=== multi_ball_collision_detector ===
**multi_ball_collision_detector: wiring by layer**

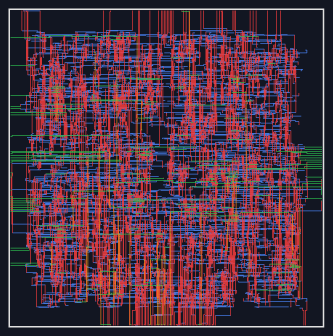
**multi_ball_collision_detector: nets reached from selected ports**

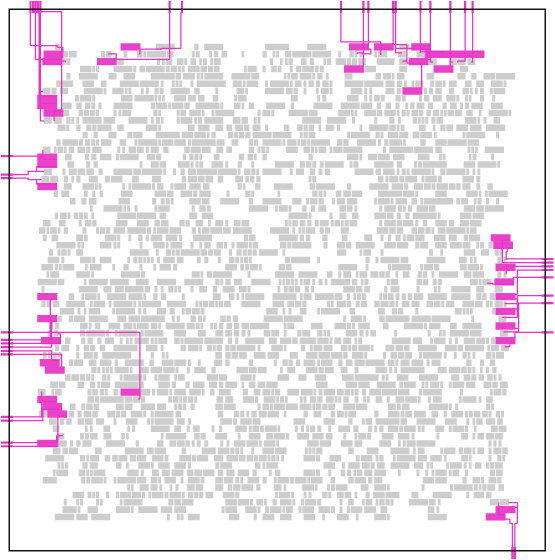
## config.mk

```make
export PLATFORM = sky130hd
export DESIGN_NAME = multi_ball_collision_detector
export DESIGN_NICKNAME = d
export VERILOG_FILES = /design/src/rtl/mbcd_pkg.sv /design/src/rtl/ball_hit_tracker.sv /design/src/rtl/multi_ball_collision_detector.sv
export SDC_FILE = /design/constraint.sdc
export NUM_CORES = 1
export LEC_CHECK = 0
export CAP_MARGIN = 15
export CORE_AREA = 10 10 188 190
export DETAILED_ROUTE_END_ITERATION = 12
export DIE_AREA = 0 0 198 200
export DONT_BUFFER_PORTS = 1
export PLACE_DENSITY_LB_ADDON = 0.05
export RECOVER_POWER = 100
export SKIP_CTS_REPAIR_TIMING = 1
export SLEW_MARGIN = 15
export SYNTH_ARGS = -nofsm -noshare
export SYNTH_HDL_FRONTEND = slang
export SYNTH_HIERARCHICAL = 1
export SYNTH_SLANG_ARGS = --single-unit
```

## constraint.sdc

```tcl
create_clock -name clk_25MHz -period 7.7 [get_ports clk_25MHz]
set_input_delay 2.31 -clock clk_25MHz [delete_from_list [all_inputs] [get_ports clk_25MHz]]
set_output_delay 2.31 -clock clk_25MHz [all_outputs]
set_load 0.1 [all_outputs]
```

## src/rtl/mbcd_pkg.sv

```systemverilog
// Shared types and helpers for the multi-ball collision detector.
package mbcd_pkg;

    localparam int unsigned COORD_W = 10;
    localparam int unsigned DIFF_W  = 16;

    typedef logic [COORD_W-1:0] coord_t;

    typedef enum logic [1:0] {
        ARMED,
        HIT,
        COOLDOWN
    } ball_state_e;

    function automatic logic [DIFF_W-1:0] abs_diff(input logic [DIFF_W-1:0] a,
                                                   input logic [DIFF_W-1:0] b);
        return (a >= b) ? (a - b) : (b - a);
    endfunction

endpackage

```

## src/rtl/ball_hit_tracker.sv

```systemverilog
// One ball: in-box pixel counting, leftmost-pixel tracking, hit/cooldown FSM and speed capture.
module ball_hit_tracker
    import mbcd_pkg::*;
#(
    parameter int unsigned BALL_SIZE       = 32,
    parameter int unsigned HIT_THRESH      = 16,
    parameter int unsigned COOLDOWN_FRAMES = 8,
    parameter int unsigned X_W             = 10,
    parameter int unsigned CNT_W           = 11
) (
    input  logic           clk_i,
    input  logic           rst_i,
    input  logic           enable_i,
    input  logic [X_W-1:0] x_i,
    input  logic [X_W-1:0] y_i,
    input  logic           de_i,
    input  logic           target_i,
    input  logic           frame_end_i,
    input  logic           valid_i,
    input  logic [X_W-1:0] box_x_i,
    input  logic [X_W-1:0] box_y_i,
    output logic           hit_o,
    output logic [X_W-1:0] speed_o
);

    localparam int unsigned CD_W = (COOLDOWN_FRAMES > 1) ? $clog2(COOLDOWN_FRAMES + 1) : 1;
    localparam logic [CD_W-1:0] CD_INIT = CD_W'(COOLDOWN_FRAMES);
    localparam logic [X_W:0] SIZE = (X_W + 1)'(BALL_SIZE);

    logic             in_box;
    logic             qualify;
    logic             hit_now;
    logic [CNT_W-1:0] count_q, count_eff;
    logic [X_W-1:0]   min_x_q, min_x_eff;
    logic [X_W-1:0]   prev_min_x_q;
    logic             prev_valid_q;
    logic [X_W-1:0]   speed_q;
    logic [CD_W-1:0]  cd_q;
    ball_state_e      state_q;

    // Extra top bit keeps box_x+BALL_SIZE from wrapping past the screen edge.
    always_comb begin
        in_box = de_i && valid_i
              && ({1'b0, box_x_i} <= {1'b0, x_i}) && ({1'b0, x_i} < ({1'b0, box_x_i} + SIZE))
              && ({1'b0, box_y_i} <= {1'b0, y_i}) && ({1'b0, y_i} < ({1'b0, box_y_i} + SIZE));
        qualify   = in_box && target_i;
        count_eff = count_q;
        min_x_eff = min_x_q;
        if (qualify) begin
            if (count_q != '1) count_eff = count_q + 1'b1;
            if (x_i < min_x_q) min_x_eff = x_i;
        end
        hit_now = valid_i && (32'(count_eff) >= HIT_THRESH);
    end

    always_ff @(posedge clk_i) begin
        if (rst_i) begin
            count_q      <= '0;
            min_x_q      <= '1;
            prev_min_x_q <= '0;
            prev_valid_q <= 1'b0;
            speed_q      <= '0;
            cd_q         <= '0;
            state_q      <= ARMED;
        end else if (!enable_i) begin
            count_q      <= '0;
            min_x_q      <= '1;
            prev_valid_q <= 1'b0;
            cd_q         <= '0;
            state_q      <= ARMED;
        end else begin
            if (frame_end_i) begin
                count_q <= '0;
                min_x_q <= '1;
                if (count_eff != '0) begin
                    prev_min_x_q <= min_x_eff;
                    prev_valid_q <= 1'b1;
                end else begin
                    prev_valid_q <= 1'b0;
                end
            end else begin
                count_q <= count_eff;
                min_x_q <= min_x_eff;
            end

            case (state_q)
                ARMED: begin
                    if (frame_end_i && hit_now) begin
                        state_q <= HIT;
                        speed_q <= prev_valid_q
                                 ? X_W'(abs_diff(DIFF_W'(min_x_eff), DIFF_W'(prev_min_x_q)))
                                 : '0;
                    end
                end
                HIT: begin
                    state_q <= COOLDOWN;
                    cd_q    <= CD_INIT;
                end
                COOLDOWN: begin
                    if (frame_end_i) begin
                        if (cd_q <= CD_W'(1)) begin
                            cd_q    <= '0;
                            state_q <= ARMED;
                        end else begin
                            cd_q <= cd_q - 1'b1;
                        end
                    end
                end
                default: state_q <= ARMED;
            endcase
        end
    end

    assign hit_o   = (state_q == HIT);
    assign speed_o = speed_q;

endmodule

```

## src/rtl/multi_ball_collision_detector.sv

```systemverilog
// Per-frame target-pixel hit detection for N_BALLS balls with cooldown and speed estimate.
module multi_ball_collision_detector
    import mbcd_pkg::*;
#(
    parameter int unsigned N_BALLS         = 4,
    parameter int unsigned BALL_SIZE       = 32,
    parameter int unsigned HIT_THRESH      = 16,
    parameter int unsigned COOLDOWN_FRAMES = 8,
    parameter int unsigned X_W             = 10,
    parameter int unsigned CNT_W           = 11,
    parameter int unsigned IDX_W           = (N_BALLS > 1) ? $clog2(N_BALLS) : 1
) (
    input  logic                   clk_25MHz,
    input  logic                   reset,
    input  logic                   enable,
    input  logic [X_W-1:0]         x_pixel,
    input  logic [X_W-1:0]         y_pixel,
    input  logic                   DE,
    input  logic                   is_target_color,
    input  logic                   frame_end,
    input  logic [N_BALLS-1:0]     ball_valid,
    input  logic [N_BALLS*X_W-1:0] ball_x,
    input  logic [N_BALLS*X_W-1:0] ball_y,
    output logic [N_BALLS-1:0]     collision_detected,
    output logic                   collision_any,
    output logic [IDX_W-1:0]       collision_idx,
    output logic [N_BALLS*X_W-1:0] estimated_speed
);

    if (HIT_THRESH == 0) begin : g_bad_thresh
        $fatal(1, "multi_ball_collision_detector: HIT_THRESH must be nonzero");
    end

    for (genvar i = 0; i < N_BALLS; i++) begin : g_ball
        ball_hit_tracker #(
            .BALL_SIZE      (BALL_SIZE),
            .HIT_THRESH     (HIT_THRESH),
            .COOLDOWN_FRAMES(COOLDOWN_FRAMES),
            .X_W            (X_W),
            .CNT_W          (CNT_W)
        ) u_tracker (
            .clk_i      (clk_25MHz),
            .rst_i      (reset),
            .enable_i   (enable),
            .x_i        (x_pixel),
            .y_i        (y_pixel),
            .de_i       (DE),
            .target_i   (is_target_color),
            .frame_end_i(frame_end),
            .valid_i    (ball_valid[i]),
            .box_x_i    (ball_x[i*X_W +: X_W]),
            .box_y_i    (ball_y[i*X_W +: X_W]),
            .hit_o      (collision_detected[i]),
            .speed_o    (estimated_speed[i*X_W +: X_W])
        );
    end

    assign collision_any = |collision_detected;

    // Scan downwards so the lowest pulsing index wins.
    always_comb begin
        collision_idx = '0;
        for (int i = N_BALLS - 1; i >= 0; i--) begin
            if (collision_detected[i]) collision_idx = IDX_W'(i);
        end
    end

endmodule

```

==> flow_summary.toml <==
# yosys + openroad results
[status]
status = "complete, but fails checks"
violations = "max-capacitance violations, max-slew violations"

[grt]
antenna_found_initial = 1
met1_usage = 0.287
top_usage_layer = "met2"
grt_max_degree = 79

[timing]
slew_viol_final = 67
worst_pin_slew_ns = 2.11

[cells_and_area]
clock_area_frac = 0.0333
finalNonFillerCells = 2647
final-seq-area_um2 = 3840
fin_util = 0.599
design_area_um2 = 18800
antenna_cells = 0

[logic_synthesis]
xor_share = 0.0331
synth.logic.top_family = "simple AND/OR/NAND/NOR gates"
fp_nets = 2649
synth.mux.area_fraction = 0.0385
ys_async_sr_fraction = 0
ys_ff = 192
ys_cells = 2251

[setup_path]
path_buffers = 3

[min_path]
hold_path.class = "reg -> reg"
min_from = "g_ball[1].u_tracker/prev_min_x_q[9]"

[power]
p_sw_frac = 0.287
p_int_mw = 1.71

[clock_tree]
cts_tree = "built"
clk_pin_slew_ns = 0.08

[job]
cap_violations = 5
Notes on 'wiring by layer' of multi_ball_collision_detector above:
legend:
  blue:
    layer: met1
    wire_length: 21.0 mm
  red:
    layer: met2
    wire_length: 25.0 mm
  green:
    layer: met3
    wire_length: 2540 um
  orange:
    layer: met4
    wire_length: 1430 um
gr usage total: 0.249
total wire length: 50100 um

Notes on 'nets reached from selected ports' of multi_ball_collision_detector above:
legend:
  magenta:
    port: `estimated_speed`
    bits: 40
    direction: output
    edge: 17 top, 13 left, 8 right, 2 bottom
    end_cells: 40
    buffers: 0
    wire: 1120 um
Port Buffers: 0
I/O pin total: 157

-- synthesized netlist by cell type, types with 10 or more instances --
cell      number
a211o_1       10
a211oi_1      31
a211oi_2      24
a21o_1        24
a21oi_1      120
a22o_1        15
a22oi_1       10
a31oi_1       29
and2_1        15
and3_1        30
and4_1        14
clkbuf_1      48
dfxtp_1      192
ha_1         280
inv_1        299
mux2i_1       50
nand2_1      167
nand2b_1      36
nand3_1       78
nand3b_1      12
nand4_1       40
nor2_1       195
nor2b_1       22
nor3_1        38
nor4_1        20
o211ai_1      18
o21a_1        10
o21ai_0       80
o31ai_1       14
xnor2_1       35
xor2_1        33

=== denoise_frame_ctrl ===
**denoise_frame_ctrl: wiring by layer**

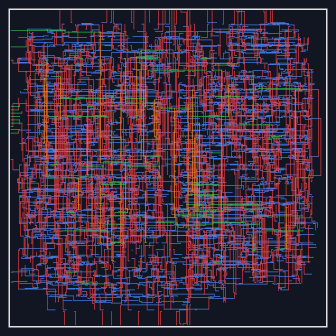
**denoise_frame_ctrl: clock nets**

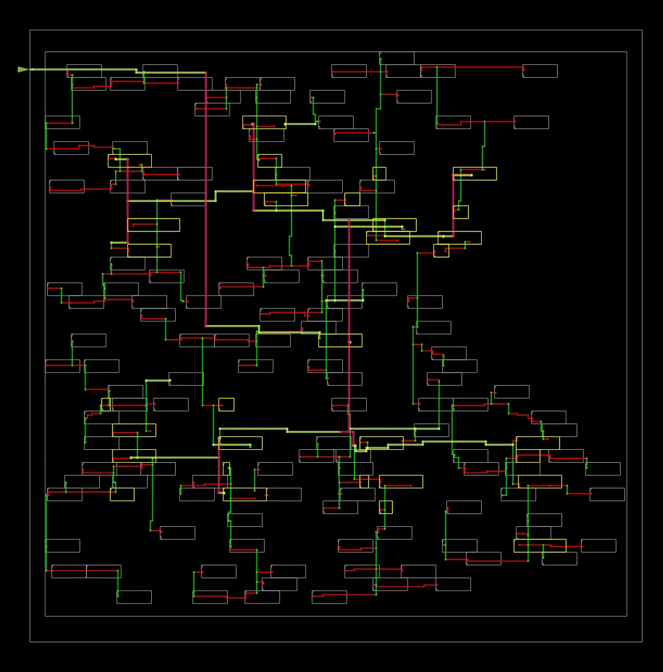
**denoise_frame_ctrl: nets reached from selected ports**

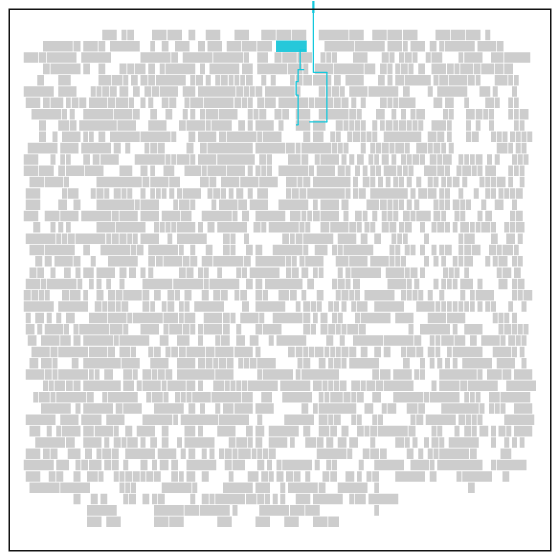
### src/rtl/denoise_frame_ctrl.sv
// rtl/denoise_frame_ctrl.sv - frame statistics and adaptive threshold control for the denoise stage
// Publishes paddle vertical centres once per frame and steers the filter threshold toward a target band.
module denoise_frame_ctrl #(
   parameter int CNT_W          = 20,
   parameter int MIN_PIXELS     = 64,
   parameter int LOW_COUNT      = 400,
   parameter int HIGH_COUNT     = 6000,
   parameter int INIT_THRESHOLD = 8,
   parameter int THR_MIN        = 1,
   parameter int THR_MAX        = 15,
   parameter int DEFAULT_Y      = 240
) (
   input  logic        clk,
   input  logic        reset,
   input  logic        vs_n,
   input  logic        blank_n,
   input  logic        left_paddle,
   input  logic        right_paddle,
   input  logic [12:0] row,
   input  logic [12:0] col,
   input  logic        manual_sw,
   input  logic [3:0]  threshold_sw,
   output logic        en_o,
   output logic [3:0]  threshold_o,
   output logic [12:0] left_y,
   output logic [12:0] right_y,
   output logic        left_valid,
   output logic        right_valid,
   output logic        frame_done
);

   localparam logic [CNT_W-1:0] MIN_T   = CNT_W'(MIN_PIXELS);
   localparam logic [CNT_W:0]   LOW_T   = (CNT_W+1)'(LOW_COUNT);
   localparam logic [CNT_W:0]   HIGH_T  = (CNT_W+1)'(HIGH_COUNT);
   localparam logic [3:0]       INIT_T  = 4'(INIT_THRESHOLD);
   localparam logic [3:0]       TMIN_T  = 4'(THR_MIN);
   localparam logic [3:0]       TMAX_T  = 4'(THR_MAX);
   localparam logic [12:0]      DEF_Y_T = 13'(DEFAULT_Y);

   typedef enum logic [1:0] {WAIT_VS, CLEAR, ACCUM, UPDATE} state_t;

   state_t           state;
   logic             vs_q;
   logic             vs_fall;
   logic [CNT_W-1:0] l_cnt, r_cnt;
   logic [12:0]      l_min, l_max, r_min, r_max;
   logic [CNT_W:0]   total;
   logic [13:0]      l_sum, r_sum;

   // col is carried only for debug taps
   logic unused_col;
   assign unused_col = ^col;

   always_comb begin
      vs_fall = vs_q & ~vs_n;
      total   = {1'b0, l_cnt} + {1'b0, r_cnt};
      l_sum   = {1'b0, l_min} + {1'b0, l_max};
      r_sum   = {1'b0, r_min} + {1'b0, r_max};
   end

   always_ff @(posedge clk) begin
      if (reset) begin
         state       <= WAIT_VS;
         vs_q        <= 1'b1;
         en_o        <= 1'b0;
         threshold_o <= INIT_T;
         left_y      <= DEF_Y_T;
         right_y     <= DEF_Y_T;
         left_valid  <= 1'b0;
         right_valid <= 1'b0;
         frame_done  <= 1'b0;
         l_cnt       <= '0;
         r_cnt       <= '0;
         l_min       <= 13'h1FFF;
         r_min       <= 13'h1FFF;
         l_max       <= '0;
         r_max       <= '0;
      end else begin
         vs_q       <= vs_n;
         frame_done <= 1'b0;
         case (state)
            WAIT_VS: begin
               if (vs_fall) state <= CLEAR;
            end
            CLEAR: begin
               l_cnt <= '0;
               r_cnt <= '0;
               l_min <= 13'h1FFF;
               r_min <= 13'h1FFF;
               l_max <= '0;
               r_max <= '0;
               en_o  <= 1'b1;
               state <= ACCUM;
            end
            ACCUM: begin
               // The pixel coinciding with the boundary belongs to no frame
               if (vs_fall) begin
                  state <= UPDATE;
               end else if (blank_n) begin
                  if (left_paddle) begin
                     if (l_cnt != '1) l_cnt <= l_cnt + 1'b1;
                     if (row < l_min) l_min <= row;
                     if (row > l_max) l_max <= row;
                  end
                  if (right_paddle) begin
                     if (r_cnt != '1) r_cnt <= r_cnt + 1'b1;
                     if (row < r_min) r_min <= row;
                     if (row > r_max) r_max <= row;
                  end
               end
            end
            UPDATE: begin
               left_valid  <= (l_cnt >= MIN_T);
               right_valid <= (r_cnt >= MIN_T);
               if (l_cnt >= MIN_T) left_y  <= l_sum[13:1];
               if (r_cnt >= MIN_T) right_y <= r_sum[13:1];
               if (manual_sw)
                  threshold_o <= threshold_sw;
               else if (total > HIGH_T && threshold_o < TMAX_T)
                  threshold_o <= threshold_o + 1'b1;
               else if (total < LOW_T && threshold_o > TMIN_T)
                  threshold_o <= threshold_o - 1'b1;
               frame_done <= 1'b1;
               state      <= CLEAR;
            end
            default: state <= WAIT_VS;
         endcase
      end
   end

endmodule

### config.mk
export PLATFORM = sky130hd
export DESIGN_NAME = denoise_frame_ctrl
export DESIGN_NICKNAME = d
export VERILOG_FILES = /design/src/rtl/denoise_frame_ctrl.sv
export SDC_FILE = /design/constraint.sdc
export NUM_CORES = 1
export LEC_CHECK = 0
export ABC_AREA = 1
export CAP_MARGIN = 30
export CORE_MARGIN = 3
export CORE_UTILIZATION = 60
export CTS_CLUSTER_SIZE = 25
export DETAILED_ROUTE_END_ITERATION = 7
export HOLD_SLACK_MARGIN = 0.12
export PLACE_DENSITY = 0.82
export SETUP_SLACK_MARGIN = 0.3
export SLEW_MARGIN = 25
export SYNTH_ARGS = -nofsm -noshare
export SYNTH_HDL_FRONTEND = slang
export SYNTH_SLANG_ARGS = --single-unit
### constraint.sdc
create_clock -name clk -period 6.01 [get_ports clk]
set_input_delay 0.9015 -clock clk [delete_from_list [all_inputs] [get_ports clk]]
set_output_delay 0.9015 -clock clk [all_outputs]
set_load 0.02 [all_outputs]
==> flow_summary.toml <==
# yosys + openroad results
[power]
p_seq_frac = 0.274
power.total_mw = 4.23
peakVddDrop_mv = 0.375

[routing]
drt-initial-drc-count = 543

[job]
cap_violations = 0

[place]
place_hpwl_um = 17600
place.gp.congestion = 0.921
place_area_um2 = 9920

[cells_and_area]
lay_top_cells = "303 x nand2_1, 203 x inv_1, 133 x a21oi_1, 129 x dfxtp_1, 106 x ha_1"

[timing]
worst_pin_slew_ns = 0.811

[setup_path]
critPathMaxFanout = 14
cp.required_ns = 6.29

[grt]
grt_pass1_vias = 8727

[clock_tree]
cts_root_buffer = "clkbuf_16"

[status]
status = "finished, final reports clean"

[logic_synthesis]
top_area_frac = 0.281
## Picture notes: 'wiring by layer' of denoise_frame_ctrl
legend:
  orange:
    layer: met4
    wire_length: 1100 um
  blue:
    layer: met1
    wire_length: 9810 um
  red:
    layer: met2
    wire_length: 11800 um
  green:
    layer: met3
    wire_length: 1070 um
total wire length: 23800 um
DR WL/cell: 14.7 um
via count: 9051

## Picture notes: 'clock nets' of denoise_frame_ctrl
Clock Power: 1.09 mW
flop count: 129
CTS Buf Count: 17
Clock Skew: 0.00521 ns
Skew-Pair Late Insertion Delay: 0.42 ns

## Picture notes: 'nets reached from selected ports' of denoise_frame_ctrl
legend:
  cyan:
    port: `left_valid`
    bits: 1
    direction: output
    edge: top
    end_cells: 1
    buffers: 1
    wire: 56.2 um
I/O pin total: 71
Port Buffers: 57

## flip-flops by register name, summed over array words and instances (netlist names)
signal and flops:
en_o 1, frame_done 1, l_cnt 20, l_max 13
l_min 13, left_valid 1, left_y 13, r_cnt 20
r_max 13, r_min 13, right_valid 1, right_y 13
state 2, threshold_o 4, vs_q 1
## worst paths after layout
path | startpoint | end | slack (ns) | cells after the start
min | left_y[5] | left_y[5] | 0.47 | 2
max | row[4] | l_min[3] | 2.49 | 14
min reg2reg | left_y[5] | left_y[5] | 0.47 | 2
max reg2reg | state[0] | l_cnt[19] | 2.84 | 14

=== apb_timer_master ===
**apb_timer_master: wiring by layer**

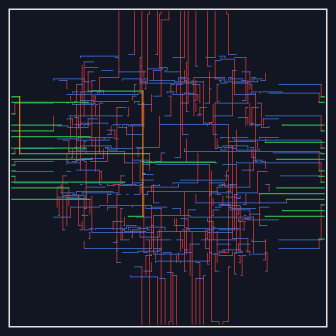
**apb_timer_master: clock network drawn from the DEF**

Bar = 20 um.
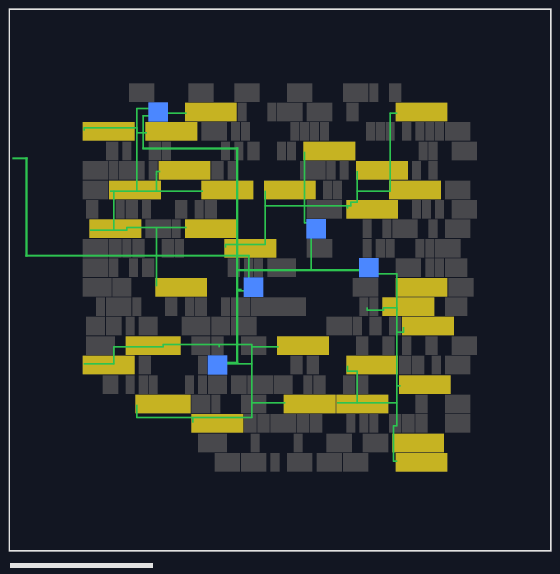
### src/rtl/apb_pkg.sv
// Shared APB definitions: master FSM encoding and timer register map.
// Used by apb_timer_master and by the timer's APB responder.
package apb_pkg;

    localparam int unsigned ST_W = 2;

    typedef logic [ST_W-1:0] apb_state_t;

    // Master FSM encoding; 2'b11 is unused and recovers to IDLE
    localparam apb_state_t IDLE   = 2'b00;
    localparam apb_state_t SETUP  = 2'b01;
    localparam apb_state_t ACCESS = 2'b10;

    // Timer register map
    localparam logic [7:0] ADDR_TDR = 8'h00;
    localparam logic [7:0] ADDR_TCR = 8'h01;
    localparam logic [7:0] ADDR_TSR = 8'h02;

endpackage

### src/rtl/apb_wait_timer.sv
// ACCESS-phase wait counter for apb_timer_master.
// Only instantiated when APB_TIMEOUT_EN is defined.
module apb_wait_timer #(
    parameter int unsigned LIMIT = 16
) (
    input  logic clk_i,
    input  logic rst_i,
    input  logic clr_i,
    input  logic en_i,
    output logic expired_c
);

    localparam int unsigned CNT_W = $clog2(LIMIT + 1);

    logic [CNT_W-1:0] cnt_q;
    logic [CNT_W-1:0] cnt_d;

    // Clear has priority; count saturates at LIMIT so it never wraps
    always_comb begin
        cnt_d = cnt_q;
        if (clr_i) begin
            cnt_d = '0;
        end else if (en_i && (cnt_q != CNT_W'(LIMIT))) begin
            cnt_d = cnt_q + CNT_W'(1);
        end
    end

    // Counter register, synchronous reset
    always_ff @(posedge clk_i) begin
        if (rst_i) begin
            cnt_q <= '0;
        end else begin
            cnt_q <= cnt_d;
        end
    end

    // Last permitted wait cycle reached
    assign expired_c = (cnt_q == CNT_W'(LIMIT - 1));

endmodule

### src/rtl/apb_timer_master.sv
// APB3 initiator: single-command request/response to the timer register block.
// Optional ACCESS timeout enabled with `define APB_TIMEOUT_EN.
module apb_timer_master #(
    parameter int unsigned ADDR_WIDTH     = 8,
    parameter int unsigned DATA_WIDTH     = 8,
    parameter int unsigned TIMEOUT_CYCLES = 16
) (
    input  logic                  PCLK,
    input  logic                  PRESET,
    input  logic                  cmd_valid,
    output logic                  cmd_ready,
    input  logic                  cmd_write,
    input  logic [ADDR_WIDTH-1:0] cmd_addr,
    input  logic [DATA_WIDTH-1:0] cmd_wdata,
    output logic                  rsp_valid,
    output logic [DATA_WIDTH-1:0] rsp_rdata,
    output logic                  rsp_err,
    output logic                  rsp_timeout,
    output logic                  PSEL,
    output logic                  PENABLE,
    output logic                  PWRITE,
    output logic [ADDR_WIDTH-1:0] PADDR,
    output logic [DATA_WIDTH-1:0] PWDATA,
    input  logic                  PREADY,
    input  logic [DATA_WIDTH-1:0] PRDATA,
    input  logic                  PSLVERR
);

    import apb_pkg::*;

    apb_state_t state_q, state_d;

    logic                  psel_q,        psel_d;
    logic                  penable_q,     penable_d;
    logic                  pwrite_q,      pwrite_d;
    logic [ADDR_WIDTH-1:0] paddr_q,       paddr_d;
    logic [DATA_WIDTH-1:0] pwdata_q,      pwdata_d;
    logic                  rsp_valid_q,   rsp_valid_d;
    logic [DATA_WIDTH-1:0] rsp_rdata_q,   rsp_rdata_d;
    logic                  rsp_err_q,     rsp_err_d;
    logic                  rsp_timeout_q, rsp_timeout_d;

    logic accept_c;
    logic done_c;
    logic abort_c;

    assign cmd_ready = (state_q == IDLE) & ~PRESET;
    assign accept_c  = cmd_valid & cmd_ready;
    assign done_c    = (state_q == ACCESS) & PREADY;

`ifdef APB_TIMEOUT_EN
    logic wait_clr_c;
    logic wait_en_c;
    logic wait_expired_c;

    // Counter starts from zero on the first ACCESS cycle
    assign wait_clr_c = (state_q == SETUP);
    assign wait_en_c  = (state_q == ACCESS) & ~PREADY;

    apb_wait_timer #(
        .LIMIT (TIMEOUT_CYCLES)
    ) u_wait_timer (
        .clk_i     (PCLK),
        .rst_i     (PRESET),
        .clr_i     (wait_clr_c),
        .en_i      (wait_en_c),
        .expired_c (wait_expired_c)
    );

    // PREADY in the final cycle wins over the abort
    assign abort_c = wait_en_c & wait_expired_c;
`else
    assign abort_c = 1'b0;
`endif

    // State register
    always_ff @(posedge PCLK) begin
        if (PRESET) begin
            state_q <= IDLE;
        end else begin
            state_q <= state_d;
        end
    end

    // Next-state logic
    always_comb begin
        state_d = state_q;
        case (state_q)
            IDLE:    if (accept_c) state_d = SETUP;
            SETUP:   state_d = ACCESS;
            ACCESS:  if (done_c || abort_c) state_d = IDLE;
            default: state_d = IDLE;
        endcase
    end

    // Next values for APB drive and response registers
    always_comb begin
        psel_d        = psel_q;
        penable_d     = penable_q;
        pwrite_d      = pwrite_q;
        paddr_d       = paddr_q;
        pwdata_d      = pwdata_q;
        rsp_valid_d   = 1'b0;
        rsp_rdata_d   = rsp_rdata_q;
        rsp_err_d     = rsp_err_q;
        rsp_timeout_d = rsp_timeout_q;
        case (state_q)
            IDLE: begin
                if (accept_c) begin
                    paddr_d   = cmd_addr;
                    pwrite_d  = cmd_write;
                    // Reads leave the previous write data on PWDATA
                    if (cmd_write) pwdata_d = cmd_wdata;
                    psel_d    = 1'b1;
                    penable_d = 1'b0;
                end
            end
            SETUP: begin
                penable_d = 1'b1;
            end
            ACCESS: begin
                if (done_c) begin
                    psel_d        = 1'b0;
                    penable_d     = 1'b0;
                    rsp_valid_d   = 1'b1;
                    rsp_rdata_d   = pwrite_q ? '0 : PRDATA;
                    rsp_err_d     = PSLVERR;
                    rsp_timeout_d = 1'b0;
                end else if (abort_c) begin
                    psel_d        = 1'b0;
                    penable_d     = 1'b0;
                    rsp_valid_d   = 1'b1;
                    rsp_rdata_d   = '0;
                    rsp_err_d     = 1'b1;
                    rsp_timeout_d = 1'b1;
                end
            end
            default: begin
                psel_d    = 1'b0;
                penable_d = 1'b0;
            end
        endcase
    end

    // APB and response registers, synchronous reset
    always_ff @(posedge PCLK) begin
        if (PRESET) begin
            psel_q        <= 1'b0;
            penable_q     <= 1'b0;
            pwrite_q      <= 1'b0;
            paddr_q       <= '0;
            pwdata_q      <= '0;
            rsp_valid_q   <= 1'b0;
            rsp_rdata_q   <= '0;
            rsp_err_q     <= 1'b0;
            rsp_timeout_q <= 1'b0;
        end else begin
            psel_q        <= psel_d;
            penable_q     <= penable_d;
            pwrite_q      <= pwrite_d;
            paddr_q       <= paddr_d;
            pwdata_q      <= pwdata_d;
            rsp_valid_q   <= rsp_valid_d;
            rsp_rdata_q   <= rsp_rdata_d;
            rsp_err_q     <= rsp_err_d;
            rsp_timeout_q <= rsp_timeout_d;
        end
    end

    assign PSEL        = psel_q;
    assign PENABLE     = penable_q;
    assign PWRITE      = pwrite_q;
    assign PADDR       = paddr_q;
    assign PWDATA      = pwdata_q;
    assign rsp_valid   = rsp_valid_q;
    assign rsp_rdata   = rsp_rdata_q;
    assign rsp_err     = rsp_err_q;
    assign rsp_timeout = rsp_timeout_q;

endmodule

### config.mk
export PLATFORM = sky130hd
export DESIGN_NAME = apb_timer_master
export DESIGN_NICKNAME = d
export VERILOG_FILES = /design/src/rtl/apb_pkg.sv /design/src/rtl/apb_wait_timer.sv /design/src/rtl/apb_timer_master.sv
export SDC_FILE = /design/constraint.sdc
export NUM_CORES = 1
export LEC_CHECK = 0
export ABC_AREA = 1
export CAP_MARGIN = 30
export CORE_MARGIN = 10
export CORE_UTILIZATION = 38
export CTS_CLUSTER_DIAMETER = 120
export DETAILED_ROUTE_END_ITERATION = 10
export PLACE_DENSITY = 0.81
export SLEW_MARGIN = 0
export SYNTH_ARGS = -nofsm -noshare
export SYNTH_HDL_FRONTEND = slang
export SYNTH_HIERARCHICAL = 1
export SYNTH_SLANG_ARGS = --single-unit
### constraint.sdc
create_clock -name PCLK -period 1.75 [get_ports PCLK]
set_clock_uncertainty 0.2 [all_clocks]
set_input_delay 0.525 -clock PCLK [delete_from_list [all_inputs] [get_ports PCLK]]
set_output_delay 0.525 -clock PCLK [all_outputs]
set_load 0.02 [all_outputs]
==> flow_summary.toml <==
# yosys + openroad results
[logic_synthesis]
synth.distinct_cells = 18
edf_count = 0
ys_cells = 151
yosysMostFrequentCell = "nand2_1"
ys_ff = 30
simple_gate_area_frac = 0.290
synth.mux.area_fraction = 0
fp_nets = 181
xor_share = 0

[timing]
setup_violations = 0
grt_setup_unrepaired = "true"
slew_viol_final = 0

[place]
place.gp.congestion = 0.686
dp.cells = 244
place_area_um2 = 1800

[setup_path]
reg2reg_slack_ns = 0.42
cp.required_ns = 1.02
critPathMaxFanout = 2
cpLargestDelayFamily = "buffers and inverters"
crit_path_start_kind = "input pin"
worstReg2RegStart = "state_q[0]"
cp_slowest_stage_delay_ns = 0.21

[cells_and_area]
fin_util = 0.604
nNetsFinal = 248
finalNonFillerCells = 252
nonClkBufAreaFrac = 0.326
final-comb-area_um2 = 448
design_area_um2 = 1810
lay_top_cells = "45 x nand2_1, 28 x dfxtp_1, 28 x clkdlybuf4s50_1, 16 x nor2_1, 15 x inv_1"
clock_area_frac = 0.0331

[status]
status = "finished, final reports clean"

[floorplan]
chipArea_um2 = 5690
io_pins = 61
fp-row-count = 20

[min_path]
min_from = "rsp_err"
hold_path.class = "reg -> reg"

[grt]
grt_pass1_wl_um = 4930
grt_pass1_vias = 1066
antenna_found_initial = 0

[clock_tree]
cts_tree = "built"
cts_sinks = 30
cts_setup_buffers = 0

[power]
power.total_mw = 1.40

[routing]
vias_per_cell = 4.43
About 'wiring by layer' of apb_timer_master:
legend:
  blue:
    layer: met1
    wire_length: 1290 um
  green:
    layer: met3
    wire_length: 328 um
  red:
    layer: met2
    wire_length: 1410 um
  orange:
    layer: met4
    wire_length: 43.5 um
DR WL/cell: 12.2 um
gr usage total: 0.115
total wire length: 3060 um
via count: 1116

About 'clock network drawn from the DEF' of apb_timer_master:
legend:
  green:
    item: clock wires
    length: 378 um
  yellow:
    item: flip-flops
    count: 30
  blue:
    item: cells driving clock nets
    count: 5
routed clock nets: 6
Clock Power: 0.421 mW
clock share of power: 0.301
Skew-Pair Late Insertion Delay: 0.32 ns

[routing by layer]
| layer | GRT usage | vias to the layer above | wire length (um) |
|---|---|---|---|
| met2 | 0.185 | 38 | 1410 |
| li1 | - | 601 | - |
| met5 | 0 | - | 0 |
| met3 | 0.0625 | 6 | 328 |
| met1 | 0.123 | 471 | 1290 |
| met4 | 0.0495 | 0 | 43 |
[report_power, final]
group / leakage [nW] / total, mW / switching, mW / internal [mW]
registers: 0.245 / 0.727 / 0.0148 / 0.712
logic: 0.557 / 0.251 / 0.126 / 0.125
clock network: 0.0353 / 0.421 / 0.227 / 0.194

=== seg7_capture_decoder_flat ===
**seg7_capture_decoder_flat: clock nets**

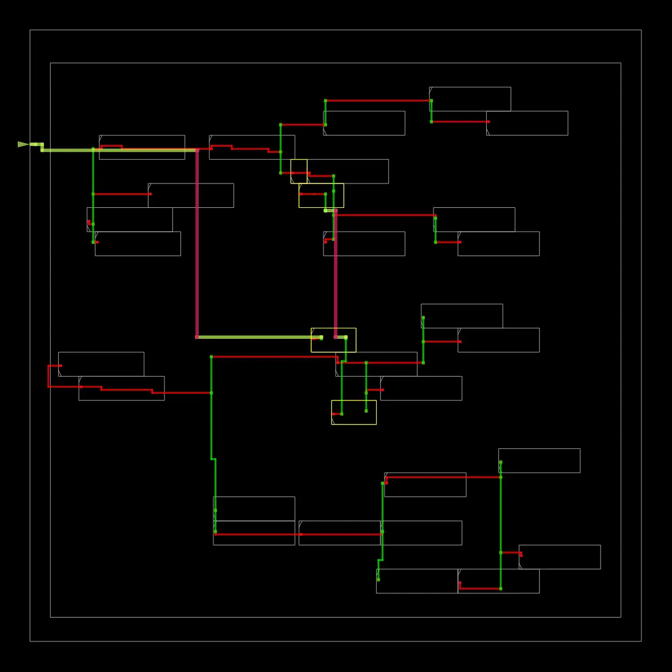
**seg7_capture_decoder_flat: logic cells by family**

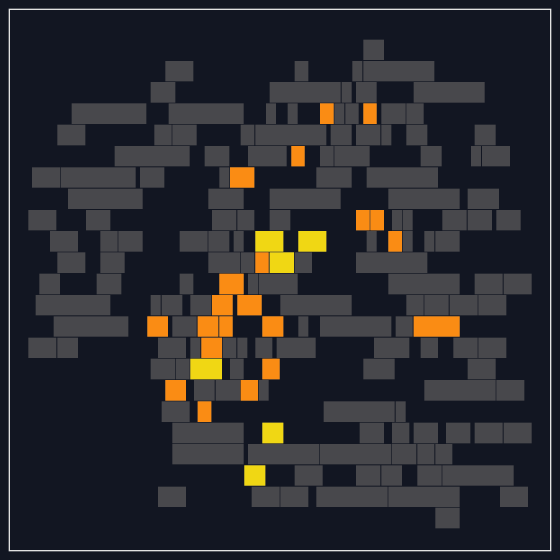
**seg7_capture_decoder_flat: nets reached from selected ports**

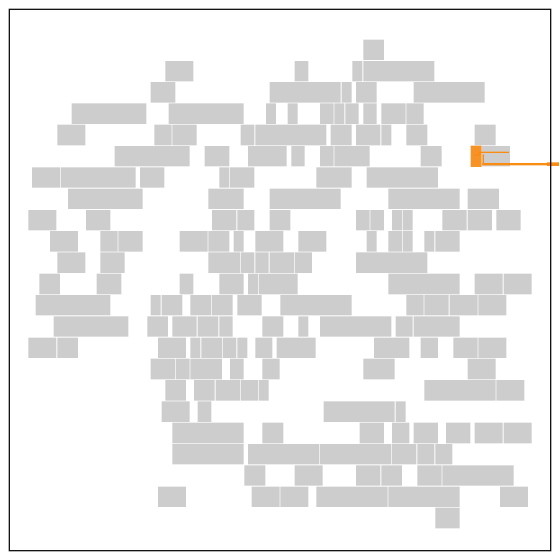
### src/rtl/seg7_capture_decoder_if.sv
// Segment capture port bundle: raw pattern and controls in, decoded digit handshake out.
interface seg7_capture_decoder_if #(
   parameter int ERR_W = 8
);
   logic [6:0]       seg_in;
   logic             sample_en;
   logic             out_ready;
   logic             out_valid;
   logic [3:0]       out_nibble;
   logic             out_err;
   logic             stable;
   logic [ERR_W-1:0] err_count;

   modport master (
      output seg_in, sample_en, out_ready,
      input  out_valid, out_nibble, out_err, stable, err_count
   );

   modport slave (
      input  seg_in, sample_en, out_ready,
      output out_valid, out_nibble, out_err, stable, err_count
   );
endinterface

### src/rtl/seg7_capture_decoder.sv
// Recovers hex digits from an active-low 7-segment pattern; result appears STABLE_CYCLES+1 edges after a change.
// Each stable pattern is offered once and held on out_valid until out_ready; illegal patterns are flagged and counted.
module seg7_capture_decoder #(
   parameter int STABLE_CYCLES = 4,
   parameter int ERR_W         = 8
) (
   input logic                   clk,
   input logic                   reset,
   seg7_capture_decoder_if.slave bus
);
   localparam logic [3:0] CNT_MAX = 4'(STABLE_CYCLES);
   localparam logic [6:0] BLANK   = 7'h7F;

   typedef enum logic [1:0] {
      IDLE     = 2'd0,
      EMIT     = 2'd1,
      WAIT_CHG = 2'd2
   } state_t;

   state_t           state;
   state_t           state_nxt;
   logic [6:0]       p;
   logic [3:0]       cnt;
   logic             chg;
   logic [3:0]       nib_q;
   logic             err_q;
   logic [ERR_W-1:0] err_cnt_q;
   logic             stable_w;
   logic [3:0]       dec_nib;
   logic             dec_err;
   logic             capture;
   logic             handshake;

   assign stable_w = (cnt == CNT_MAX);

   always_ff @(posedge clk or posedge reset) begin
      if (reset) begin
         p   <= BLANK;
         cnt <= 4'd0;
      end else begin
         p <= bus.seg_in;
         if (bus.seg_in != p) begin
            cnt <= 4'd1;
         end else if (cnt != CNT_MAX) begin
            cnt <= cnt + 4'd1;
         end
      end
   end

   always_comb begin
      dec_nib = 4'h0;
      dec_err = 1'b0;
      case (p)
         7'b1000000: dec_nib = 4'h0;
         7'b1111001: dec_nib = 4'h1;
         7'b0100100: dec_nib = 4'h2;
         7'b0110000: dec_nib = 4'h3;
         7'b0011001: dec_nib = 4'h4;
         7'b0010010: dec_nib = 4'h5;
         7'b0000010: dec_nib = 4'h6;
         7'b1111000: dec_nib = 4'h7;
         7'b0000000: dec_nib = 4'h8;
         7'b0010000: dec_nib = 4'h9;
         7'b0001000: dec_nib = 4'hA;
         7'b0000011: dec_nib = 4'hB;
         7'b1000110: dec_nib = 4'hC;
         7'b0100001: dec_nib = 4'hD;
         7'b0000110: dec_nib = 4'hE;
         7'b0001110: dec_nib = 4'hF;
         default:    dec_err = 1'b1;
      endcase
   end

   // chg remembers a pattern change seen while the result was still being offered,
   // so WAIT_CHG can leave even if the new pattern has already re-stabilised.
   always_comb begin
      state_nxt = state;
      capture   = 1'b0;
      handshake = 1'b0;
      case (state)
         IDLE: begin
            if (stable_w && bus.sample_en && (p != BLANK)) begin
               capture   = 1'b1;
               state_nxt = EMIT;
            end
         end
         EMIT: begin
            if (bus.out_ready) begin
               handshake = 1'b1;
               state_nxt = WAIT_CHG;
            end
         end
         WAIT_CHG: begin
            if (!stable_w || chg) begin
               state_nxt = IDLE;
            end
         end
         default: state_nxt = IDLE;
      endcase
   end

   always_ff @(posedge clk or posedge reset) begin
      if (reset) begin
         state <= IDLE;
      end else begin
         state <= state_nxt;
      end
   end

   always_ff @(posedge clk or posedge reset) begin
      if (reset) begin
         nib_q     <= 4'h0;
         err_q     <= 1'b0;
         chg       <= 1'b0;
         err_cnt_q <= '0;
      end else begin
         if (capture) begin
            nib_q <= dec_err ? 4'h0 : dec_nib;
            err_q <= dec_err;
            chg   <= 1'b0;
         end else if ((state == EMIT) && !stable_w) begin
            chg <= 1'b1;
         end
         if (handshake && err_q && (err_cnt_q != {ERR_W{1'b1}})) begin
            err_cnt_q <= err_cnt_q + 1'b1;
         end
      end
   end

   assign bus.out_valid  = (state == EMIT);
   assign bus.out_nibble = nib_q;
   assign bus.out_err    = err_q;
   assign bus.stable     = stable_w;
   assign bus.err_count  = err_cnt_q;
endmodule

### src/flat_wrapper.sv
// flat-port wrapper written by rule: the top's interface ports become plain ports
module seg7_capture_decoder_flat 
#(
   parameter int STABLE_CYCLES = 4,
   parameter int ERR_W         = 8
)
  (clk, reset, bus_seg_in, bus_sample_en, bus_out_ready, bus_out_valid, bus_out_nibble, bus_out_err, bus_stable, bus_err_count);
  seg7_capture_decoder_if #(.ERR_W(ERR_W)) bus_i ();
  input logic clk;
  input logic reset;
  input wire logic [$bits(bus_i.seg_in)-1:0] bus_seg_in;
  input wire logic [$bits(bus_i.sample_en)-1:0] bus_sample_en;
  input wire logic [$bits(bus_i.out_ready)-1:0] bus_out_ready;
  output wire logic [$bits(bus_i.out_valid)-1:0] bus_out_valid;
  output wire logic [$bits(bus_i.out_nibble)-1:0] bus_out_nibble;
  output wire logic [$bits(bus_i.out_err)-1:0] bus_out_err;
  output wire logic [$bits(bus_i.stable)-1:0] bus_stable;
  output wire logic [$bits(bus_i.err_count)-1:0] bus_err_count;
  assign bus_i.seg_in = bus_seg_in;
  assign bus_i.sample_en = bus_sample_en;
  assign bus_i.out_ready = bus_out_ready;
  assign bus_out_valid = bus_i.out_valid;
  assign bus_out_nibble = bus_i.out_nibble;
  assign bus_out_err = bus_i.out_err;
  assign bus_stable = bus_i.stable;
  assign bus_err_count = bus_i.err_count;
  seg7_capture_decoder #(.STABLE_CYCLES(STABLE_CYCLES), .ERR_W(ERR_W)) u_core (.clk(clk), .reset(reset), .bus(bus_i));
endmodule
### config.mk
export PLATFORM = sky130hd
export DESIGN_NAME = seg7_capture_decoder_flat
export DESIGN_NICKNAME = d
export VERILOG_FILES = /design/src/rtl/seg7_capture_decoder_if.sv /design/src/rtl/seg7_capture_decoder.sv /design/src/flat_wrapper.sv
export SDC_FILE = /design/constraint.sdc
export NUM_CORES = 1
export LEC_CHECK = 0
export CORE_MARGIN = 2
export CORE_UTILIZATION = 35
export CTS_CLUSTER_SIZE = 28
export DETAILED_ROUTE_END_ITERATION = 16
export GPL_ROUTABILITY_DRIVEN = 0
export REMOVE_ABC_BUFFERS = 1
export SYNTH_ARGS = -nofsm -noshare
export SYNTH_HDL_FRONTEND = slang
export SYNTH_SLANG_ARGS = --single-unit
### constraint.sdc
create_clock -name clk -period 2 [get_ports clk]
set_input_delay 0.6 -clock clk [delete_from_list [all_inputs] [get_ports clk]]
set_output_delay 0.6 -clock clk [all_outputs]
set_load 0.01 [all_outputs]
==> flow_summary.toml <==
# yosys + openroad results
[cells_and_area]
largest_reg_flops = 8
lay_top_cells = "22 x clkdlybuf4s50_1, 20 x dfrtp_1, 9 x xnor2_1, 9 x buf_4"
fin_util = 0.462

[place]
dp.cells = 217

[power]
p_sw_mw = 0.239
powerDensity_nw_per_um2 = 538

[routing]
drt-initial-drc-count = 46

[min_path]
hold_path.class = "reg -> reg"

[clock_tree]
cts_setup_buffers = 0
clock_latency_ns = 0.27

[logic_synthesis]
synth.logic.top_family = "simple AND/OR/NAND/NOR gates"
yosysChipArea_um2 = 1480
flop_cell = "dfrtp_1"

[status]
status = "finished, final reports clean"

[timing]
hold_viol = 0

[grt]
antenna_found_initial = 0
About 'clock nets' of seg7_capture_decoder_flat:
Clock Skew: 0.0118 ns
Clock Power: 0.308 mW
CTS Buf Count: 3

About 'logic cells by family' of seg7_capture_decoder_flat:
legend:
  yellow:
    family: AND-OR and OR-AND gates
    cells: 6
  orange:
    family: inverting AOI/OAI gates
    cells: 21
dominant logic cell type in the layout: clkdlybuf4s50_1
Final Instance Count excl. Fillers: 222
combinational fraction of the cell area: 0.394

About 'nets reached from selected ports' of seg7_capture_decoder_flat:
legend:
  orange:
    port: `reset`
    bits: 1
    direction: input
    edge: right
    end_cells: 1
    buffers: 1
    wire: 13.8 um
Port Buffers: 25
I/O pin total: 26

per-layer routing:
metal / vias to the layer above / global-route usage
met5: - / 0
met4: 0 / 0.0566
met3: 6 / 0.0307
met2: 44 / 0.234
met1: 569 / 0.177
li1: 578 / -
layout make-up:
cell class | count | area (um^2)
Sequential cell | 27 | 684
Inverter | 7 | 26.3
Clock inverter | 1 | 5.00
Tap cell | 50 | 62.6
Clock buffer | 3 | 41.3
Fill cell | 389 | 2170
Multi-Input combinational cell | 100 | 733
Timing Repair Buffer | 34 | 310

=== code_entry ===
<file path="src/rtl/code_entry.sv">
// code_entry: keypad digit collector feeding the 4-digit BCD code comparator.
// Collects up to four decimal keys, issues a one-cycle submit pulse on enter,
// and handles clear, short-entry rejection and inactivity timeout.
// Optional build macro: CODE_ENTRY_BACKSPACE_EN (key 4'hC acts as backspace).
module code_entry #(
  parameter int unsigned      CNT_W          = 26,
  parameter logic [CNT_W-1:0] TIMEOUT_CYCLES = 26'd50_000_000
) (
  input  logic       clk_i,
  input  logic       rst_i,
  input  logic       key_valid_i,
  input  logic [3:0] key_code_i,
  output logic [3:0] bcd_0_o,
  output logic [3:0] bcd_1_o,
  output logic [3:0] bcd_2_o,
  output logic [3:0] bcd_3_o,
  output logic       enable_o,
  output logic [2:0] count_o,
  output logic       reject_o,
  output logic       timeout_o
);

  localparam logic [3:0] KEY_MAX_DIGIT = 4'd9;
  localparam logic [3:0] KEY_CLEAR     = 4'hA;
  localparam logic [3:0] KEY_ENTER     = 4'hB;
`ifdef CODE_ENTRY_BACKSPACE_EN
  localparam logic [3:0] KEY_BKSP      = 4'hC;
`endif
  localparam logic [2:0]       CNT_FULL = 3'd4;
  localparam logic [CNT_W-1:0] TMO_LAST = TIMEOUT_CYCLES - CNT_W'(1);

  typedef enum logic [1:0] {
    ST_IDLE   = 2'd0,
    ST_ENTRY  = 2'd1,
    ST_FULL   = 2'd2,
    ST_SUBMIT = 2'd3
  } state_e;

  state_e           state_q, state_d;
  logic [3:0]       bcd0_q, bcd0_d;
  logic [3:0]       bcd1_q, bcd1_d;
  logic [3:0]       bcd2_q, bcd2_d;
  logic [3:0]       bcd3_q, bcd3_d;
  logic [2:0]       count_q, count_d;
  logic [CNT_W-1:0] timer_q, timer_d;
  logic             enable_q, enable_d;
  logic             reject_q, reject_d;
  logic             timeout_q, timeout_d;

  logic key_digit_c;
  logic key_clear_c;
  logic key_enter_c;
`ifdef CODE_ENTRY_BACKSPACE_EN
  logic key_bksp_c;
`endif
  logic tmo_hit_c;

  // Key classification; codes outside these classes are ignored entirely
  always_comb begin
    key_digit_c = key_valid_i && (key_code_i <= KEY_MAX_DIGIT);
    key_clear_c = key_valid_i && (key_code_i == KEY_CLEAR);
    key_enter_c = key_valid_i && (key_code_i == KEY_ENTER);
`ifdef CODE_ENTRY_BACKSPACE_EN
    key_bksp_c  = key_valid_i && (key_code_i == KEY_BKSP);
`endif
    tmo_hit_c   = (timer_q == TMO_LAST);
  end

  // Next-state, datapath and pulse decode
  always_comb begin
    logic wipe;
    state_d   = state_q;
    bcd0_d    = bcd0_q;
    bcd1_d    = bcd1_q;
    bcd2_d    = bcd2_q;
    bcd3_d    = bcd3_q;
    count_d   = count_q;
    timer_d   = timer_q;
    enable_d  = 1'b0;
    reject_d  = 1'b0;
    timeout_d = 1'b0;
    wipe      = 1'b0;

    unique case (state_q)
      ST_IDLE, ST_ENTRY: begin
        // Timer only runs while a partial code is held
        timer_d = (state_q == ST_ENTRY) ? timer_q + CNT_W'(1) : '0;
        if (key_digit_c) begin
          bcd3_d  = bcd2_q;
          bcd2_d  = bcd1_q;
          bcd1_d  = bcd0_q;
          bcd0_d  = key_code_i;
          count_d = count_q + 3'd1;
          state_d = (count_q == CNT_FULL - 3'd1) ? ST_FULL : ST_ENTRY;
          timer_d = '0;
        end else if (key_enter_c) begin
          reject_d = 1'b1;
          timer_d  = '0;
        end else if (key_clear_c) begin
          wipe = 1'b1;
`ifdef CODE_ENTRY_BACKSPACE_EN
        end else if (key_bksp_c && (state_q == ST_ENTRY)) begin
          bcd0_d  = bcd1_q;
          bcd1_d  = bcd2_q;
          bcd2_d  = bcd3_q;
          bcd3_d  = 4'd0;
          count_d = count_q - 3'd1;
          state_d = (count_q == 3'd1) ? ST_IDLE : ST_ENTRY;
          timer_d = '0;
`endif
        end else if ((state_q == ST_ENTRY) && tmo_hit_c) begin
          wipe      = 1'b1;
          timeout_d = 1'b1;
        end
      end

      ST_FULL: begin
        timer_d = timer_q + CNT_W'(1);
        if (key_digit_c) begin
          // Extra digits are dropped but still count as activity
          timer_d = '0;
        end else if (key_enter_c) begin
          state_d  = ST_SUBMIT;
          enable_d = 1'b1;
          timer_d  = '0;
        end else if (key_clear_c) begin
          wipe = 1'b1;
`ifdef CODE_ENTRY_BACKSPACE_EN
        end else if (key_bksp_c) begin
          bcd0_d  = bcd1_q;
          bcd1_d  = bcd2_q;
          bcd2_d  = bcd3_q;
          bcd3_d  = 4'd0;
          count_d = count_q - 3'd1;
          state_d = ST_ENTRY;
          timer_d = '0;
`endif
        end else if (tmo_hit_c) begin
          wipe      = 1'b1;
          timeout_d = 1'b1;
        end
      end

      ST_SUBMIT: begin
        // Digits were held for the comparator this cycle; drop them unconditionally
        wipe = 1'b1;
      end

      default: begin
        wipe = 1'b1;
      end
    endcase

    if (wipe) begin
      state_d = ST_IDLE;
      bcd0_d  = 4'd0;
      bcd1_d  = 4'd0;
      bcd2_d  = 4'd0;
      bcd3_d  = 4'd0;
      count_d = 3'd0;
      timer_d = '0;
    end
  end

  // State and output registers with synchronous reset
  always_ff @(posedge clk_i) begin
    if (rst_i) begin
      state_q   <= ST_IDLE;
      bcd0_q    <= 4'd0;
      bcd1_q    <= 4'd0;
      bcd2_q    <= 4'd0;
      bcd3_q    <= 4'd0;
      count_q   <= 3'd0;
      timer_q   <= '0;
      enable_q  <= 1'b0;
      reject_q  <= 1'b0;
      timeout_q <= 1'b0;
    end else begin
      state_q   <= state_d;
      bcd0_q    <= bcd0_d;
      bcd1_q    <= bcd1_d;
      bcd2_q    <= bcd2_d;
      bcd3_q    <= bcd3_d;
      count_q   <= count_d;
      timer_q   <= timer_d;
      enable_q  <= enable_d;
      reject_q  <= reject_d;
      timeout_q <= timeout_d;
    end
  end

  assign bcd_0_o   = bcd0_q;
  assign bcd_1_o   = bcd1_q;
  assign bcd_2_o   = bcd2_q;
  assign bcd_3_o   = bcd3_q;
  assign count_o   = count_q;
  assign enable_o  = enable_q;
  assign reject_o  = reject_q;
  assign timeout_o = timeout_q;

endmodule

</file>
<file path="config.mk">
export PLATFORM = sky130hd
export DESIGN_NAME = code_entry
export DESIGN_NICKNAME = d
export VERILOG_FILES = /design/src/rtl/code_entry.sv
export SDC_FILE = /design/constraint.sdc
export NUM_CORES = 1
export LEC_CHECK = 0
export ABC_AREA = 1
export CAP_MARGIN = 30
export CORE_MARGIN = 3
export CORE_UTILIZATION = 30
export DETAILED_ROUTE_END_ITERATION = 7
export PLACE_DENSITY = 0.55
export SYNTH_ARGS = -nofsm -noshare
export SYNTH_HDL_FRONTEND = slang
export SYNTH_SLANG_ARGS = --single-unit
</file>
<file path="constraint.sdc">
create_clock -name clk_i -period 1.4 [get_ports clk_i]
set_clock_uncertainty 0.05 [all_clocks]
set_input_delay 0.21 -clock clk_i [delete_from_list [all_inputs] [get_ports clk_i]]
set_output_delay 0.21 -clock clk_i [all_outputs]
set_load 0.01 [all_outputs]
</file>
==> flow_summary.toml <==
# yosys + openroad results
[grt]
use_met2 = 0.235
grt_use_met3 = 0.0396
grt_usage = 0.146

[logic_synthesis]
flop_cell = "dfxtp_1"
ys_async_sr_fraction = 0
xor_share = 0.0157
synth_seq_share = 0.359
synth.logic.top_family = "simple AND/OR/NAND/NOR gates"

[status]
violations = "negative setup slack"
status = "complete, but fails checks"

[power]
pwr-share-clk = 0.357
p_leak_nw = 1.81
clk-power_mw = 1.04
power.total_mw = 2.92

[timing]
setup_violations = 47
whs_ns = 0.170
layout_setup_ws_ns = -0.171

[routing]
drt-met1-wl_um = 3590
ant_nets = 0
dr.max_layer_used = "met4"

[cells_and_area]
clock_area_frac = 0.0278
nonClkBufAreaFrac = 0.217
inv_count = 58

[clock_tree]
clk_pin_slew_ns = 0.10
numCtsBuffers = 5

[setup_path]
critical_path_class = "reg -> reg"

[floorplan]
tap_cells = 108
die_y_um = 102
## worst paths after layout
path	startpoint	to	slack, ns	depth (start not counted)
setup / recovery	timer_q[1]	bcd_0_o[1]	-0.17	11
setup reg to reg	timer_q[1]	bcd_0_o[1]	-0.17	11
hold reg to reg	bcd_3_o[3]	bcd_3_o[3]	0.42	2
hold / removal	key_code_i[1]	bcd_0_o[1]	0.17	3
## critical path, delay by kind of cell, from the launching register on
family                   cells  cell delay, ns
AND-OR/OR-AND                1            0.04
adder cells (fa/ha/maj)      1            0.15
buffers and inverters        2            0.23
flip-flops                   1            0.36
AND/OR/NAND/NOR              7            0.63
**code_entry: nets reached from selected ports**

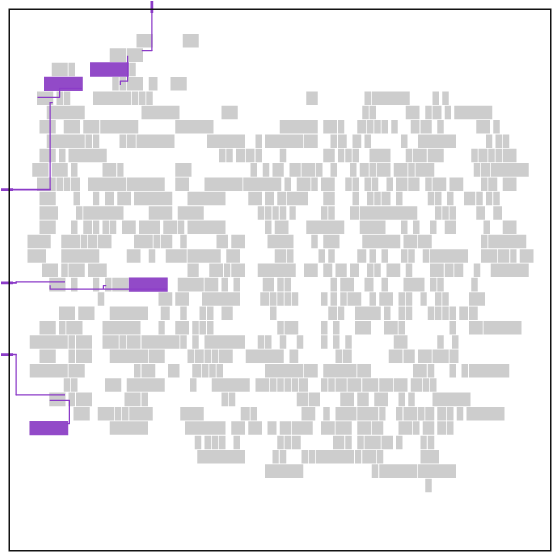
legend:
  purple:
    port: `bcd_3_o`
    bits: 4
    direction: output
    edge: 3 left, 1 top
    end_cells: 4
    buffers: 4
    wire: 110 um
I/O pin total: 29
Port Buffers: 28

**code_entry: logic cells by family**

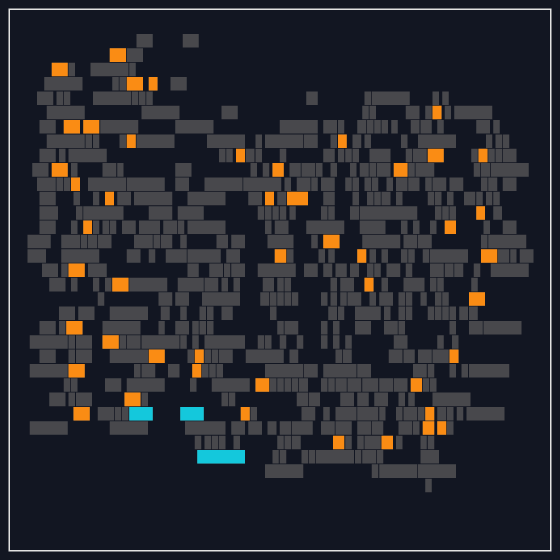
legend:
  orange:
    family: inverting AOI/OAI gates
    cells: 47
  cyan:
    family: adder and majority cells
    cells: 3
combinational fraction of the cell area: 0.403
dominant logic cell type in the layout: nand2_1
Final Instance Count excl. Fillers: 624


=== decode12_seq ===
`src/rtl/decode12_seq.sv`:
```
// Sequencer that streams K polynomials of ByteDecode_12 input bytes through one
// decode12 instance and writes each decoded coefficient pair to coefficient RAM.
module decode12_seq #(
    parameter int unsigned KMAX = 4,
    parameter int unsigned Q    = 3329,
    parameter int unsigned IDXW = 16
) (
    input  logic            clk,
    input  logic            reset,
    input  logic            start,
    input  logic [2:0]      k_num,
    input  logic            s_valid,
    input  logic [7:0]      s_data,
    output logic            s_ready,
    output logic            dec_reset,
    output logic            dec_set,
    output logic            dec_readin,
    output logic [7:0]      dec_din,
    output logic [IDXW-1:0] dec_in_index,
    input  logic [15:0]     dec_dout_1,
    input  logic [15:0]     dec_dout_2,
    input  logic [IDXW-1:0] dec_out_index,
    output logic            wr_en,
    output logic [8:0]      wr_addr,
    output logic [23:0]     wr_data,
    output logic            busy,
    output logic            done,
    output logic            mod_err
);

    localparam int unsigned BCW    = 11;  // up to 384*4 = 1536 bytes
    localparam int unsigned PCW    = 10;  // up to 128*4 = 512 pairs
    localparam int unsigned WDW    = 4;
    localparam logic [WDW-1:0] WD_LAST = WDW'(15);

    typedef enum logic [2:0] {
        S_IDLE,
        S_CLR,
        S_FEED,
        S_DRAIN,
        S_DONE
    } state_t;

    state_t          state, next_state;
    logic [2:0]      k_q, k_d;
    logic [BCW-1:0]  byte_cnt, byte_cnt_d;
    logic [PCW-1:0]  pair_cnt, pair_cnt_d;
    logic [IDXW-1:0] last_oi, last_oi_d;
    logic [WDW-1:0]  wdog, wdog_d;

    logic            s_ready_d, dec_reset_d, dec_set_d, dec_readin_d;
    logic [7:0]      dec_din_d;
    logic [IDXW-1:0] dec_in_index_d;
    logic            wr_en_d;
    logic [8:0]      wr_addr_d;
    logic [23:0]     wr_data_d;
    logic            busy_d, done_d, mod_err_d;

    logic [2:0]      k_eff_c;
    logic [BCW-1:0]  total_bytes_c;
    logic [PCW-1:0]  total_pairs_c;
    logic            accept_c;
    logic            pair_new_c;

    assign k_eff_c       = (k_num == 3'd0 || k_num > 3'(KMAX)) ? 3'd1 : k_num;
    assign total_bytes_c = BCW'(384) * BCW'(k_q);
    assign total_pairs_c = PCW'(128) * PCW'(k_q);
    assign accept_c      = s_valid && s_ready;
    assign pair_new_c    = (state == S_FEED || state == S_DRAIN) && (dec_out_index != last_oi);

    // State and datapath registers
    always_ff @(posedge clk) begin
        if (reset) begin
            state        <= S_IDLE;
            k_q          <= '0;
            byte_cnt     <= '0;
            pair_cnt     <= '0;
            last_oi      <= '0;
            wdog         <= '0;
            s_ready      <= 1'b0;
            dec_reset    <= 1'b0;
            dec_set      <= 1'b0;
            dec_readin   <= 1'b0;
            dec_din      <= '0;
            dec_in_index <= '0;
            wr_en        <= 1'b0;
            wr_addr      <= '0;
            wr_data      <= '0;
            busy         <= 1'b0;
            done         <= 1'b0;
            mod_err      <= 1'b0;
        end else begin
            state        <= next_state;
            k_q          <= k_d;
            byte_cnt     <= byte_cnt_d;
            pair_cnt     <= pair_cnt_d;
            last_oi      <= last_oi_d;
            wdog         <= wdog_d;
            s_ready      <= s_ready_d;
            dec_reset    <= dec_reset_d;
            dec_set      <= dec_set_d;
            dec_readin   <= dec_readin_d;
            dec_din      <= dec_din_d;
            dec_in_index <= dec_in_index_d;
            wr_en        <= wr_en_d;
            wr_addr      <= wr_addr_d;
            wr_data      <= wr_data_d;
            busy         <= busy_d;
            done         <= done_d;
            mod_err      <= mod_err_d;
        end
    end

    // Next-state, counters and next output values
    always_comb begin
        next_state     = state;
        k_d            = k_q;
        byte_cnt_d     = byte_cnt;
        pair_cnt_d     = pair_cnt;
        last_oi_d      = last_oi;
        wdog_d         = wdog;
        dec_readin_d   = 1'b0;
        dec_din_d      = dec_din;
        dec_in_index_d = dec_in_index;
        wr_en_d        = 1'b0;
        wr_addr_d      = wr_addr;
        wr_data_d      = wr_data;
        mod_err_d      = mod_err;

        case (state)
            S_IDLE: begin
                if (start) begin
                    next_state = S_CLR;
                    k_d        = k_eff_c;
                    mod_err_d  = 1'b0;
                    byte_cnt_d = '0;
                    pair_cnt_d = '0;
                    last_oi_d  = '0;
                    wdog_d     = '0;
                end
            end
            S_CLR: next_state = S_FEED;
            S_FEED: begin
                if (accept_c) begin
                    dec_readin_d   = 1'b1;
                    dec_din_d      = s_data;
                    dec_in_index_d = IDXW'(byte_cnt);
                    byte_cnt_d     = byte_cnt + BCW'(1);
                    if (byte_cnt_d == total_bytes_c) begin
                        next_state = S_DRAIN;
                    end
                end
            end
            S_DRAIN: begin
                if (pair_cnt == total_pairs_c) begin
                    next_state = S_DONE;
                end else if (!pair_new_c && wdog == WD_LAST) begin
                    // decoder stalled without delivering every pair
                    next_state = S_DONE;
                    mod_err_d  = 1'b1;
                end else begin
                    wdog_d = pair_new_c ? '0 : wdog + WDW'(1);
                end
            end
            S_DONE: next_state = S_IDLE;
            default: next_state = S_IDLE;
        endcase

        // Capture a freshly decoded pair and range-check it
        if (pair_new_c) begin
            last_oi_d = dec_out_index;
            if (pair_cnt < total_pairs_c) begin
                wr_en_d    = 1'b1;
                wr_addr_d  = pair_cnt[8:0];
                wr_data_d  = {dec_dout_2[11:0], dec_dout_1[11:0]};
                pair_cnt_d = pair_cnt + PCW'(1);
            end
            if (dec_out_index - last_oi != IDXW'(1)) begin
                mod_err_d = 1'b1;
            end
            if (dec_dout_1[11:0] >= 12'(Q) || dec_dout_2[11:0] >= 12'(Q) ||
                dec_dout_1[15:12] != 4'd0 || dec_dout_2[15:12] != 4'd0) begin
                mod_err_d = 1'b1;
            end
        end

        s_ready_d   = (next_state == S_FEED) && (byte_cnt_d < total_bytes_c);
        dec_reset_d = (next_state == S_CLR);
        dec_set_d   = (next_state == S_FEED) || (next_state == S_DRAIN);
        busy_d      = (next_state == S_CLR) || (next_state == S_FEED) || (next_state == S_DRAIN);
        done_d      = (next_state == S_DONE);
    end

endmodule

```
`config.mk`:
```
export PLATFORM = sky130hd
export DESIGN_NAME = decode12_seq
export DESIGN_NICKNAME = d
export VERILOG_FILES = /design/src/rtl/decode12_seq.sv
export SDC_FILE = /design/constraint.sdc
export NUM_CORES = 1
export LEC_CHECK = 0
export CELL_PAD_IN_SITES_DETAIL_PLACEMENT = 0
export CELL_PAD_IN_SITES_GLOBAL_PLACEMENT = 1
export CORE_ASPECT_RATIO = 0.8
export CORE_MARGIN = 2
export CORE_UTILIZATION = 37
export CTS_BUF_LIST = sky130_fd_sc_hd__clkbuf_8
export DETAILED_ROUTE_END_ITERATION = 10
export PLACE_DENSITY_LB_ADDON = 0.12
export SYNTH_ARGS = -nofsm -noshare
export SYNTH_HDL_FRONTEND = slang
export SYNTH_SLANG_ARGS = --single-unit
```
`constraint.sdc`:
```
create_clock -name clk -period 4 [get_ports clk]
set_input_delay 1 -clock clk [delete_from_list [all_inputs] [get_ports clk]]
set_output_delay 1 -clock clk [all_outputs]
set_load 0.005 [all_outputs]
```
==> flow_summary.toml <==
# yosys + openroad results
[clock_tree]
cts_max_path_buffers = 2
numCtsBuffers = 9
cts.hold.buffers_added = 0

[min_path]
hold_depth = 2

[setup_path]
reg2reg_slack_ns = 1.28
crit_top_cell = "a311oi_1"

[logic_synthesis]
synth.logic.top_family = "simple AND/OR/NAND/NOR gates"
avgSynthCellArea_um2 = 7.66
top_area_cell = "dfxtp_1"
synth_warnings = 0
flop_cell = "dfxtp_1"

[grt]
top_usage_layer = "met2"

[timing]
min_period_ns = 3.54
worst_pin_slew_ns = 0.589

[routing]
drt_wl_total_um = 15800
drt-met1-wl_um = 8000
drcViolationCount = 0

[place]
dp.cells = 1002

[status]
status = "finished, final reports clean"

[floorplan]
chipWidth_um = 141

[cells_and_area]
final_common_cell = "nand2_1"
fin_util = 0.493
-- area by class of cell --
| class | instances | area [um^2] |
|---|---|---|
| Clock buffer | 9 | 124 |
| Clock inverter | 7 | 62.6 |
| Fill cell | 1410 | 7330 |
| Inverter | 30 | 113 |
| Multi-Input combinational cell | 542 | 3090 |
| Sequential cell | 107 | 2140 |
| Tap cell | 184 | 230 |
| Timing Repair Buffer | 139 | 1360 |
-- tightest hold or removal path: cells and delay by family (launching register included) --
kind            cells  cell delay, ns
compound gates      1            0.05
flops               1            0.32
simple gates        1            0.05
**decode12_seq: clock network drawn from the DEF**

Bar = 50 um.
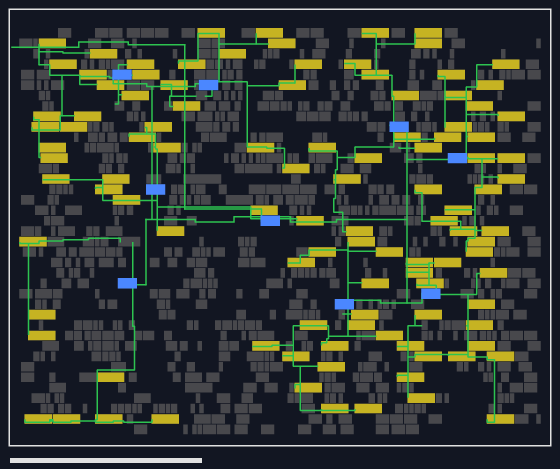
legend:
  blue:
    item: cells driving clock nets
    count: 9
  yellow:
    item: flip-flops
    count: 107
  green:
    item: clock wires
    length: 1420 um
routed clock nets: 10
flops lie: all over the die
Clock Skew: 0.00909 ns
Skew-Pair Late Insertion Delay: 0.39 ns
Clock Power: 0.645 mW
clock share of power: 0.298

**decode12_seq: wiring by layer**

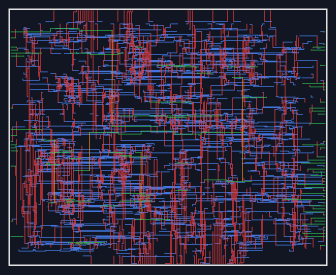
legend:
  blue:
    layer: met1
    wire_length: 8000 um
  green:
    layer: met3
    wire_length: 779 um
  red:
    layer: met2
    wire_length: 6870 um
  orange:
    layer: met4
    wire_length: 164 um
DR WL/cell: 15.5 um
gr usage total: 0.200
via count: 5385


=== muldiv_seq ===
**muldiv_seq: logic cells by family**

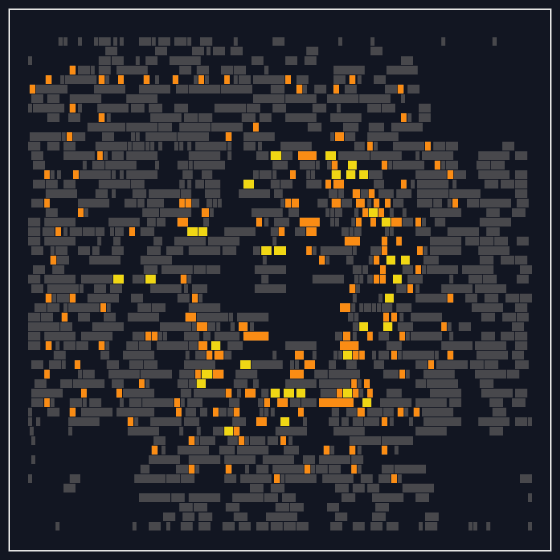
**muldiv_seq: nets reached from selected ports**

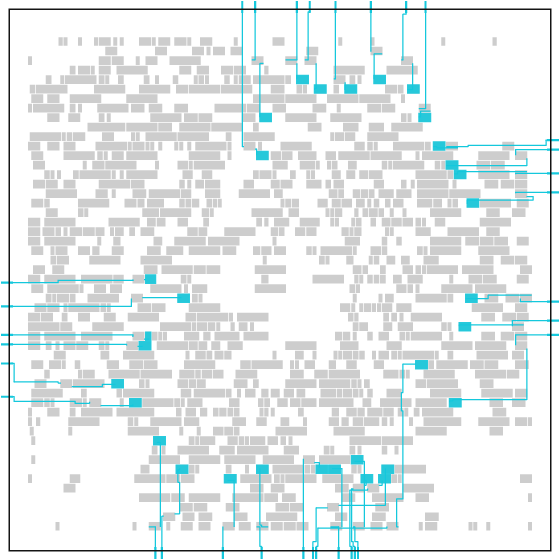
## src/rtl/muldiv_seq.sv

```systemverilog
// rtl/muldiv_seq.sv - radix-2 iterative multiply/divide sequencer, one bit per cycle.
// Define MULDIV_DIV_EN to build the restoring divider; otherwise divide requests pulse div_trap.
module muldiv_seq #(
  parameter int RV = 32,
  parameter int CW = 5
) (
  input  logic          clk,
  input  logic          reset,
  input  logic          start,
  input  logic          is_div,
  input  logic [RV-1:0] a,
  input  logic [RV-1:0] b,
  input  logic [3:0]    rd_in,
  input  logic          kill,
  output logic          busy,
  output logic          done,
  output logic [RV-1:0] result,
  output logic [RV-1:0] remainder,
  output logic [3:0]    rd_out,
  output logic          div_trap
);

  typedef enum logic [1:0] {IDLE, RUN, DONE} state_t;

  state_t        state;
  logic [CW-1:0] count;
  logic [RV-1:0] acc;      // product accumulator, or partial remainder
  logic [RV-1:0] x;        // multiplicand, or dividend shifting out / quotient shifting in
  logic [RV-1:0] y;        // multiplier, or divisor
  logic [RV-1:0] res_q;
  logic [3:0]    rd_q;
  logic [3:0]    rd_hold;
  logic          trap_q;
  logic          accept;
  logic          trap_req;
  logic [RV-1:0] step_acc;
  logic [RV-1:0] step_x;
  logic [RV-1:0] step_y;
  logic [RV-1:0] fin_res;

`ifdef MULDIV_DIV_EN
  logic          op_div;
  logic [RV-1:0] rem_q;
  logic [RV-1:0] fin_rem;
  logic [RV:0]   rem_sh;
  logic [RV:0]   diff;

  assign rem_sh   = {acc, x[RV-1]};
  assign diff     = rem_sh - {1'b0, y};
  assign accept   = start && !kill && (state == IDLE);
  assign trap_req = 1'b0;
  assign fin_res  = op_div ? x : acc;
  assign fin_rem  = op_div ? acc : '0;
`else
  assign accept   = start && !kill && !is_div && (state == IDLE);
  assign trap_req = start && !kill && is_div && (state == IDLE);
  assign fin_res  = acc;
`endif

  always_comb begin
    step_acc = y[0] ? acc + x : acc;
    step_x   = x << 1;
    step_y   = y >> 1;
`ifdef MULDIV_DIV_EN
    // diff[RV] is the borrow: set means rem_sh < divisor, so restore
    if (op_div) begin
      step_acc = diff[RV] ? rem_sh[RV-1:0] : diff[RV-1:0];
      step_x   = {x[RV-2:0], ~diff[RV]};
      step_y   = y;
    end
`endif
  end

  always_ff @(posedge clk or posedge reset) begin
    if (reset) begin
      state   <= IDLE;
      count   <= '0;
      acc     <= '0;
      x       <= '0;
      y       <= '0;
      res_q   <= '0;
      rd_q    <= '0;
      rd_hold <= '0;
      trap_q  <= 1'b0;
`ifdef MULDIV_DIV_EN
      op_div  <= 1'b0;
      rem_q   <= '0;
`endif
    end else begin
      trap_q <= trap_req;
      case (state)
        IDLE: begin
          if (accept) begin
            state <= RUN;
            count <= CW'(RV - 1);
            acc   <= '0;
            x     <= a;
            y     <= b;
            rd_q  <= rd_in;
`ifdef MULDIV_DIV_EN
            op_div <= is_div;
`endif
          end
        end
        RUN: begin
          if (kill) begin
            state <= IDLE;
          end else begin
            acc <= step_acc;
            x   <= step_x;
            y   <= step_y;
            if (count == '0) state <= DONE;
            else             count <= count - CW'(1);
          end
        end
        DONE: begin
          state <= IDLE;
          if (!kill) begin
            res_q   <= fin_res;
            rd_hold <= rd_q;
`ifdef MULDIV_DIV_EN
            rem_q   <= fin_rem;
`endif
          end
        end
        default: state <= IDLE;
      endcase
    end
  end

  // Final values show through during DONE and are committed to the hold registers only if not killed
  assign busy     = (state != IDLE);
  assign done     = (state == DONE) && !kill;
  assign result   = (state == DONE) ? fin_res : res_q;
  assign rd_out   = (state == DONE) ? rd_q : rd_hold;
  assign div_trap = trap_q;
`ifdef MULDIV_DIV_EN
  assign remainder = (state == DONE) ? fin_rem : rem_q;
`else
  assign remainder = '0;
`endif

endmodule
```

## config.mk

```make
export PLATFORM = sky130hd
export DESIGN_NAME = muldiv_seq
export DESIGN_NICKNAME = d
export VERILOG_FILES = /design/src/rtl/muldiv_seq.sv
export SDC_FILE = /design/constraint.sdc
export NUM_CORES = 1
export LEC_CHECK = 0
export ABC_AREA = 0
export CORE_MARGIN = 5
export CORE_UTILIZATION = 40
export CTS_CLUSTER_DIAMETER = 120
export DETAILED_ROUTE_END_ITERATION = 10
export GPL_ROUTABILITY_DRIVEN = 0
export PLACE_DENSITY_LB_ADDON = 0.2
export SYNTH_ARGS = -nofsm -noshare
export SYNTH_HDL_FRONTEND = slang
export SYNTH_SLANG_ARGS = --single-unit
```

## constraint.sdc

```tcl
create_clock -name clk -period 11.85 [get_ports clk]
set_clock_uncertainty 0.05 [all_clocks]
set_input_delay 1.7775 -clock clk [delete_from_list [all_inputs] [get_ports clk]]
set_output_delay 1.7775 -clock clk [all_outputs]
set_load 0.1 [all_outputs]
```

==> flow_summary.toml <==
# yosys + openroad results
[timing]
fin_crit_sh = 0.472
hold_viol = 0
grt_setup_unrepaired = "false"
min_period_ns = 5.59

[cells_and_area]
n_fill_cell = 1936
area_delta_synth_final_pct = 21.2
largest_cell_class = "logic gates"

[floorplan]
fp-row-count = 52
tap_cells = 270

[power]
p_int_mw = 1.05
clk-power_mw = 0.568
peakVddDrop_mv = 0.0957

[grt]
grt_usage = 0.158

[logic_synthesis]
avgSynthCellArea_um2 = 10.2

[setup_path]
crit_end = "done"

[status]
status = "finished, final reports clean"

[routing]
dr.max_layer_used = "met4"

[clock_tree]
cts_tree = "built"
Notes on 'logic cells by family' of muldiv_seq above:
legend:
  yellow:
    family: AND-OR and OR-AND gates
    cells: 33
    where: centre
  orange:
    family: inverting AOI/OAI gates
    cells: 156
combinational fraction of the cell area: 0.432
dominant logic cell type in the layout: dfrtp_1

Notes on 'nets reached from selected ports' of muldiv_seq above:
legend:
  cyan:
    port: `a`
    bits: 32
    direction: input
    edge: 11 bottom, 8 top, 7 right, 6 left
    end_cells: 32
    buffers: 32
    wire: 1050 um
I/O pin total: 144
Port Buffers: 111

through the flow:
| step | power [mW] | setup slack (ns) | util | instances | cell area (um^2) |
|---|---|---|---|---|---|
| CTS | 1.59 | 6.27 | 0.496 | 1194 | 10100 |
| detailed placement | 1.01 | 6.27 | 0.465 | 1162 | 9510 |
| floorplan | 0.935 | 6.16 | - | 854 | 8470 |
| global placement | 1.00 | 6.27 | 0.465 | 1162 | 9510 |
| global route | 1.66 | 6.25 | 0.496 | 1194 | 10100 |
| finish | 1.57 | 6.26 | 0.496 | 1194 | 10100 |

=== quickq_seq_flat ===
**quickq_seq_flat: wiring by layer**

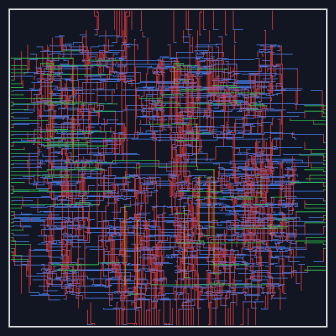
$ cat src/rtl/pq_pkg.sv
// Shared QuickQ types: key/value record, capacity and sequencer states.
package pq_pkg;
  localparam int KEY_WIDTH   = 16;
  localparam int VAL_WIDTH   = 16;
  localparam int PQ_CAPACITY = 8;

  typedef struct packed {
    logic [KEY_WIDTH-1:0] key;
    logic [VAL_WIDTH-1:0] val;
  } kv_t;

  typedef enum logic [1:0] {
    IDLE,
    SCAN,
    PLACE,
    DEQ_RD
  } quickq_seq_state_t;
endpackage

$ cat src/rtl/quickq_seq_if.sv
// Host-side command/status bundle of the QuickQ sequencer.
interface quickq_seq_if
  import pq_pkg::*;
#(
  parameter int CAP = PQ_CAPACITY,
  parameter int SW  = $clog2(CAP + 1)
);
  logic          enq;
  logic          deq;
  kv_t           kvi;
  kv_t           kvo;
  logic          full;
  logic          empty;
  logic          busy;
  logic [SW-1:0] size;

  modport master (output enq, deq, kvi, input kvo, full, empty, busy, size);
  modport slave  (input enq, deq, kvi, output kvo, full, empty, busy, size);
endinterface

$ cat src/rtl/quickq_seq.sv
// QuickQ sequencer: descending sorted array in external BRAM, cached minimum,
// O(1) dequeue and shift-up insertion; commands accepted only while idle.
module quickq_seq
  import pq_pkg::*;
#(
  parameter int CAP = PQ_CAPACITY,
  parameter int AW  = $clog2(CAP),
  parameter int SW  = $clog2(CAP + 1)
) (
  input  logic          clk,
  input  logic          rst,
  quickq_seq_if.slave   host,
  output logic          mem_we,
  output logic [AW-1:0] mem_waddr,
  output kv_t           mem_din,
  output logic [AW-1:0] mem_raddr,
  input  kv_t           mem_dout
);
  quickq_seq_state_t state;
  logic [SW-1:0]     size;
  kv_t               min_kv;
  kv_t               k;
  logic [AW-1:0]     i;
  logic              rep_pend;

  logic [SW-1:0] size_m1, size_m2;
  logic          is_full, is_empty, idle;
  logic          do_enq, do_deq, do_rep;
  logic          enq_fast, rep_fast, scan_stop, scan_bottom;
  logic          rd_en;
  logic [AW-1:0] rd_addr;

  assign size_m1     = size - SW'(1);
  assign size_m2     = size - SW'(2);
  assign is_full     = (size == SW'(CAP));
  assign is_empty    = (size == '0);
  assign idle        = (state == IDLE);
  assign do_rep      = idle && host.enq && host.deq && !is_empty;
  assign do_deq      = idle && host.deq && !host.enq && !is_empty;
  assign do_enq      = idle && host.enq && !do_rep && !is_full;
  assign enq_fast    = is_empty || (host.kvi.key < min_kv.key);
  assign rep_fast    = (host.kvi.key < min_kv.key) || (size == SW'(1));
  assign scan_stop   = (mem_dout.key > k.key);
  // Landing k in the bottom slot after a replace makes it the new minimum.
  assign scan_bottom = ((SW'(i) + SW'(1)) == size_m1);

  assign host.kvo   = min_kv;
  assign host.full  = is_full;
  assign host.empty = is_empty;
  assign host.busy  = !idle;
  assign host.size  = size;

  always_comb begin
    mem_we    = 1'b0;
    mem_waddr = '0;
    mem_din   = host.kvi;
    rd_en     = 1'b0;
    rd_addr   = '0;
    case (state)
      IDLE: begin
        if (do_enq && enq_fast) begin
          mem_we    = 1'b1;
          mem_waddr = AW'(size);
        end else if (do_enq) begin
          rd_en   = 1'b1;
          rd_addr = AW'(size_m1);
        end else if (do_rep && rep_fast) begin
          mem_we    = 1'b1;
          mem_waddr = AW'(size_m1);
        end else if ((do_deq || do_rep) && (size > SW'(1))) begin
          rd_en   = 1'b1;
          rd_addr = AW'(size_m2);
        end
      end
      SCAN: begin
        mem_we    = 1'b1;
        mem_waddr = i + AW'(1);
        mem_din   = scan_stop ? k : mem_dout;
        if (!scan_stop && (i != '0)) begin
          rd_en   = 1'b1;
          rd_addr = i - AW'(1);
        end
      end
      PLACE: begin
        mem_we  = 1'b1;
        mem_din = k;
      end
      DEQ_RD: begin
        if (rep_pend) begin
          rd_en   = 1'b1;
          rd_addr = AW'(size_m1);
        end
      end
      default: ;
    endcase
    if (rst) mem_we = 1'b0;
  end

  // Idle read port points away from the write address so the two never collide.
  assign mem_raddr = rd_en ? rd_addr : (mem_waddr ^ AW'(1));

  always_ff @(posedge clk) begin
    if (rst) begin
      state    <= IDLE;
      size     <= '0;
      min_kv   <= '0;
      k        <= '0;
      i        <= '0;
      rep_pend <= 1'b0;
    end else begin
      case (state)
        IDLE: begin
          if (do_enq) begin
            size <= size + SW'(1);
            if (enq_fast) begin
              min_kv <= host.kvi;
            end else begin
              k     <= host.kvi;
              i     <= AW'(size_m1);
              state <= SCAN;
            end
          end else if (do_rep) begin
            if (rep_fast) begin
              min_kv <= host.kvi;
            end else begin
              k        <= host.kvi;
              size     <= size_m1;
              rep_pend <= 1'b1;
              state    <= DEQ_RD;
            end
          end else if (do_deq) begin
            size     <= size_m1;
            rep_pend <= 1'b0;
            if (size > SW'(1)) state <= DEQ_RD;
          end
        end
        DEQ_RD: begin
          min_kv <= mem_dout;
          if (rep_pend) begin
            rep_pend <= 1'b0;
            i        <= AW'(size_m1);
            size     <= size + SW'(1);
            state    <= SCAN;
          end else begin
            state <= IDLE;
          end
        end
        SCAN: begin
          if (scan_stop) begin
            if (scan_bottom) min_kv <= k;
            state <= IDLE;
          end else if (i != '0) begin
            i <= i - AW'(1);
          end else begin
            state <= PLACE;
          end
        end
        PLACE: state <= IDLE;
        default: state <= IDLE;
      endcase
    end
  end
endmodule

$ cat src/flat_wrapper.sv
// flat-port wrapper written by rule: the top's interface ports become plain ports
module quickq_seq_flat import pq_pkg::*;
#(
  parameter int CAP = PQ_CAPACITY,
  parameter int AW  = $clog2(CAP),
  parameter int SW  = $clog2(CAP + 1)
)
  (clk, rst, mem_we, mem_waddr, mem_din, mem_raddr, mem_dout, host_enq, host_deq, host_kvi, host_kvo, host_full, host_empty, host_busy, host_size);
  quickq_seq_if #(.CAP(CAP), .SW(SW)) host_i ();
  input  logic clk;
  input  logic rst;
  output logic mem_we;
  output logic [AW-1:0] mem_waddr;
  output kv_t mem_din;
  output logic [AW-1:0] mem_raddr;
  input  kv_t mem_dout;
  input wire logic [$bits(host_i.enq)-1:0] host_enq;
  input wire logic [$bits(host_i.deq)-1:0] host_deq;
  input wire logic [$bits(host_i.kvi)-1:0] host_kvi;
  output wire logic [$bits(host_i.kvo)-1:0] host_kvo;
  output wire logic [$bits(host_i.full)-1:0] host_full;
  output wire logic [$bits(host_i.empty)-1:0] host_empty;
  output wire logic [$bits(host_i.busy)-1:0] host_busy;
  output wire logic [$bits(host_i.size)-1:0] host_size;
  assign host_i.enq = host_enq;
  assign host_i.deq = host_deq;
  assign host_i.kvi = host_kvi;
  assign host_kvo = host_i.kvo;
  assign host_full = host_i.full;
  assign host_empty = host_i.empty;
  assign host_busy = host_i.busy;
  assign host_size = host_i.size;
  quickq_seq #(.CAP(CAP), .AW(AW), .SW(SW)) u_core (.clk(clk), .rst(rst), .host(host_i), .mem_we(mem_we), .mem_waddr(mem_waddr), .mem_din(mem_din), .mem_raddr(mem_raddr), .mem_dout(mem_dout));
endmodule
$ cat config.mk
export PLATFORM = sky130hd
export DESIGN_NAME = quickq_seq_flat
export DESIGN_NICKNAME = d
export VERILOG_FILES = /design/src/rtl/pq_pkg.sv /design/src/rtl/quickq_seq_if.sv /design/src/rtl/quickq_seq.sv /design/src/flat_wrapper.sv
export SDC_FILE = /design/constraint.sdc
export NUM_CORES = 1
export LEC_CHECK = 0
export CAP_MARGIN = 0
export CORE_MARGIN = 4
export CORE_UTILIZATION = 45
export CTS_BUF_LIST = sky130_fd_sc_hd__clkbuf_16
export DETAILED_ROUTE_END_ITERATION = 6
export PLACE_DENSITY = 0.73
export SLEW_MARGIN = 20
export SYNTH_ARGS = -nofsm -noshare
export SYNTH_HDL_FRONTEND = slang
export SYNTH_SLANG_ARGS = --single-unit
$ cat constraint.sdc
create_clock -name clk -period 5.96 [get_ports clk]
set_clock_uncertainty 0.05 [all_clocks]
set_input_delay 0.894 -clock clk [delete_from_list [all_inputs] [get_ports clk]]
set_output_delay 0.894 -clock clk [all_outputs]
set_load 0.01 [all_outputs]
==> flow_summary.toml <==
# yosys + openroad results
[grt]
antenna_found_initial = 0
met1_usage = 0.302
overflow = 0
grt_use_met3 = 0.0644

[logic_synthesis]
synthAoiAreaFrac = 0.303
synth.distinct_cells = 57
yosysChipArea_um2 = 5400
synth.logic.top_family = "AND-OR/OR-AND gates"
ys_sh_adder = 0.107

[setup_path]
critPathMaxFanout = 14
critPathLaunch = "mem_dout[31]"
worst_setup_path_end_kind = "primary output"

[clock_tree]
cts_setup_buffers = 0
cts_root_buffer = "clkbuf_16"
htree_levels = 3
clock_latency_ns = 0.34
cts_max_path_buffers = 2
cts_tree = "built"
cts.hold.buffers_added = 0
numCtsBuffers = 9

[timing]
slew_headroom = 0.365
whs_ns = 0.412
fmax_ghz = 0.185
min_period_ns = 5.41

[floorplan]
tap_cells = 143
fp_util = 0.467
coreArea_um2 = 11600

[cells_and_area]
final-seq-area_um2 = 1480
logic_gates = 521
inv_count = 46
area_delta_synth_final_pct = 33.7
nClkBuffers = 9
nonClkBufAreaFrac = 0.214
fin_util = 0.625

[routing]
first_pass_iters = 4
drt-initial-drc-count = 409
drt-met1-wl_um = 7400

[min_path]
hold_depth = 2
min_from = "u_core.host.kvo[0]"

[job]
warning_count = 37

[place]
place_area_um2 = 6910
dp.cells = 942

[power]
powerDensity_nw_per_um2 = 522
power.total_mw = 3.77

[status]
status = "finished, final reports clean"
## Picture notes: 'wiring by layer' of quickq_seq_flat
legend:
  green:
    layer: met3
    wire_length: 1330 um
  orange:
    layer: met4
    wire_length: 267 um
  blue:
    layer: met1
    wire_length: 7400 um
  red:
    layer: met2
    wire_length: 7620 um
gr usage total: 0.237
via count: 5607
DR WL/cell: 17.3 um
total wire length: 16600 um

## synth_stat cells (19+ instances only)
cell,count
inv_1,45
a21oi_1,52
nand2_1,69
dfxtp_1,74
a22oi_1,52
clkbuf_1,35
nor2_1,84
a211oi_1,36
o21ai_0,28
mux2i_1,35
a21o_1,19
ha_1,46
## power by group
| part | internal, mW | switching, mW | total [mW] |
|---|---|---|---|
| Clock | 0.328 | 0.231 | 0.559 |
| Sequential | 0.646 | 0.118 | 0.763 |
| Combinational | 1.12 | 1.32 | 2.45 |
| Total | 2.10 | 1.67 | 3.77 |

=== exec_unit_p ===
==> src/rtl/exec_pkg.sv <==
// Shared definitions for the execute unit: opcodes, FSM states,
// result-flag indices and instruction field positions.
package exec_pkg;

   localparam logic [5:0] OP_LDI  = 6'h00;
   localparam logic [5:0] OP_MOV  = 6'h01;
   localparam logic [5:0] OP_LD   = 6'h02;
   localparam logic [5:0] OP_ST   = 6'h03;
   localparam logic [5:0] OP_ADD  = 6'h04;
   localparam logic [5:0] OP_SUB  = 6'h05;
   localparam logic [5:0] OP_NEG  = 6'h06;
   localparam logic [5:0] OP_MUL  = 6'h07;
   localparam logic [5:0] OP_DIV  = 6'h08;
   localparam logic [5:0] OP_OR   = 6'h09;
   localparam logic [5:0] OP_XOR  = 6'h0A;
   localparam logic [5:0] OP_NAND = 6'h0B;
   localparam logic [5:0] OP_NOR  = 6'h0C;
   localparam logic [5:0] OP_XNOR = 6'h0D;
   localparam logic [5:0] OP_NOT  = 6'h0E;
   localparam logic [5:0] OP_SHL  = 6'h0F;
   localparam logic [5:0] OP_SHR  = 6'h10;

   typedef enum logic [1:0] {IDLE, ITER, RESP} state_t;

   localparam int F_ZERO  = 0;
   localparam int F_CARRY = 1;
   localparam int F_DZ    = 2;
   localparam int F_ILL   = 3;

   localparam int OPC_LSB = 26;
   localparam int RD_LSB  = 21;
   localparam int RS1_LSB = 16;
   localparam int RS2_LSB = 11;

endpackage

==> src/rtl/exec_unit_p_muldiv.sv <==
// Iterative unsigned multiplier (shift-add) and restoring divider.
// hi/lo present the value the current step will produce; done marks the last step.
module seq_muldiv #(
   parameter int DW = 8
) (
   input  logic          clk,
   input  logic          reset,
   input  logic          start,
   input  logic          op,
   input  logic [DW-1:0] a,
   input  logic [DW-1:0] b,
   output logic          done,
   output logic [DW-1:0] hi,
   output logic [DW-1:0] lo
);
   localparam int CW = $clog2(DW);

   logic              r_busy;
   logic              r_op;
   logic [DW-1:0]     r_b;
   logic [2*DW-1:0]   r_p;
   logic [CW-1:0]     r_cnt;
   logic [DW:0]       w_sum;
   logic [DW:0]       w_t;
   logic [DW:0]       w_diff;
   logic [2*DW-1:0]   w_next;

   // r_p holds {acc, multiplier} for MUL and {remainder, quotient} for DIV
   always_comb begin
      w_sum  = {1'b0, r_p[2*DW-1:DW]} + (r_p[0] ? {1'b0, r_b} : '0);
      w_t    = {r_p[2*DW-1:DW], r_p[DW-1]};
      w_diff = w_t - {1'b0, r_b};
      if (r_op)
         w_next = w_diff[DW] ? {w_t[DW-1:0], r_p[DW-2:0], 1'b0}
                             : {w_diff[DW-1:0], r_p[DW-2:0], 1'b1};
      else
         w_next = {w_sum, r_p[DW-1:1]};
   end

   assign done = r_busy && (r_cnt == CW'(DW - 1));
   assign hi   = w_next[2*DW-1:DW];
   assign lo   = w_next[DW-1:0];

   always_ff @(posedge clk or posedge reset) begin
      if (reset) begin
         r_busy <= 1'b0;
         r_op   <= 1'b0;
         r_b    <= '0;
         r_p    <= '0;
         r_cnt  <= '0;
      end else if (start) begin
         r_busy <= 1'b1;
         r_op   <= op;
         r_b    <= b;
         r_p    <= {{DW{1'b0}}, a};
         r_cnt  <= '0;
      end else if (r_busy) begin
         r_p   <= w_next;
         r_cnt <= r_cnt + 1'b1;
         if (done) r_busy <= 1'b0;
      end
   end

endmodule

==> src/rtl/exec_unit_p.sv <==
// Execute unit: decode, ALU, register file and data memory with
// valid/ready instruction and result handshakes.
module exec_unit_p
   import exec_pkg::*;
#(
   parameter int DW = 8,
   parameter int RA = 5,
   parameter int DA = 8
) (
   input  logic            clk,
   input  logic            reset,
   input  logic            instr_valid,
   output logic            instr_ready,
   input  logic [31:0]     instruction,
   output logic            res_valid,
   input  logic            res_ready,
   output logic [2*DW-1:0] res,
   output logic [3:0]      res_flags,
   input  logic [RA-1:0]   dbg_addr,
   output logic [DW-1:0]   dbg_data
);
   localparam int SW = $clog2(DW);
   localparam int NR = 2**RA;

   state_t            r_state, w_state_nx;
   logic [DW-1:0]     r_rf  [NR];
   logic [DW-1:0]     r_mem [2**DA];
   logic [RA-1:0]     r_rd;
   logic [2*DW-1:0]   r_res;
   logic [3:0]        r_flags;

   logic [5:0]        w_opc;
   logic [RA-1:0]     w_rd, w_rs1, w_rs2;
   logic [DA-1:0]     w_addr;
   logic [DW-1:0]     w_a, w_b, w_imm, w_val, w_hi, w_lo;
   logic [DW:0]       w_wide;
   logic              w_carry, w_ill, w_is_md, w_dz, w_accept;
   logic              w_start, w_md_done, w_fin, w_load, w_mem_we;
   logic              w_we0, w_we1;
   logic [RA-1:0]     w_wa0, w_wa1;
   logic [DW-1:0]     w_wd0, w_wd1;
   logic [2*DW-1:0]   w_res_nx;
   logic [3:0]        w_flags_nx;
   logic              w_unused;

   assign w_opc    = instruction[OPC_LSB +: 6];
   assign w_rd     = instruction[RD_LSB +: RA];
   assign w_rs1    = instruction[RS1_LSB +: RA];
   assign w_rs2    = instruction[RS2_LSB +: RA];
   assign w_imm    = DW'(instruction[10:0]);
   assign w_addr   = instruction[DA-1:0];
   assign w_unused = ^instruction;
   assign w_a      = r_rf[w_rs1];
   assign w_b      = r_rf[w_rs2];

   assign w_is_md  = (w_opc == OP_MUL) || (w_opc == OP_DIV);
   assign w_dz     = (w_opc == OP_DIV) && (w_b == '0);
   assign w_accept = (r_state == IDLE) && instr_valid;
   assign w_start  = w_accept && w_is_md && !w_dz;
   assign w_fin    = (r_state == ITER) && w_md_done;
   assign w_mem_we = w_accept && (w_opc == OP_ST) && !reset;

   always_comb begin
      w_val   = '0;
      w_wide  = '0;
      w_carry = 1'b0;
      w_ill   = 1'b0;
      unique case (w_opc)
         OP_LDI:  w_val = w_imm;
         OP_MOV:  w_val = w_a;
         OP_LD:   w_val = r_mem[w_addr];
         OP_ST:   w_val = w_a;
         OP_ADD: begin
            w_wide  = {1'b0, w_a} + {1'b0, w_b};
            w_val   = w_wide[DW-1:0];
            w_carry = w_wide[DW];
         end
         OP_SUB: begin
            w_wide  = {1'b0, w_a} - {1'b0, w_b};
            w_val   = w_wide[DW-1:0];
            w_carry = w_wide[DW];
         end
         OP_NEG:  w_val = -w_a;
         // all-ones doubles as the divide-by-zero quotient
         OP_MUL, OP_DIV: w_val = '1;
         OP_OR:   w_val = w_a | w_b;
         OP_XOR:  w_val = w_a ^ w_b;
         OP_NAND: w_val = ~(w_a & w_b);
         OP_NOR:  w_val = ~(w_a | w_b);
         OP_XNOR: w_val = ~(w_a ^ w_b);
         OP_NOT:  w_val = ~w_a;
         OP_SHL:  w_val = w_a << w_b[SW-1:0];
         OP_SHR:  w_val = w_a >> w_b[SW-1:0];
         default: w_ill = 1'b1;
      endcase
   end

   seq_muldiv #(.DW(DW)) u_muldiv (
      .clk   (clk),
      .reset (reset),
      .start (w_start),
      .op    (w_opc == OP_DIV),
      .a     (w_a),
      .b     (w_b),
      .done  (w_md_done),
      .hi    (w_hi),
      .lo    (w_lo)
   );

   always_comb begin
      w_we0 = 1'b0;
      w_we1 = 1'b0;
      w_wa0 = w_rd;
      w_wa1 = w_rd + 1'b1;
      w_wd0 = w_val;
      w_wd1 = w_a;
      if (w_accept && !w_ill) begin
         if (w_dz) begin
            w_we0 = 1'b1;
            w_we1 = 1'b1;
         end else if (!w_is_md && (w_opc != OP_ST)) begin
            w_we0 = 1'b1;
         end
      end
      if (w_fin) begin
         w_we0 = 1'b1;
         w_we1 = 1'b1;
         w_wa0 = r_rd;
         w_wa1 = r_rd + 1'b1;
         w_wd0 = w_lo;
         w_wd1 = w_hi;
      end
   end

   always_comb begin
      w_state_nx = r_state;
      unique case (r_state)
         IDLE: if (instr_valid)
                  w_state_nx = (w_is_md && !w_dz) ? ITER : RESP;
         ITER: if (w_md_done) w_state_nx = RESP;
         RESP: if (res_ready) w_state_nx = IDLE;
         default: w_state_nx = IDLE;
      endcase
   end

   always_comb begin
      w_res_nx   = '0;
      w_flags_nx = '0;
      if (r_state == ITER) begin
         w_res_nx           = {w_hi, w_lo};
         w_flags_nx[F_ZERO] = ({w_hi, w_lo} == '0);
      end else if (w_dz) begin
         w_res_nx           = {w_a, w_val};
         w_flags_nx[F_DZ]   = 1'b1;
      end else begin
         w_res_nx            = {{DW{1'b0}}, w_val};
         w_flags_nx[F_ILL]   = w_ill;
         w_flags_nx[F_CARRY] = w_carry;
         w_flags_nx[F_ZERO]  = !w_ill && (w_val == '0);
      end
   end

   assign w_load = (r_state != RESP) && (w_state_nx == RESP);

   always_ff @(posedge clk or posedge reset) begin
      if (reset) begin
         r_state <= IDLE;
         r_rd    <= '0;
         r_res   <= '0;
         r_flags <= '0;
      end else begin
         r_state <= w_state_nx;
         if (w_accept) r_rd <= w_rd;
         if (w_load) begin
            r_res   <= w_res_nx;
            r_flags <= w_flags_nx;
         end
      end
   end

   always_ff @(posedge clk or posedge reset) begin
      if (reset) begin
         for (int i = 0; i < NR; i++) r_rf[i] <= '0;
      end else begin
         if (w_we0) r_rf[w_wa0] <= w_wd0;
         if (w_we1) r_rf[w_wa1] <= w_wd1;
      end
   end

   always_ff @(posedge clk) begin
      if (w_mem_we) r_mem[w_addr] <= w_a;
   end

   assign instr_ready = (r_state == IDLE);
   assign res_valid   = (r_state == RESP);
   assign res         = r_res;
   assign res_flags   = r_flags;
   assign dbg_data    = r_rf[dbg_addr];

endmodule

==> config.mk <==
export PLATFORM = sky130hd
export DESIGN_NAME = exec_unit_p
export DESIGN_NICKNAME = d
export VERILOG_FILES = /design/src/rtl/exec_pkg.sv /design/src/rtl/exec_unit_p_muldiv.sv /design/src/rtl/exec_unit_p.sv
export SDC_FILE = /design/constraint.sdc
export NUM_CORES = 2
export LEC_CHECK = 0
export ABC_CLOCK_PERIOD_IN_PS = 13900
export CORE_UTILIZATION = 30
export DETAILED_ROUTE_END_ITERATION = 10
export SYNTH_ARGS = -nofsm -noshare
export SYNTH_HDL_FRONTEND = slang
export SYNTH_HIERARCHICAL = 1
export SYNTH_SLANG_ARGS = --single-unit
export TNS_END_PERCENT = 10
==> constraint.sdc <==
create_clock -name clk -period 13.9 [get_ports clk]
set_input_delay 2.78 -clock clk [delete_from_list [all_inputs] [get_ports clk]]
set_output_delay 2.78 -clock clk [all_outputs]
set_load 0.005 [all_outputs]
**exec_unit_p: nets reached from selected ports**

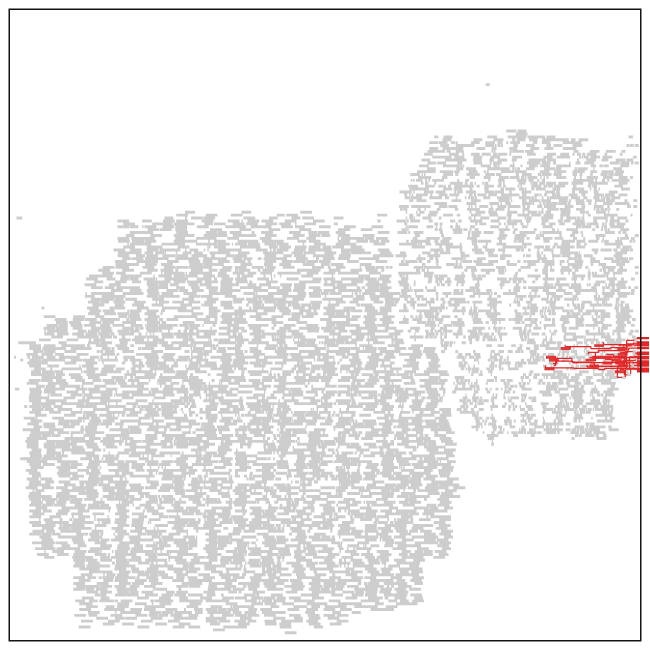
legend:
  red:
    port: `res`
    bits: 16
    direction: output
    edge: right
    end_cells: 16
    buffers: 16
    wire: 785 um
Port Buffers: 67
I/O pin total: 71

**exec_unit_p: clock network drawn from the DEF**

Bar = 200 um.
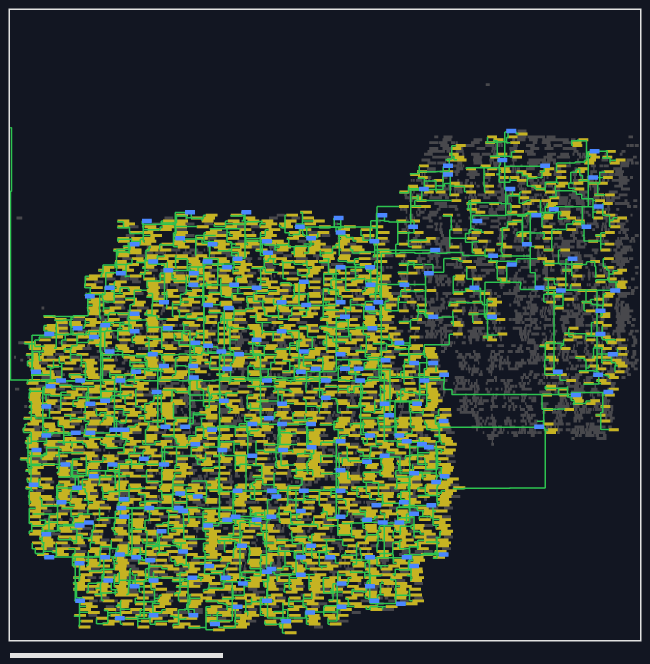
legend:
  blue:
    item: cells driving clock nets
    count: 235
  green:
    item: clock wires
    length: 28.0 mm
  yellow:
    item: flip-flops
    count: 2360
routed clock nets: 236
Clock Skew: 0.135 ns
clock share of power: 0.370
Clock Power: 6.38 mW
Skew-Pair Late Insertion Delay: 0.95 ns

==> flow_summary.toml <==
# yosys + openroad results
[status]
status = "finished, final reports clean"

[setup_path]
timing.rr.end = "r_rf[68]"
worstSetupPathDepth = 20
cp.required_ns = 14.53
r2r.worst_path.cells = 19
path_cells = "clkdlybuf4s50_1 > nor2b_1 > a22oi_1 > nand2_1 > a211oi_1 > nor2_2 > buf_4 > clkinv_1 > ha_1 > fa_1 > a21o_1 > a21oi_1 > nor2_1 > a211o_1 > a211oi_1 > o211ai_1 > nor4_1 > a21oi_1 > a22oi_1 > o22ai_1"

[routing]
first_pass_iters = 9
ant_nets = 0
via_count = 64700
drt_wl_total_um = 343000

[logic_synthesis]
netlist_instances = 6278
flop_cell = "edfxtp_1"
fp_nets = 6367

[timing]
slew_headroom = 0.0101
worst_pin_slew_ns = 1.48
fin_crit_sh = 0.737
min_period_ns = 10.25

[min_path]
hold_depth = 1

[clock_tree]
cts_tree = "built"
clk_pin_slew_ns = 0.06
cts.hold.buffers_added = 0

[grt]
grt_max_degree = 173
overflow = 0
grt_usage = 0.191
grt_use_met3 = 0.0519

[cells_and_area]
n_fill_cell = 32400
antenna_cells = 10
area_delta_synth_final_pct = 13.4

[place]
dp_slack_ns = 3.08

[floorplan]
die_y_um = 591

[job]
warning_count = 65
-- sequential cells by signal (all words and copies together), names as in the netlist --
| register | cells |
|---|---|
| r_mem | 2048 |
| r_rd | 5 |
| r_rf | 256 |
| r_state | 2 |
| res | 16 |
| res_flags | 4 |
| u_muldiv/r_b | 8 |
| u_muldiv/r_busy | 1 |
| u_muldiv/r_cnt | 3 |
| u_muldiv/r_op | 1 |
| u_muldiv/r_p | 16 |
-- metal layers --
metal | up-vias | share of wire
met1 | 33800 | 0.39
met5 | - | 0.00036
li1 | 25800 | -
met2 | 4165 | 0.44
met4 | 14 | 0.051
met3 | 858 | 0.11

=== pipeline_ctrl ===
**pipeline_ctrl: logic cells by family**

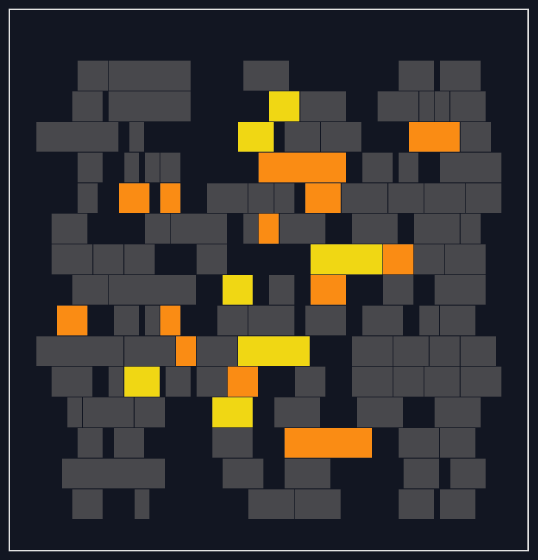
<file path="config.mk">
export PLATFORM = sky130hd
export DESIGN_NAME = pipeline_ctrl
export DESIGN_NICKNAME = d
export VERILOG_FILES = /design/src/rtl/pipeline_ctrl.sv
export SDC_FILE = /design/constraint.sdc
export NUM_CORES = 1
export LEC_CHECK = 0
export ABC_CLOCK_PERIOD_IN_PS = 1800
export CAP_MARGIN = 10
export CORE_AREA = 2 2 44 46
export DETAILED_ROUTE_END_ITERATION = 16
export DIE_AREA = 0 0 46 48
export PLACE_DENSITY = 0.73
export SETUP_SLACK_MARGIN = 0.15
export SLEW_MARGIN = 15
export SYNTH_ARGS = -nofsm -noshare
export SYNTH_HDL_FRONTEND = slang
export SYNTH_SLANG_ARGS = --single-unit
</file>
<file path="constraint.sdc">
create_clock -name CLK -period 1.8 [get_ports CLK]
set_input_delay 0.36 -clock CLK [delete_from_list [all_inputs] [get_ports CLK]]
set_output_delay 0.36 -clock CLK [all_outputs]
set_load 0.02 [all_outputs]
</file>
<file path="src/rtl/pipeline_ctrl.sv">
// Pipeline hazard/stall controller: RUN/MEMWAIT/HALTED FSM driving latch enables and bubble flushes.
// Optional front-end stall counter on port stall_cnt, enabled by defining PIPE_PERF_CNT_EN.
module pipeline_ctrl #(
    parameter int LU_BUBBLES = 1
) (
    input  logic       CLK,
    input  logic       nRST,
    input  logic       ihit,
    input  logic       dhit,
    input  logic [4:0] dec_rs,
    input  logic [4:0] dec_rt,
    input  logic       ex_memRen,
    input  logic       ex_regWen,
    input  logic [4:0] ex_regDest,
    input  logic       ex_brTaken,
    input  logic       mem_memRen,
    input  logic       mem_memWen,
    input  logic       wb_halt,
    output logic       pc_en,
    output logic       ifid_en,
    output logic       idex_en,
    output logic       exmem_en,
    output logic       memwb_en,
    output logic       ifid_flush,
    output logic       idex_flush,
    output logic       halt
`ifdef PIPE_PERF_CNT_EN
    ,
    output logic [31:0] stall_cnt
`endif
);

    localparam logic [1:0] RUN     = 2'd0;
    localparam logic [1:0] MEMWAIT = 2'd1;
    localparam logic [1:0] HALTED  = 2'd2;

    // Enable bit order: {pc, ifid, idex, exmem, memwb}.
    localparam logic [4:0] EN_ALL = 5'b11111;
    localparam logic [4:0] EN_LU  = 5'b00111;
    localparam logic [4:0] EN_IM  = 5'b01111;

    logic [1:0] state_reg, state_next;
    logic [1:0] bub_reg, bub_next;
    logic       halt_reg;
    logic [4:0] en_vec;
    logic       ifid_flush_next, idex_flush_next;
    logic       mem_busy, lu_hit;

    assign mem_busy = (mem_memRen | mem_memWen) & ~dhit;
    assign lu_hit   = ex_memRen & ex_regWen & (ex_regDest != 5'd0) &
                      ((ex_regDest == dec_rs) | (ex_regDest == dec_rt));

    always_comb begin
        state_next      = state_reg;
        bub_next        = bub_reg;
        en_vec          = 5'b00000;
        ifid_flush_next = 1'b0;
        idex_flush_next = 1'b0;
        if (nRST) begin
            case (state_reg)
                HALTED: begin
                end
                MEMWAIT: begin
                    // Bubble counter stays frozen across the whole wait, including the release cycle.
                    if (dhit) begin
                        en_vec     = EN_ALL;
                        state_next = RUN;
                    end
                end
                default: begin
                    if (wb_halt) begin
                        state_next = HALTED;
                    end else if (mem_busy) begin
                        state_next = MEMWAIT;
                    end else if (bub_reg != 2'd0) begin
                        en_vec          = EN_LU;
                        idex_flush_next = 1'b1;
                        bub_next        = bub_reg - 2'd1;
                    end else if (lu_hit) begin
                        en_vec          = EN_LU;
                        idex_flush_next = 1'b1;
                        bub_next        = 2'(LU_BUBBLES - 1);
                    end else if (ex_brTaken) begin
                        en_vec          = EN_ALL;
                        ifid_flush_next = 1'b1;
                        idex_flush_next = 1'b1;
                        bub_next        = 2'd0;
                    end else if (!ihit) begin
                        en_vec          = EN_IM;
                        ifid_flush_next = 1'b1;
                    end else begin
                        en_vec = EN_ALL;
                    end
                end
            endcase
        end
    end

    assign {pc_en, ifid_en, idex_en, exmem_en, memwb_en} = en_vec;
    assign ifid_flush = ifid_flush_next & ifid_en;
    assign idex_flush = idex_flush_next & idex_en;
    // Gated so the flag reads 0 for the whole time reset is held, not only after the edge.
    assign halt       = halt_reg & nRST;

    always_ff @(posedge CLK) begin
        if (!nRST) begin
            state_reg <= RUN;
            bub_reg   <= 2'd0;
            halt_reg  <= 1'b0;
        end else begin
            state_reg <= state_next;
            bub_reg   <= bub_next;
            halt_reg  <= (state_next == HALTED);
        end
    end

`ifdef PIPE_PERF_CNT_EN
    logic [31:0] stall_cnt_reg;

    always_ff @(posedge CLK) begin
        if (!nRST) begin
            stall_cnt_reg <= 32'd0;
        end else if (!pc_en && (state_reg != HALTED) && (stall_cnt_reg != 32'hFFFF_FFFF)) begin
            stall_cnt_reg <= stall_cnt_reg + 32'd1;
        end
    end

    assign stall_cnt = stall_cnt_reg;
`endif

endmodule

</file>
==> flow_summary.toml <==
# yosys + openroad results
[status]
status = "complete, but fails checks"
violations = "negative setup slack"

[grt]
grt_max_degree = 7
grt_pass1_vias = 668

[timing]
setup_violations = 7
slew_viol_final = 0
layout_setup_ws_ns = -0.242
worst_pin_slew_ns = 0.312

[logic_synthesis]
edf_count = 0
synth_warnings = 0
ys_async_sr_fraction = 0
synthAoiAreaFrac = 0.265
synth_seq_share = 0.190
yosysChipArea_um2 = 528
yosysMostFrequentCell = "xnor2_1"
synth.logic.top_family = "AND-OR/OR-AND gates"

[place]
io_buffer_count = 32
place_hpwl_um = 1410

[routing]
vias_per_cell = 5.06
drt_wl_total_um = 1680
drcViolationCount = 0
drt-initial-drc-count = 5

[power]
p_int_mw = 0.379
pwr-share-clk = 0.242
p_seq_frac = 0.229
sequentialPower_mw = 0.128

[clock_tree]
numCtsBuffers = 3
cts_tree = "built"
clk_pin_slew_ns = 0.04
clock_latency_ns = 0.25

[cells_and_area]
area_delta_synth_final_pct = 110
layout.non_clock_buffers = 48
n_fill_cell = 157
nonClkBufAreaFrac = 0.405

[min_path]
hold_end = "bub_reg[1]"

[setup_path]
crit_end = "idex_flush"
crit_arrival_ns = 1.68
r2r.worst_path.cells = 6

[floorplan]
fp-row-count = 15
coreArea_um2 = 1690
chipArea_um2 = 2210
fp_util = 0.313
About 'logic cells by family' of pipeline_ctrl:
legend:
  orange:
    family: inverting AOI/OAI gates
    cells: 13
    where: centre
  yellow:
    family: AND-OR and OR-AND gates
    cells: 7
combinational fraction of the cell area: 0.453
dominant logic cell type in the layout: clkdlybuf4s50_1

==> metal layers <==
metal  GRT usage  vias up  share of wire
li1            -      343              -
met1       0.158      304           0.34
met2       0.353       29           0.54
met3      0.0415        2          0.095
met4       0.103        0          0.021
met5           0        -              0
==> through the flow <==
stage | area, um^2 | TNS, ns
final | 1110 | -1.31
after global routing | 1110 | -1.74
after CTS | 1080 | -1.35
after detailed placement | 1010 | -5.88
after global placement | 1010 | -5.79
after floorplan | 586 | -0.0843
==> worst max-delay path, stage by stage <==
cell     delay [ns]
buf_6          0.09
or4_4          0.53
o211a_4        0.29
and2_4         0.13
a21o_1         0.15
buf_6          0.12

=== i2c_engine ===
**i2c_engine: wiring by layer**

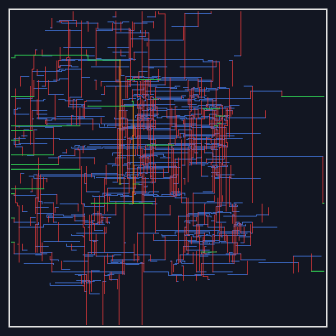
**i2c_engine: clock network drawn from the DEF**

Bar = 20 um.
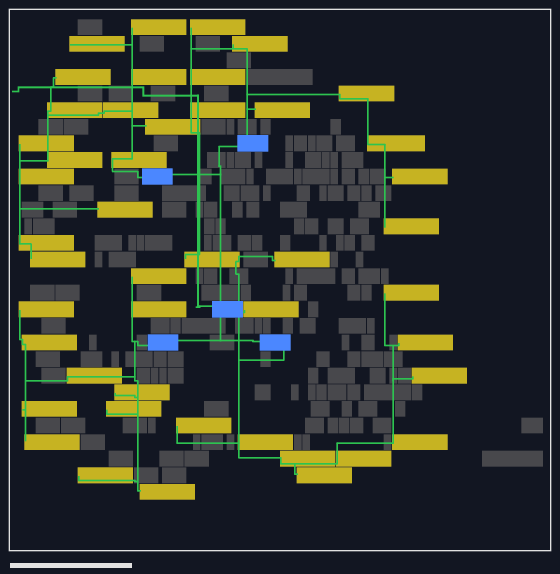
### src/rtl/i2c_engine.sv
// i2c_engine: byte-level I2C master bit engine.
// A client issues one instruction at a time (START, STOP, READ_BYTE, WRITE_BYTE)
// with an enable/complete handshake. Each bit is four quarters of CLK_DIV clocks.
// scl and sda_oe are registered decodes of the quarter/bit position, so the bus
// pins trail the internal position by one clock. complete trails DONE the same way.
//
// state | meaning
// ------+--------------------------------------------------------------
// IDLE  | waiting for enable; latches instruction and operands on accept
// START | one bit time generating a (repeated) start condition
// STOP  | one bit time generating a stop condition, bus left idle
// WRITE | 8 data bits from byteToSend MSB first, then slave ACK bit
// READ  | 8 data bits sampled from sda_in MSB first, then master ACK/NACK
// DONE  | instruction finished; waits for enable low before IDLE

module i2c_engine #(
    parameter int CLK_DIV = 67
) (
    input  logic       clk,
    input  logic       rst_n,
    input  logic [1:0] instruction,
    input  logic       enable,
    input  logic [7:0] byteToSend,
    input  logic       readAck,
    output logic [7:0] byteReceived,
    output logic       ackReceived,
    output logic       complete,
    output logic       scl,
    output logic       sda_oe,
    input  logic       sda_in
);

    typedef enum logic [2:0] {
        IDLE  = 3'd0,
        START = 3'd1,
        STOP  = 3'd2,
        WRITE = 3'd3,
        READ  = 3'd4,
        DONE  = 3'd5
    } state_t;

    localparam logic [7:0] QTR_LAST = 8'(CLK_DIV - 1);

    state_t     state;
    logic [1:0] qtr;
    logic [7:0] cnt;
    logic [3:0] bitn;
    logic [7:0] tx_shift;
    logic [7:0] rx_shift;
    logic       rack;

    logic       qtr_end;
    logic       bit_end;
    logic       sample_pt;
    logic       scl_nxt;
    logic       sda_nxt;

    // Position decode and bus-pin targets for the current quarter/bit.
    always_comb begin
        qtr_end   = (cnt == QTR_LAST);
        bit_end   = qtr_end && (qtr == 2'd3);
        sample_pt = qtr_end && (qtr == 2'd1);
        scl_nxt   = scl;
        sda_nxt   = sda_oe;
        case (state)
            START: begin
                scl_nxt = (qtr == 2'd1) || (qtr == 2'd2);
                sda_nxt = qtr[1];
            end
            STOP: begin
                scl_nxt = (qtr != 2'd0);
                sda_nxt = ~qtr[1];
            end
            WRITE: begin
                scl_nxt = qtr[0] ^ qtr[1];
                // 9th bit (bitn == 8) releases SDA for the slave ACK.
                sda_nxt = bitn[3] ? 1'b0 : ~tx_shift[7];
            end
            READ: begin
                scl_nxt = qtr[0] ^ qtr[1];
                sda_nxt = bitn[3] ? rack : 1'b0;
            end
            default: begin
            end
        endcase
    end

    // Sequencer: handshake, quarter/bit counters, shift registers and pins.
    always_ff @(posedge clk or negedge rst_n) begin
        if (!rst_n) begin
            state        <= IDLE;
            qtr          <= 2'd0;
            cnt          <= 8'd0;
            bitn         <= 4'd0;
            tx_shift     <= 8'd0;
            rx_shift     <= 8'd0;
            rack         <= 1'b0;
            byteReceived <= 8'd0;
            ackReceived  <= 1'b0;
            complete     <= 1'b0;
            scl          <= 1'b1;
            sda_oe       <= 1'b0;
        end else begin
            complete <= (state == DONE);
            // Outside execution states the pins hold, so the bus stays where
            // the last instruction left it.
            scl      <= scl_nxt;
            sda_oe   <= sda_nxt;
            case (state)
                IDLE: begin
                    if (enable) begin
                        tx_shift <= byteToSend;
                        rack     <= readAck;
                        cnt      <= 8'd0;
                        qtr      <= 2'd0;
                        bitn     <= 4'd0;
                        case (instruction)
                            2'd0:    state <= START;
                            2'd1:    state <= STOP;
                            2'd2:    state <= READ;
                            default: state <= WRITE;
                        endcase
                    end
                end
                START, STOP, WRITE, READ: begin
                    if (sample_pt && (state == WRITE) && bitn[3]) begin
                        ackReceived <= ~sda_in;
                    end
                    if (sample_pt && (state == READ) && !bitn[3]) begin
                        rx_shift <= {rx_shift[6:0], sda_in};
                    end
                    if (qtr_end) begin
                        cnt <= 8'd0;
                        qtr <= qtr + 2'd1;
                    end else begin
                        cnt <= cnt + 8'd1;
                    end
                    if (bit_end) begin
                        if ((state == START) || (state == STOP) || bitn[3]) begin
                            state <= DONE;
                            if (state == READ) begin
                                byteReceived <= rx_shift;
                            end
                        end else begin
                            bitn     <= bitn + 4'd1;
                            tx_shift <= {tx_shift[6:0], 1'b0};
                        end
                    end
                end
                DONE: begin
                    if (!enable) begin
                        state <= IDLE;
                    end
                end
                default: begin
                    state <= IDLE;
                end
            endcase
        end
    end

endmodule
### config.mk
export PLATFORM = sky130hd
export DESIGN_NAME = i2c_engine
export DESIGN_NICKNAME = d
export VERILOG_FILES = /design/src/rtl/i2c_engine.sv
export SDC_FILE = /design/constraint.sdc
export NUM_CORES = 1
export LEC_CHECK = 0
export CORE_UTILIZATION = 33
export CTS_CLUSTER_DIAMETER = 100
export DETAILED_ROUTE_END_ITERATION = 7
export DONT_BUFFER_PORTS = 1
export GPL_TIMING_DRIVEN = 0
export PLACE_DENSITY_LB_ADDON = 0.3
export SYNTH_ARGS = -nofsm -noshare
export SYNTH_HDL_FRONTEND = slang
export SYNTH_SLANG_ARGS = --single-unit
### constraint.sdc
create_clock -name clk -period 2.25 [get_ports clk]
set_input_delay 0.225 -clock clk [delete_from_list [all_inputs] [get_ports clk]]
set_output_delay 0.225 -clock clk [all_outputs]
set_load 0.02 [all_outputs]
==> flow_summary.toml <==
# yosys + openroad results
[setup_path]
r2r.worst_path.cells = 6
path_buffers = 2
crit_path_start_kind = "flop"
cp.required_ns = 2.43

[floorplan]
chipArea_um2 = 7830

[status]
status = "finished, final reports clean"

[logic_synthesis]
synth_seq_share = 0.467
synthesis.area_um2 = 2470
ys_sh_adder = 0.0456

[power]
sequentialPower_mw = 1.23
comb_power_share = 0.415
p_seq_frac = 0.392
p_sw_frac = 0.368

[place]
place_area_um2 = 2590
io_buffer_count = 0

[min_path]
hold_end = "tx_shift[0]"

[grt]
met1_usage = 0.194

[routing]
dr.max_layer_used = "met4"

[cells_and_area]
design_area_um2 = 2780
Notes on 'wiring by layer' of i2c_engine above:
legend:
  orange:
    layer: met4
    wire_length: 61.9 um
  green:
    layer: met3
    wire_length: 199 um
  red:
    layer: met2
    wire_length: 2200 um
  blue:
    layer: met1
    wire_length: 2410 um
DR WL/cell: 14.6 um
total wire length: 4870 um
via count: 1725
gr usage total: 0.136

Notes on 'clock network drawn from the DEF' of i2c_engine above:
legend:
  green:
    item: clock wires
    length: 605 um
  blue:
    item: cells driving clock nets
    count: 5
  yellow:
    item: flip-flops
    count: 46
routed clock nets: 6
Clock Power: 0.608 mW
clock share of power: 0.193
Skew-Pair Late Insertion Delay: 0.30 ns
Clock Skew: 0.00786 ns

## cell type report
class                   count  area (um^2)
clock inverters             3         40.0
flip-flops and latches     46         1150
fillers                   730         4470
plain buffers               9         50.0
multi-input cells         151         1220
inverters                  14         52.6
repair buffers              6         70.1
clock buffers               5         68.8
well taps                  99          124
## registers in the layout (all words and copies together), names as in the netlist
name / cells
ackReceived: 1
bitn: 4
byteReceived: 8
cnt: 8
complete: 1
qtr: 2
rack: 1
rx_shift: 8
scl: 1
sda_oe: 1
state: 3
tx_shift: 8


==> screenshots <==
Wiring by layer.
Plate I
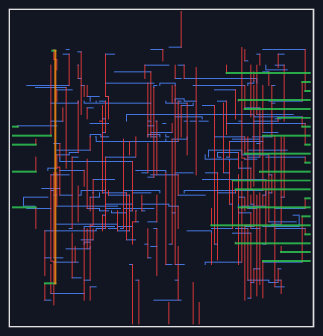
Plate II
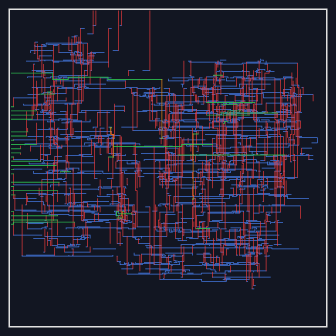
Plate III
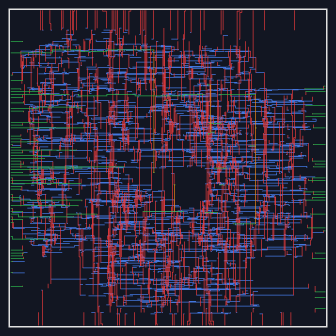
Plate IV
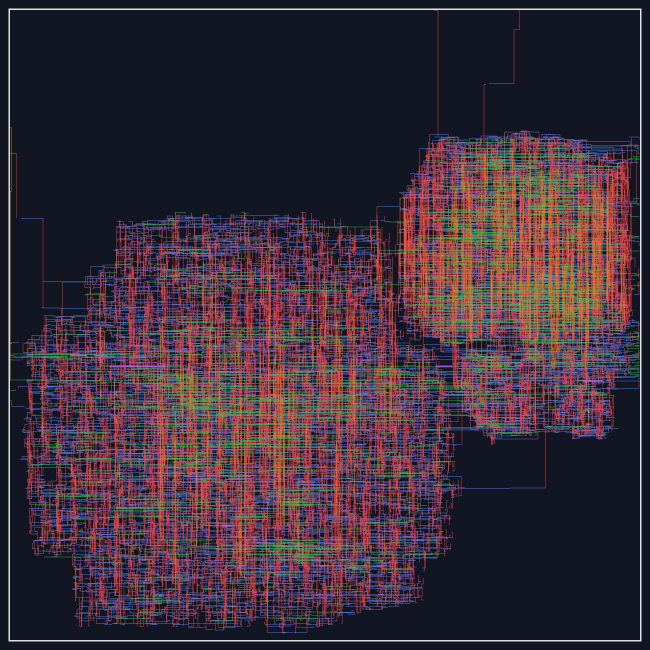
Plate V
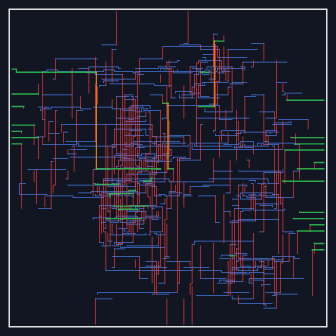
- least wire: Plate I
- most wire: Plate IV
Plate IV -> exec_unit_p
Plate III -> muldiv_seq
Plate I -> pipeline_ctrl
Plate V -> seg7_capture_decoder_flat
Plate II -> code_entry

Key to Plate III:
legend:
  blue:
    layer: met1
    wire_length: 8640 um
  orange:
    layer: met4
    wire_length: 159 um
  red:
    layer: met2
    wire_length: 8460 um
  green:
    layer: met3
    wire_length: 1030 um


## Gallery

Clock network drawn from the DEF.
(a)
Bar = 50 um.
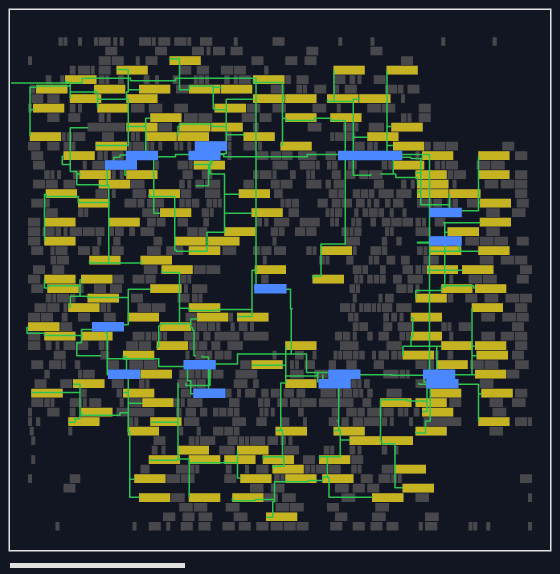
(b)
Bar = 20 um.
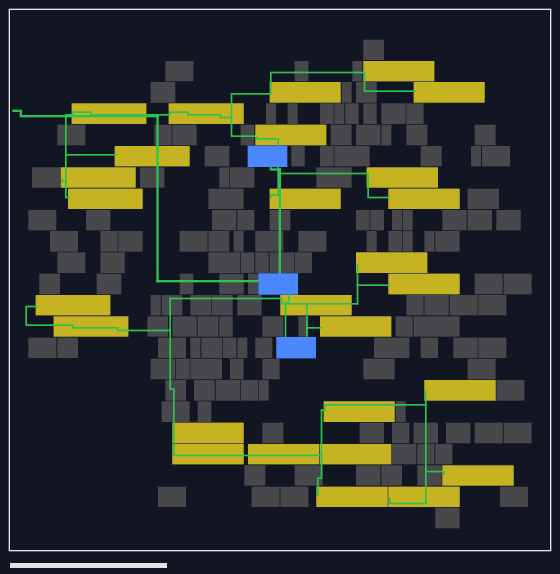
(c)
Bar = 20 um.
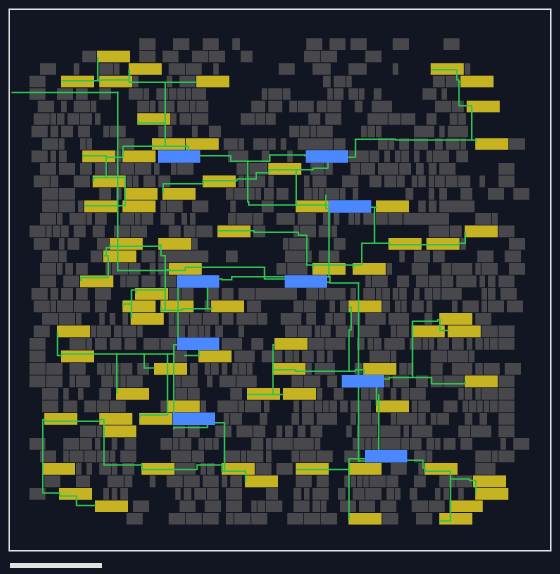
(d)
Bar = 50 um.
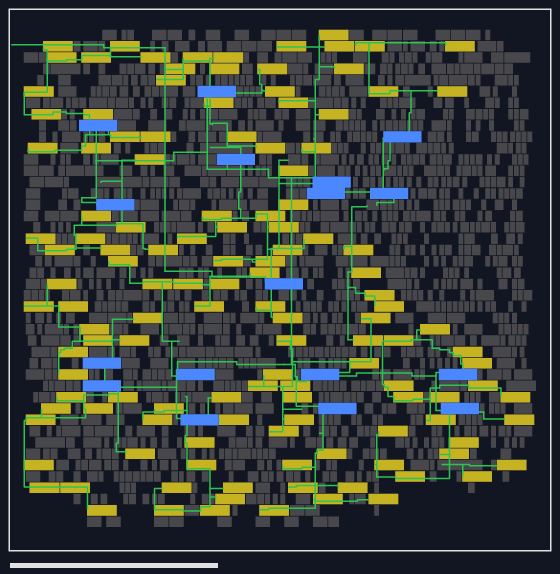
(e)
Bar = 10 um.
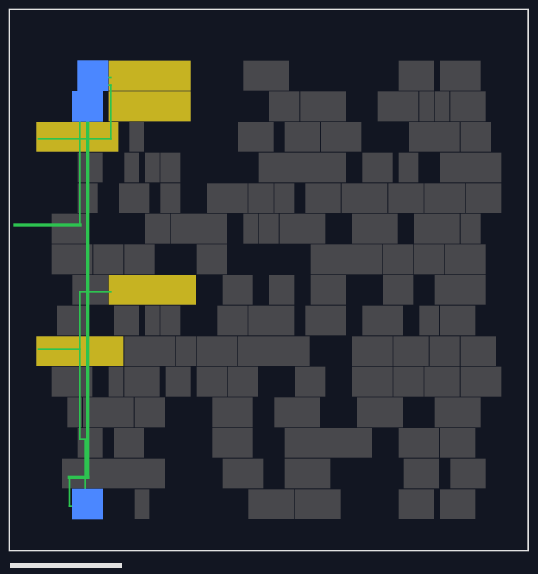
(f)
Bar = 20 um.
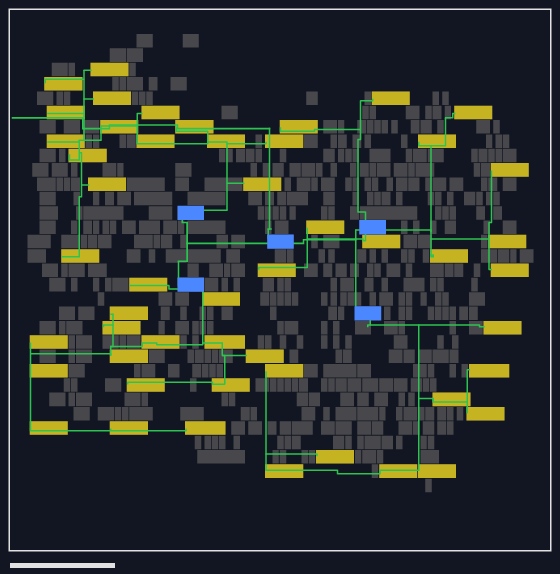
code_entry: (f)
pipeline_ctrl: (e)
seg7_capture_decoder_flat: (b)
muldiv_seq: (a)
quickq_seq_flat: (c)
denoise_frame_ctrl: (d)

Power and IR drop assume default switching activity.
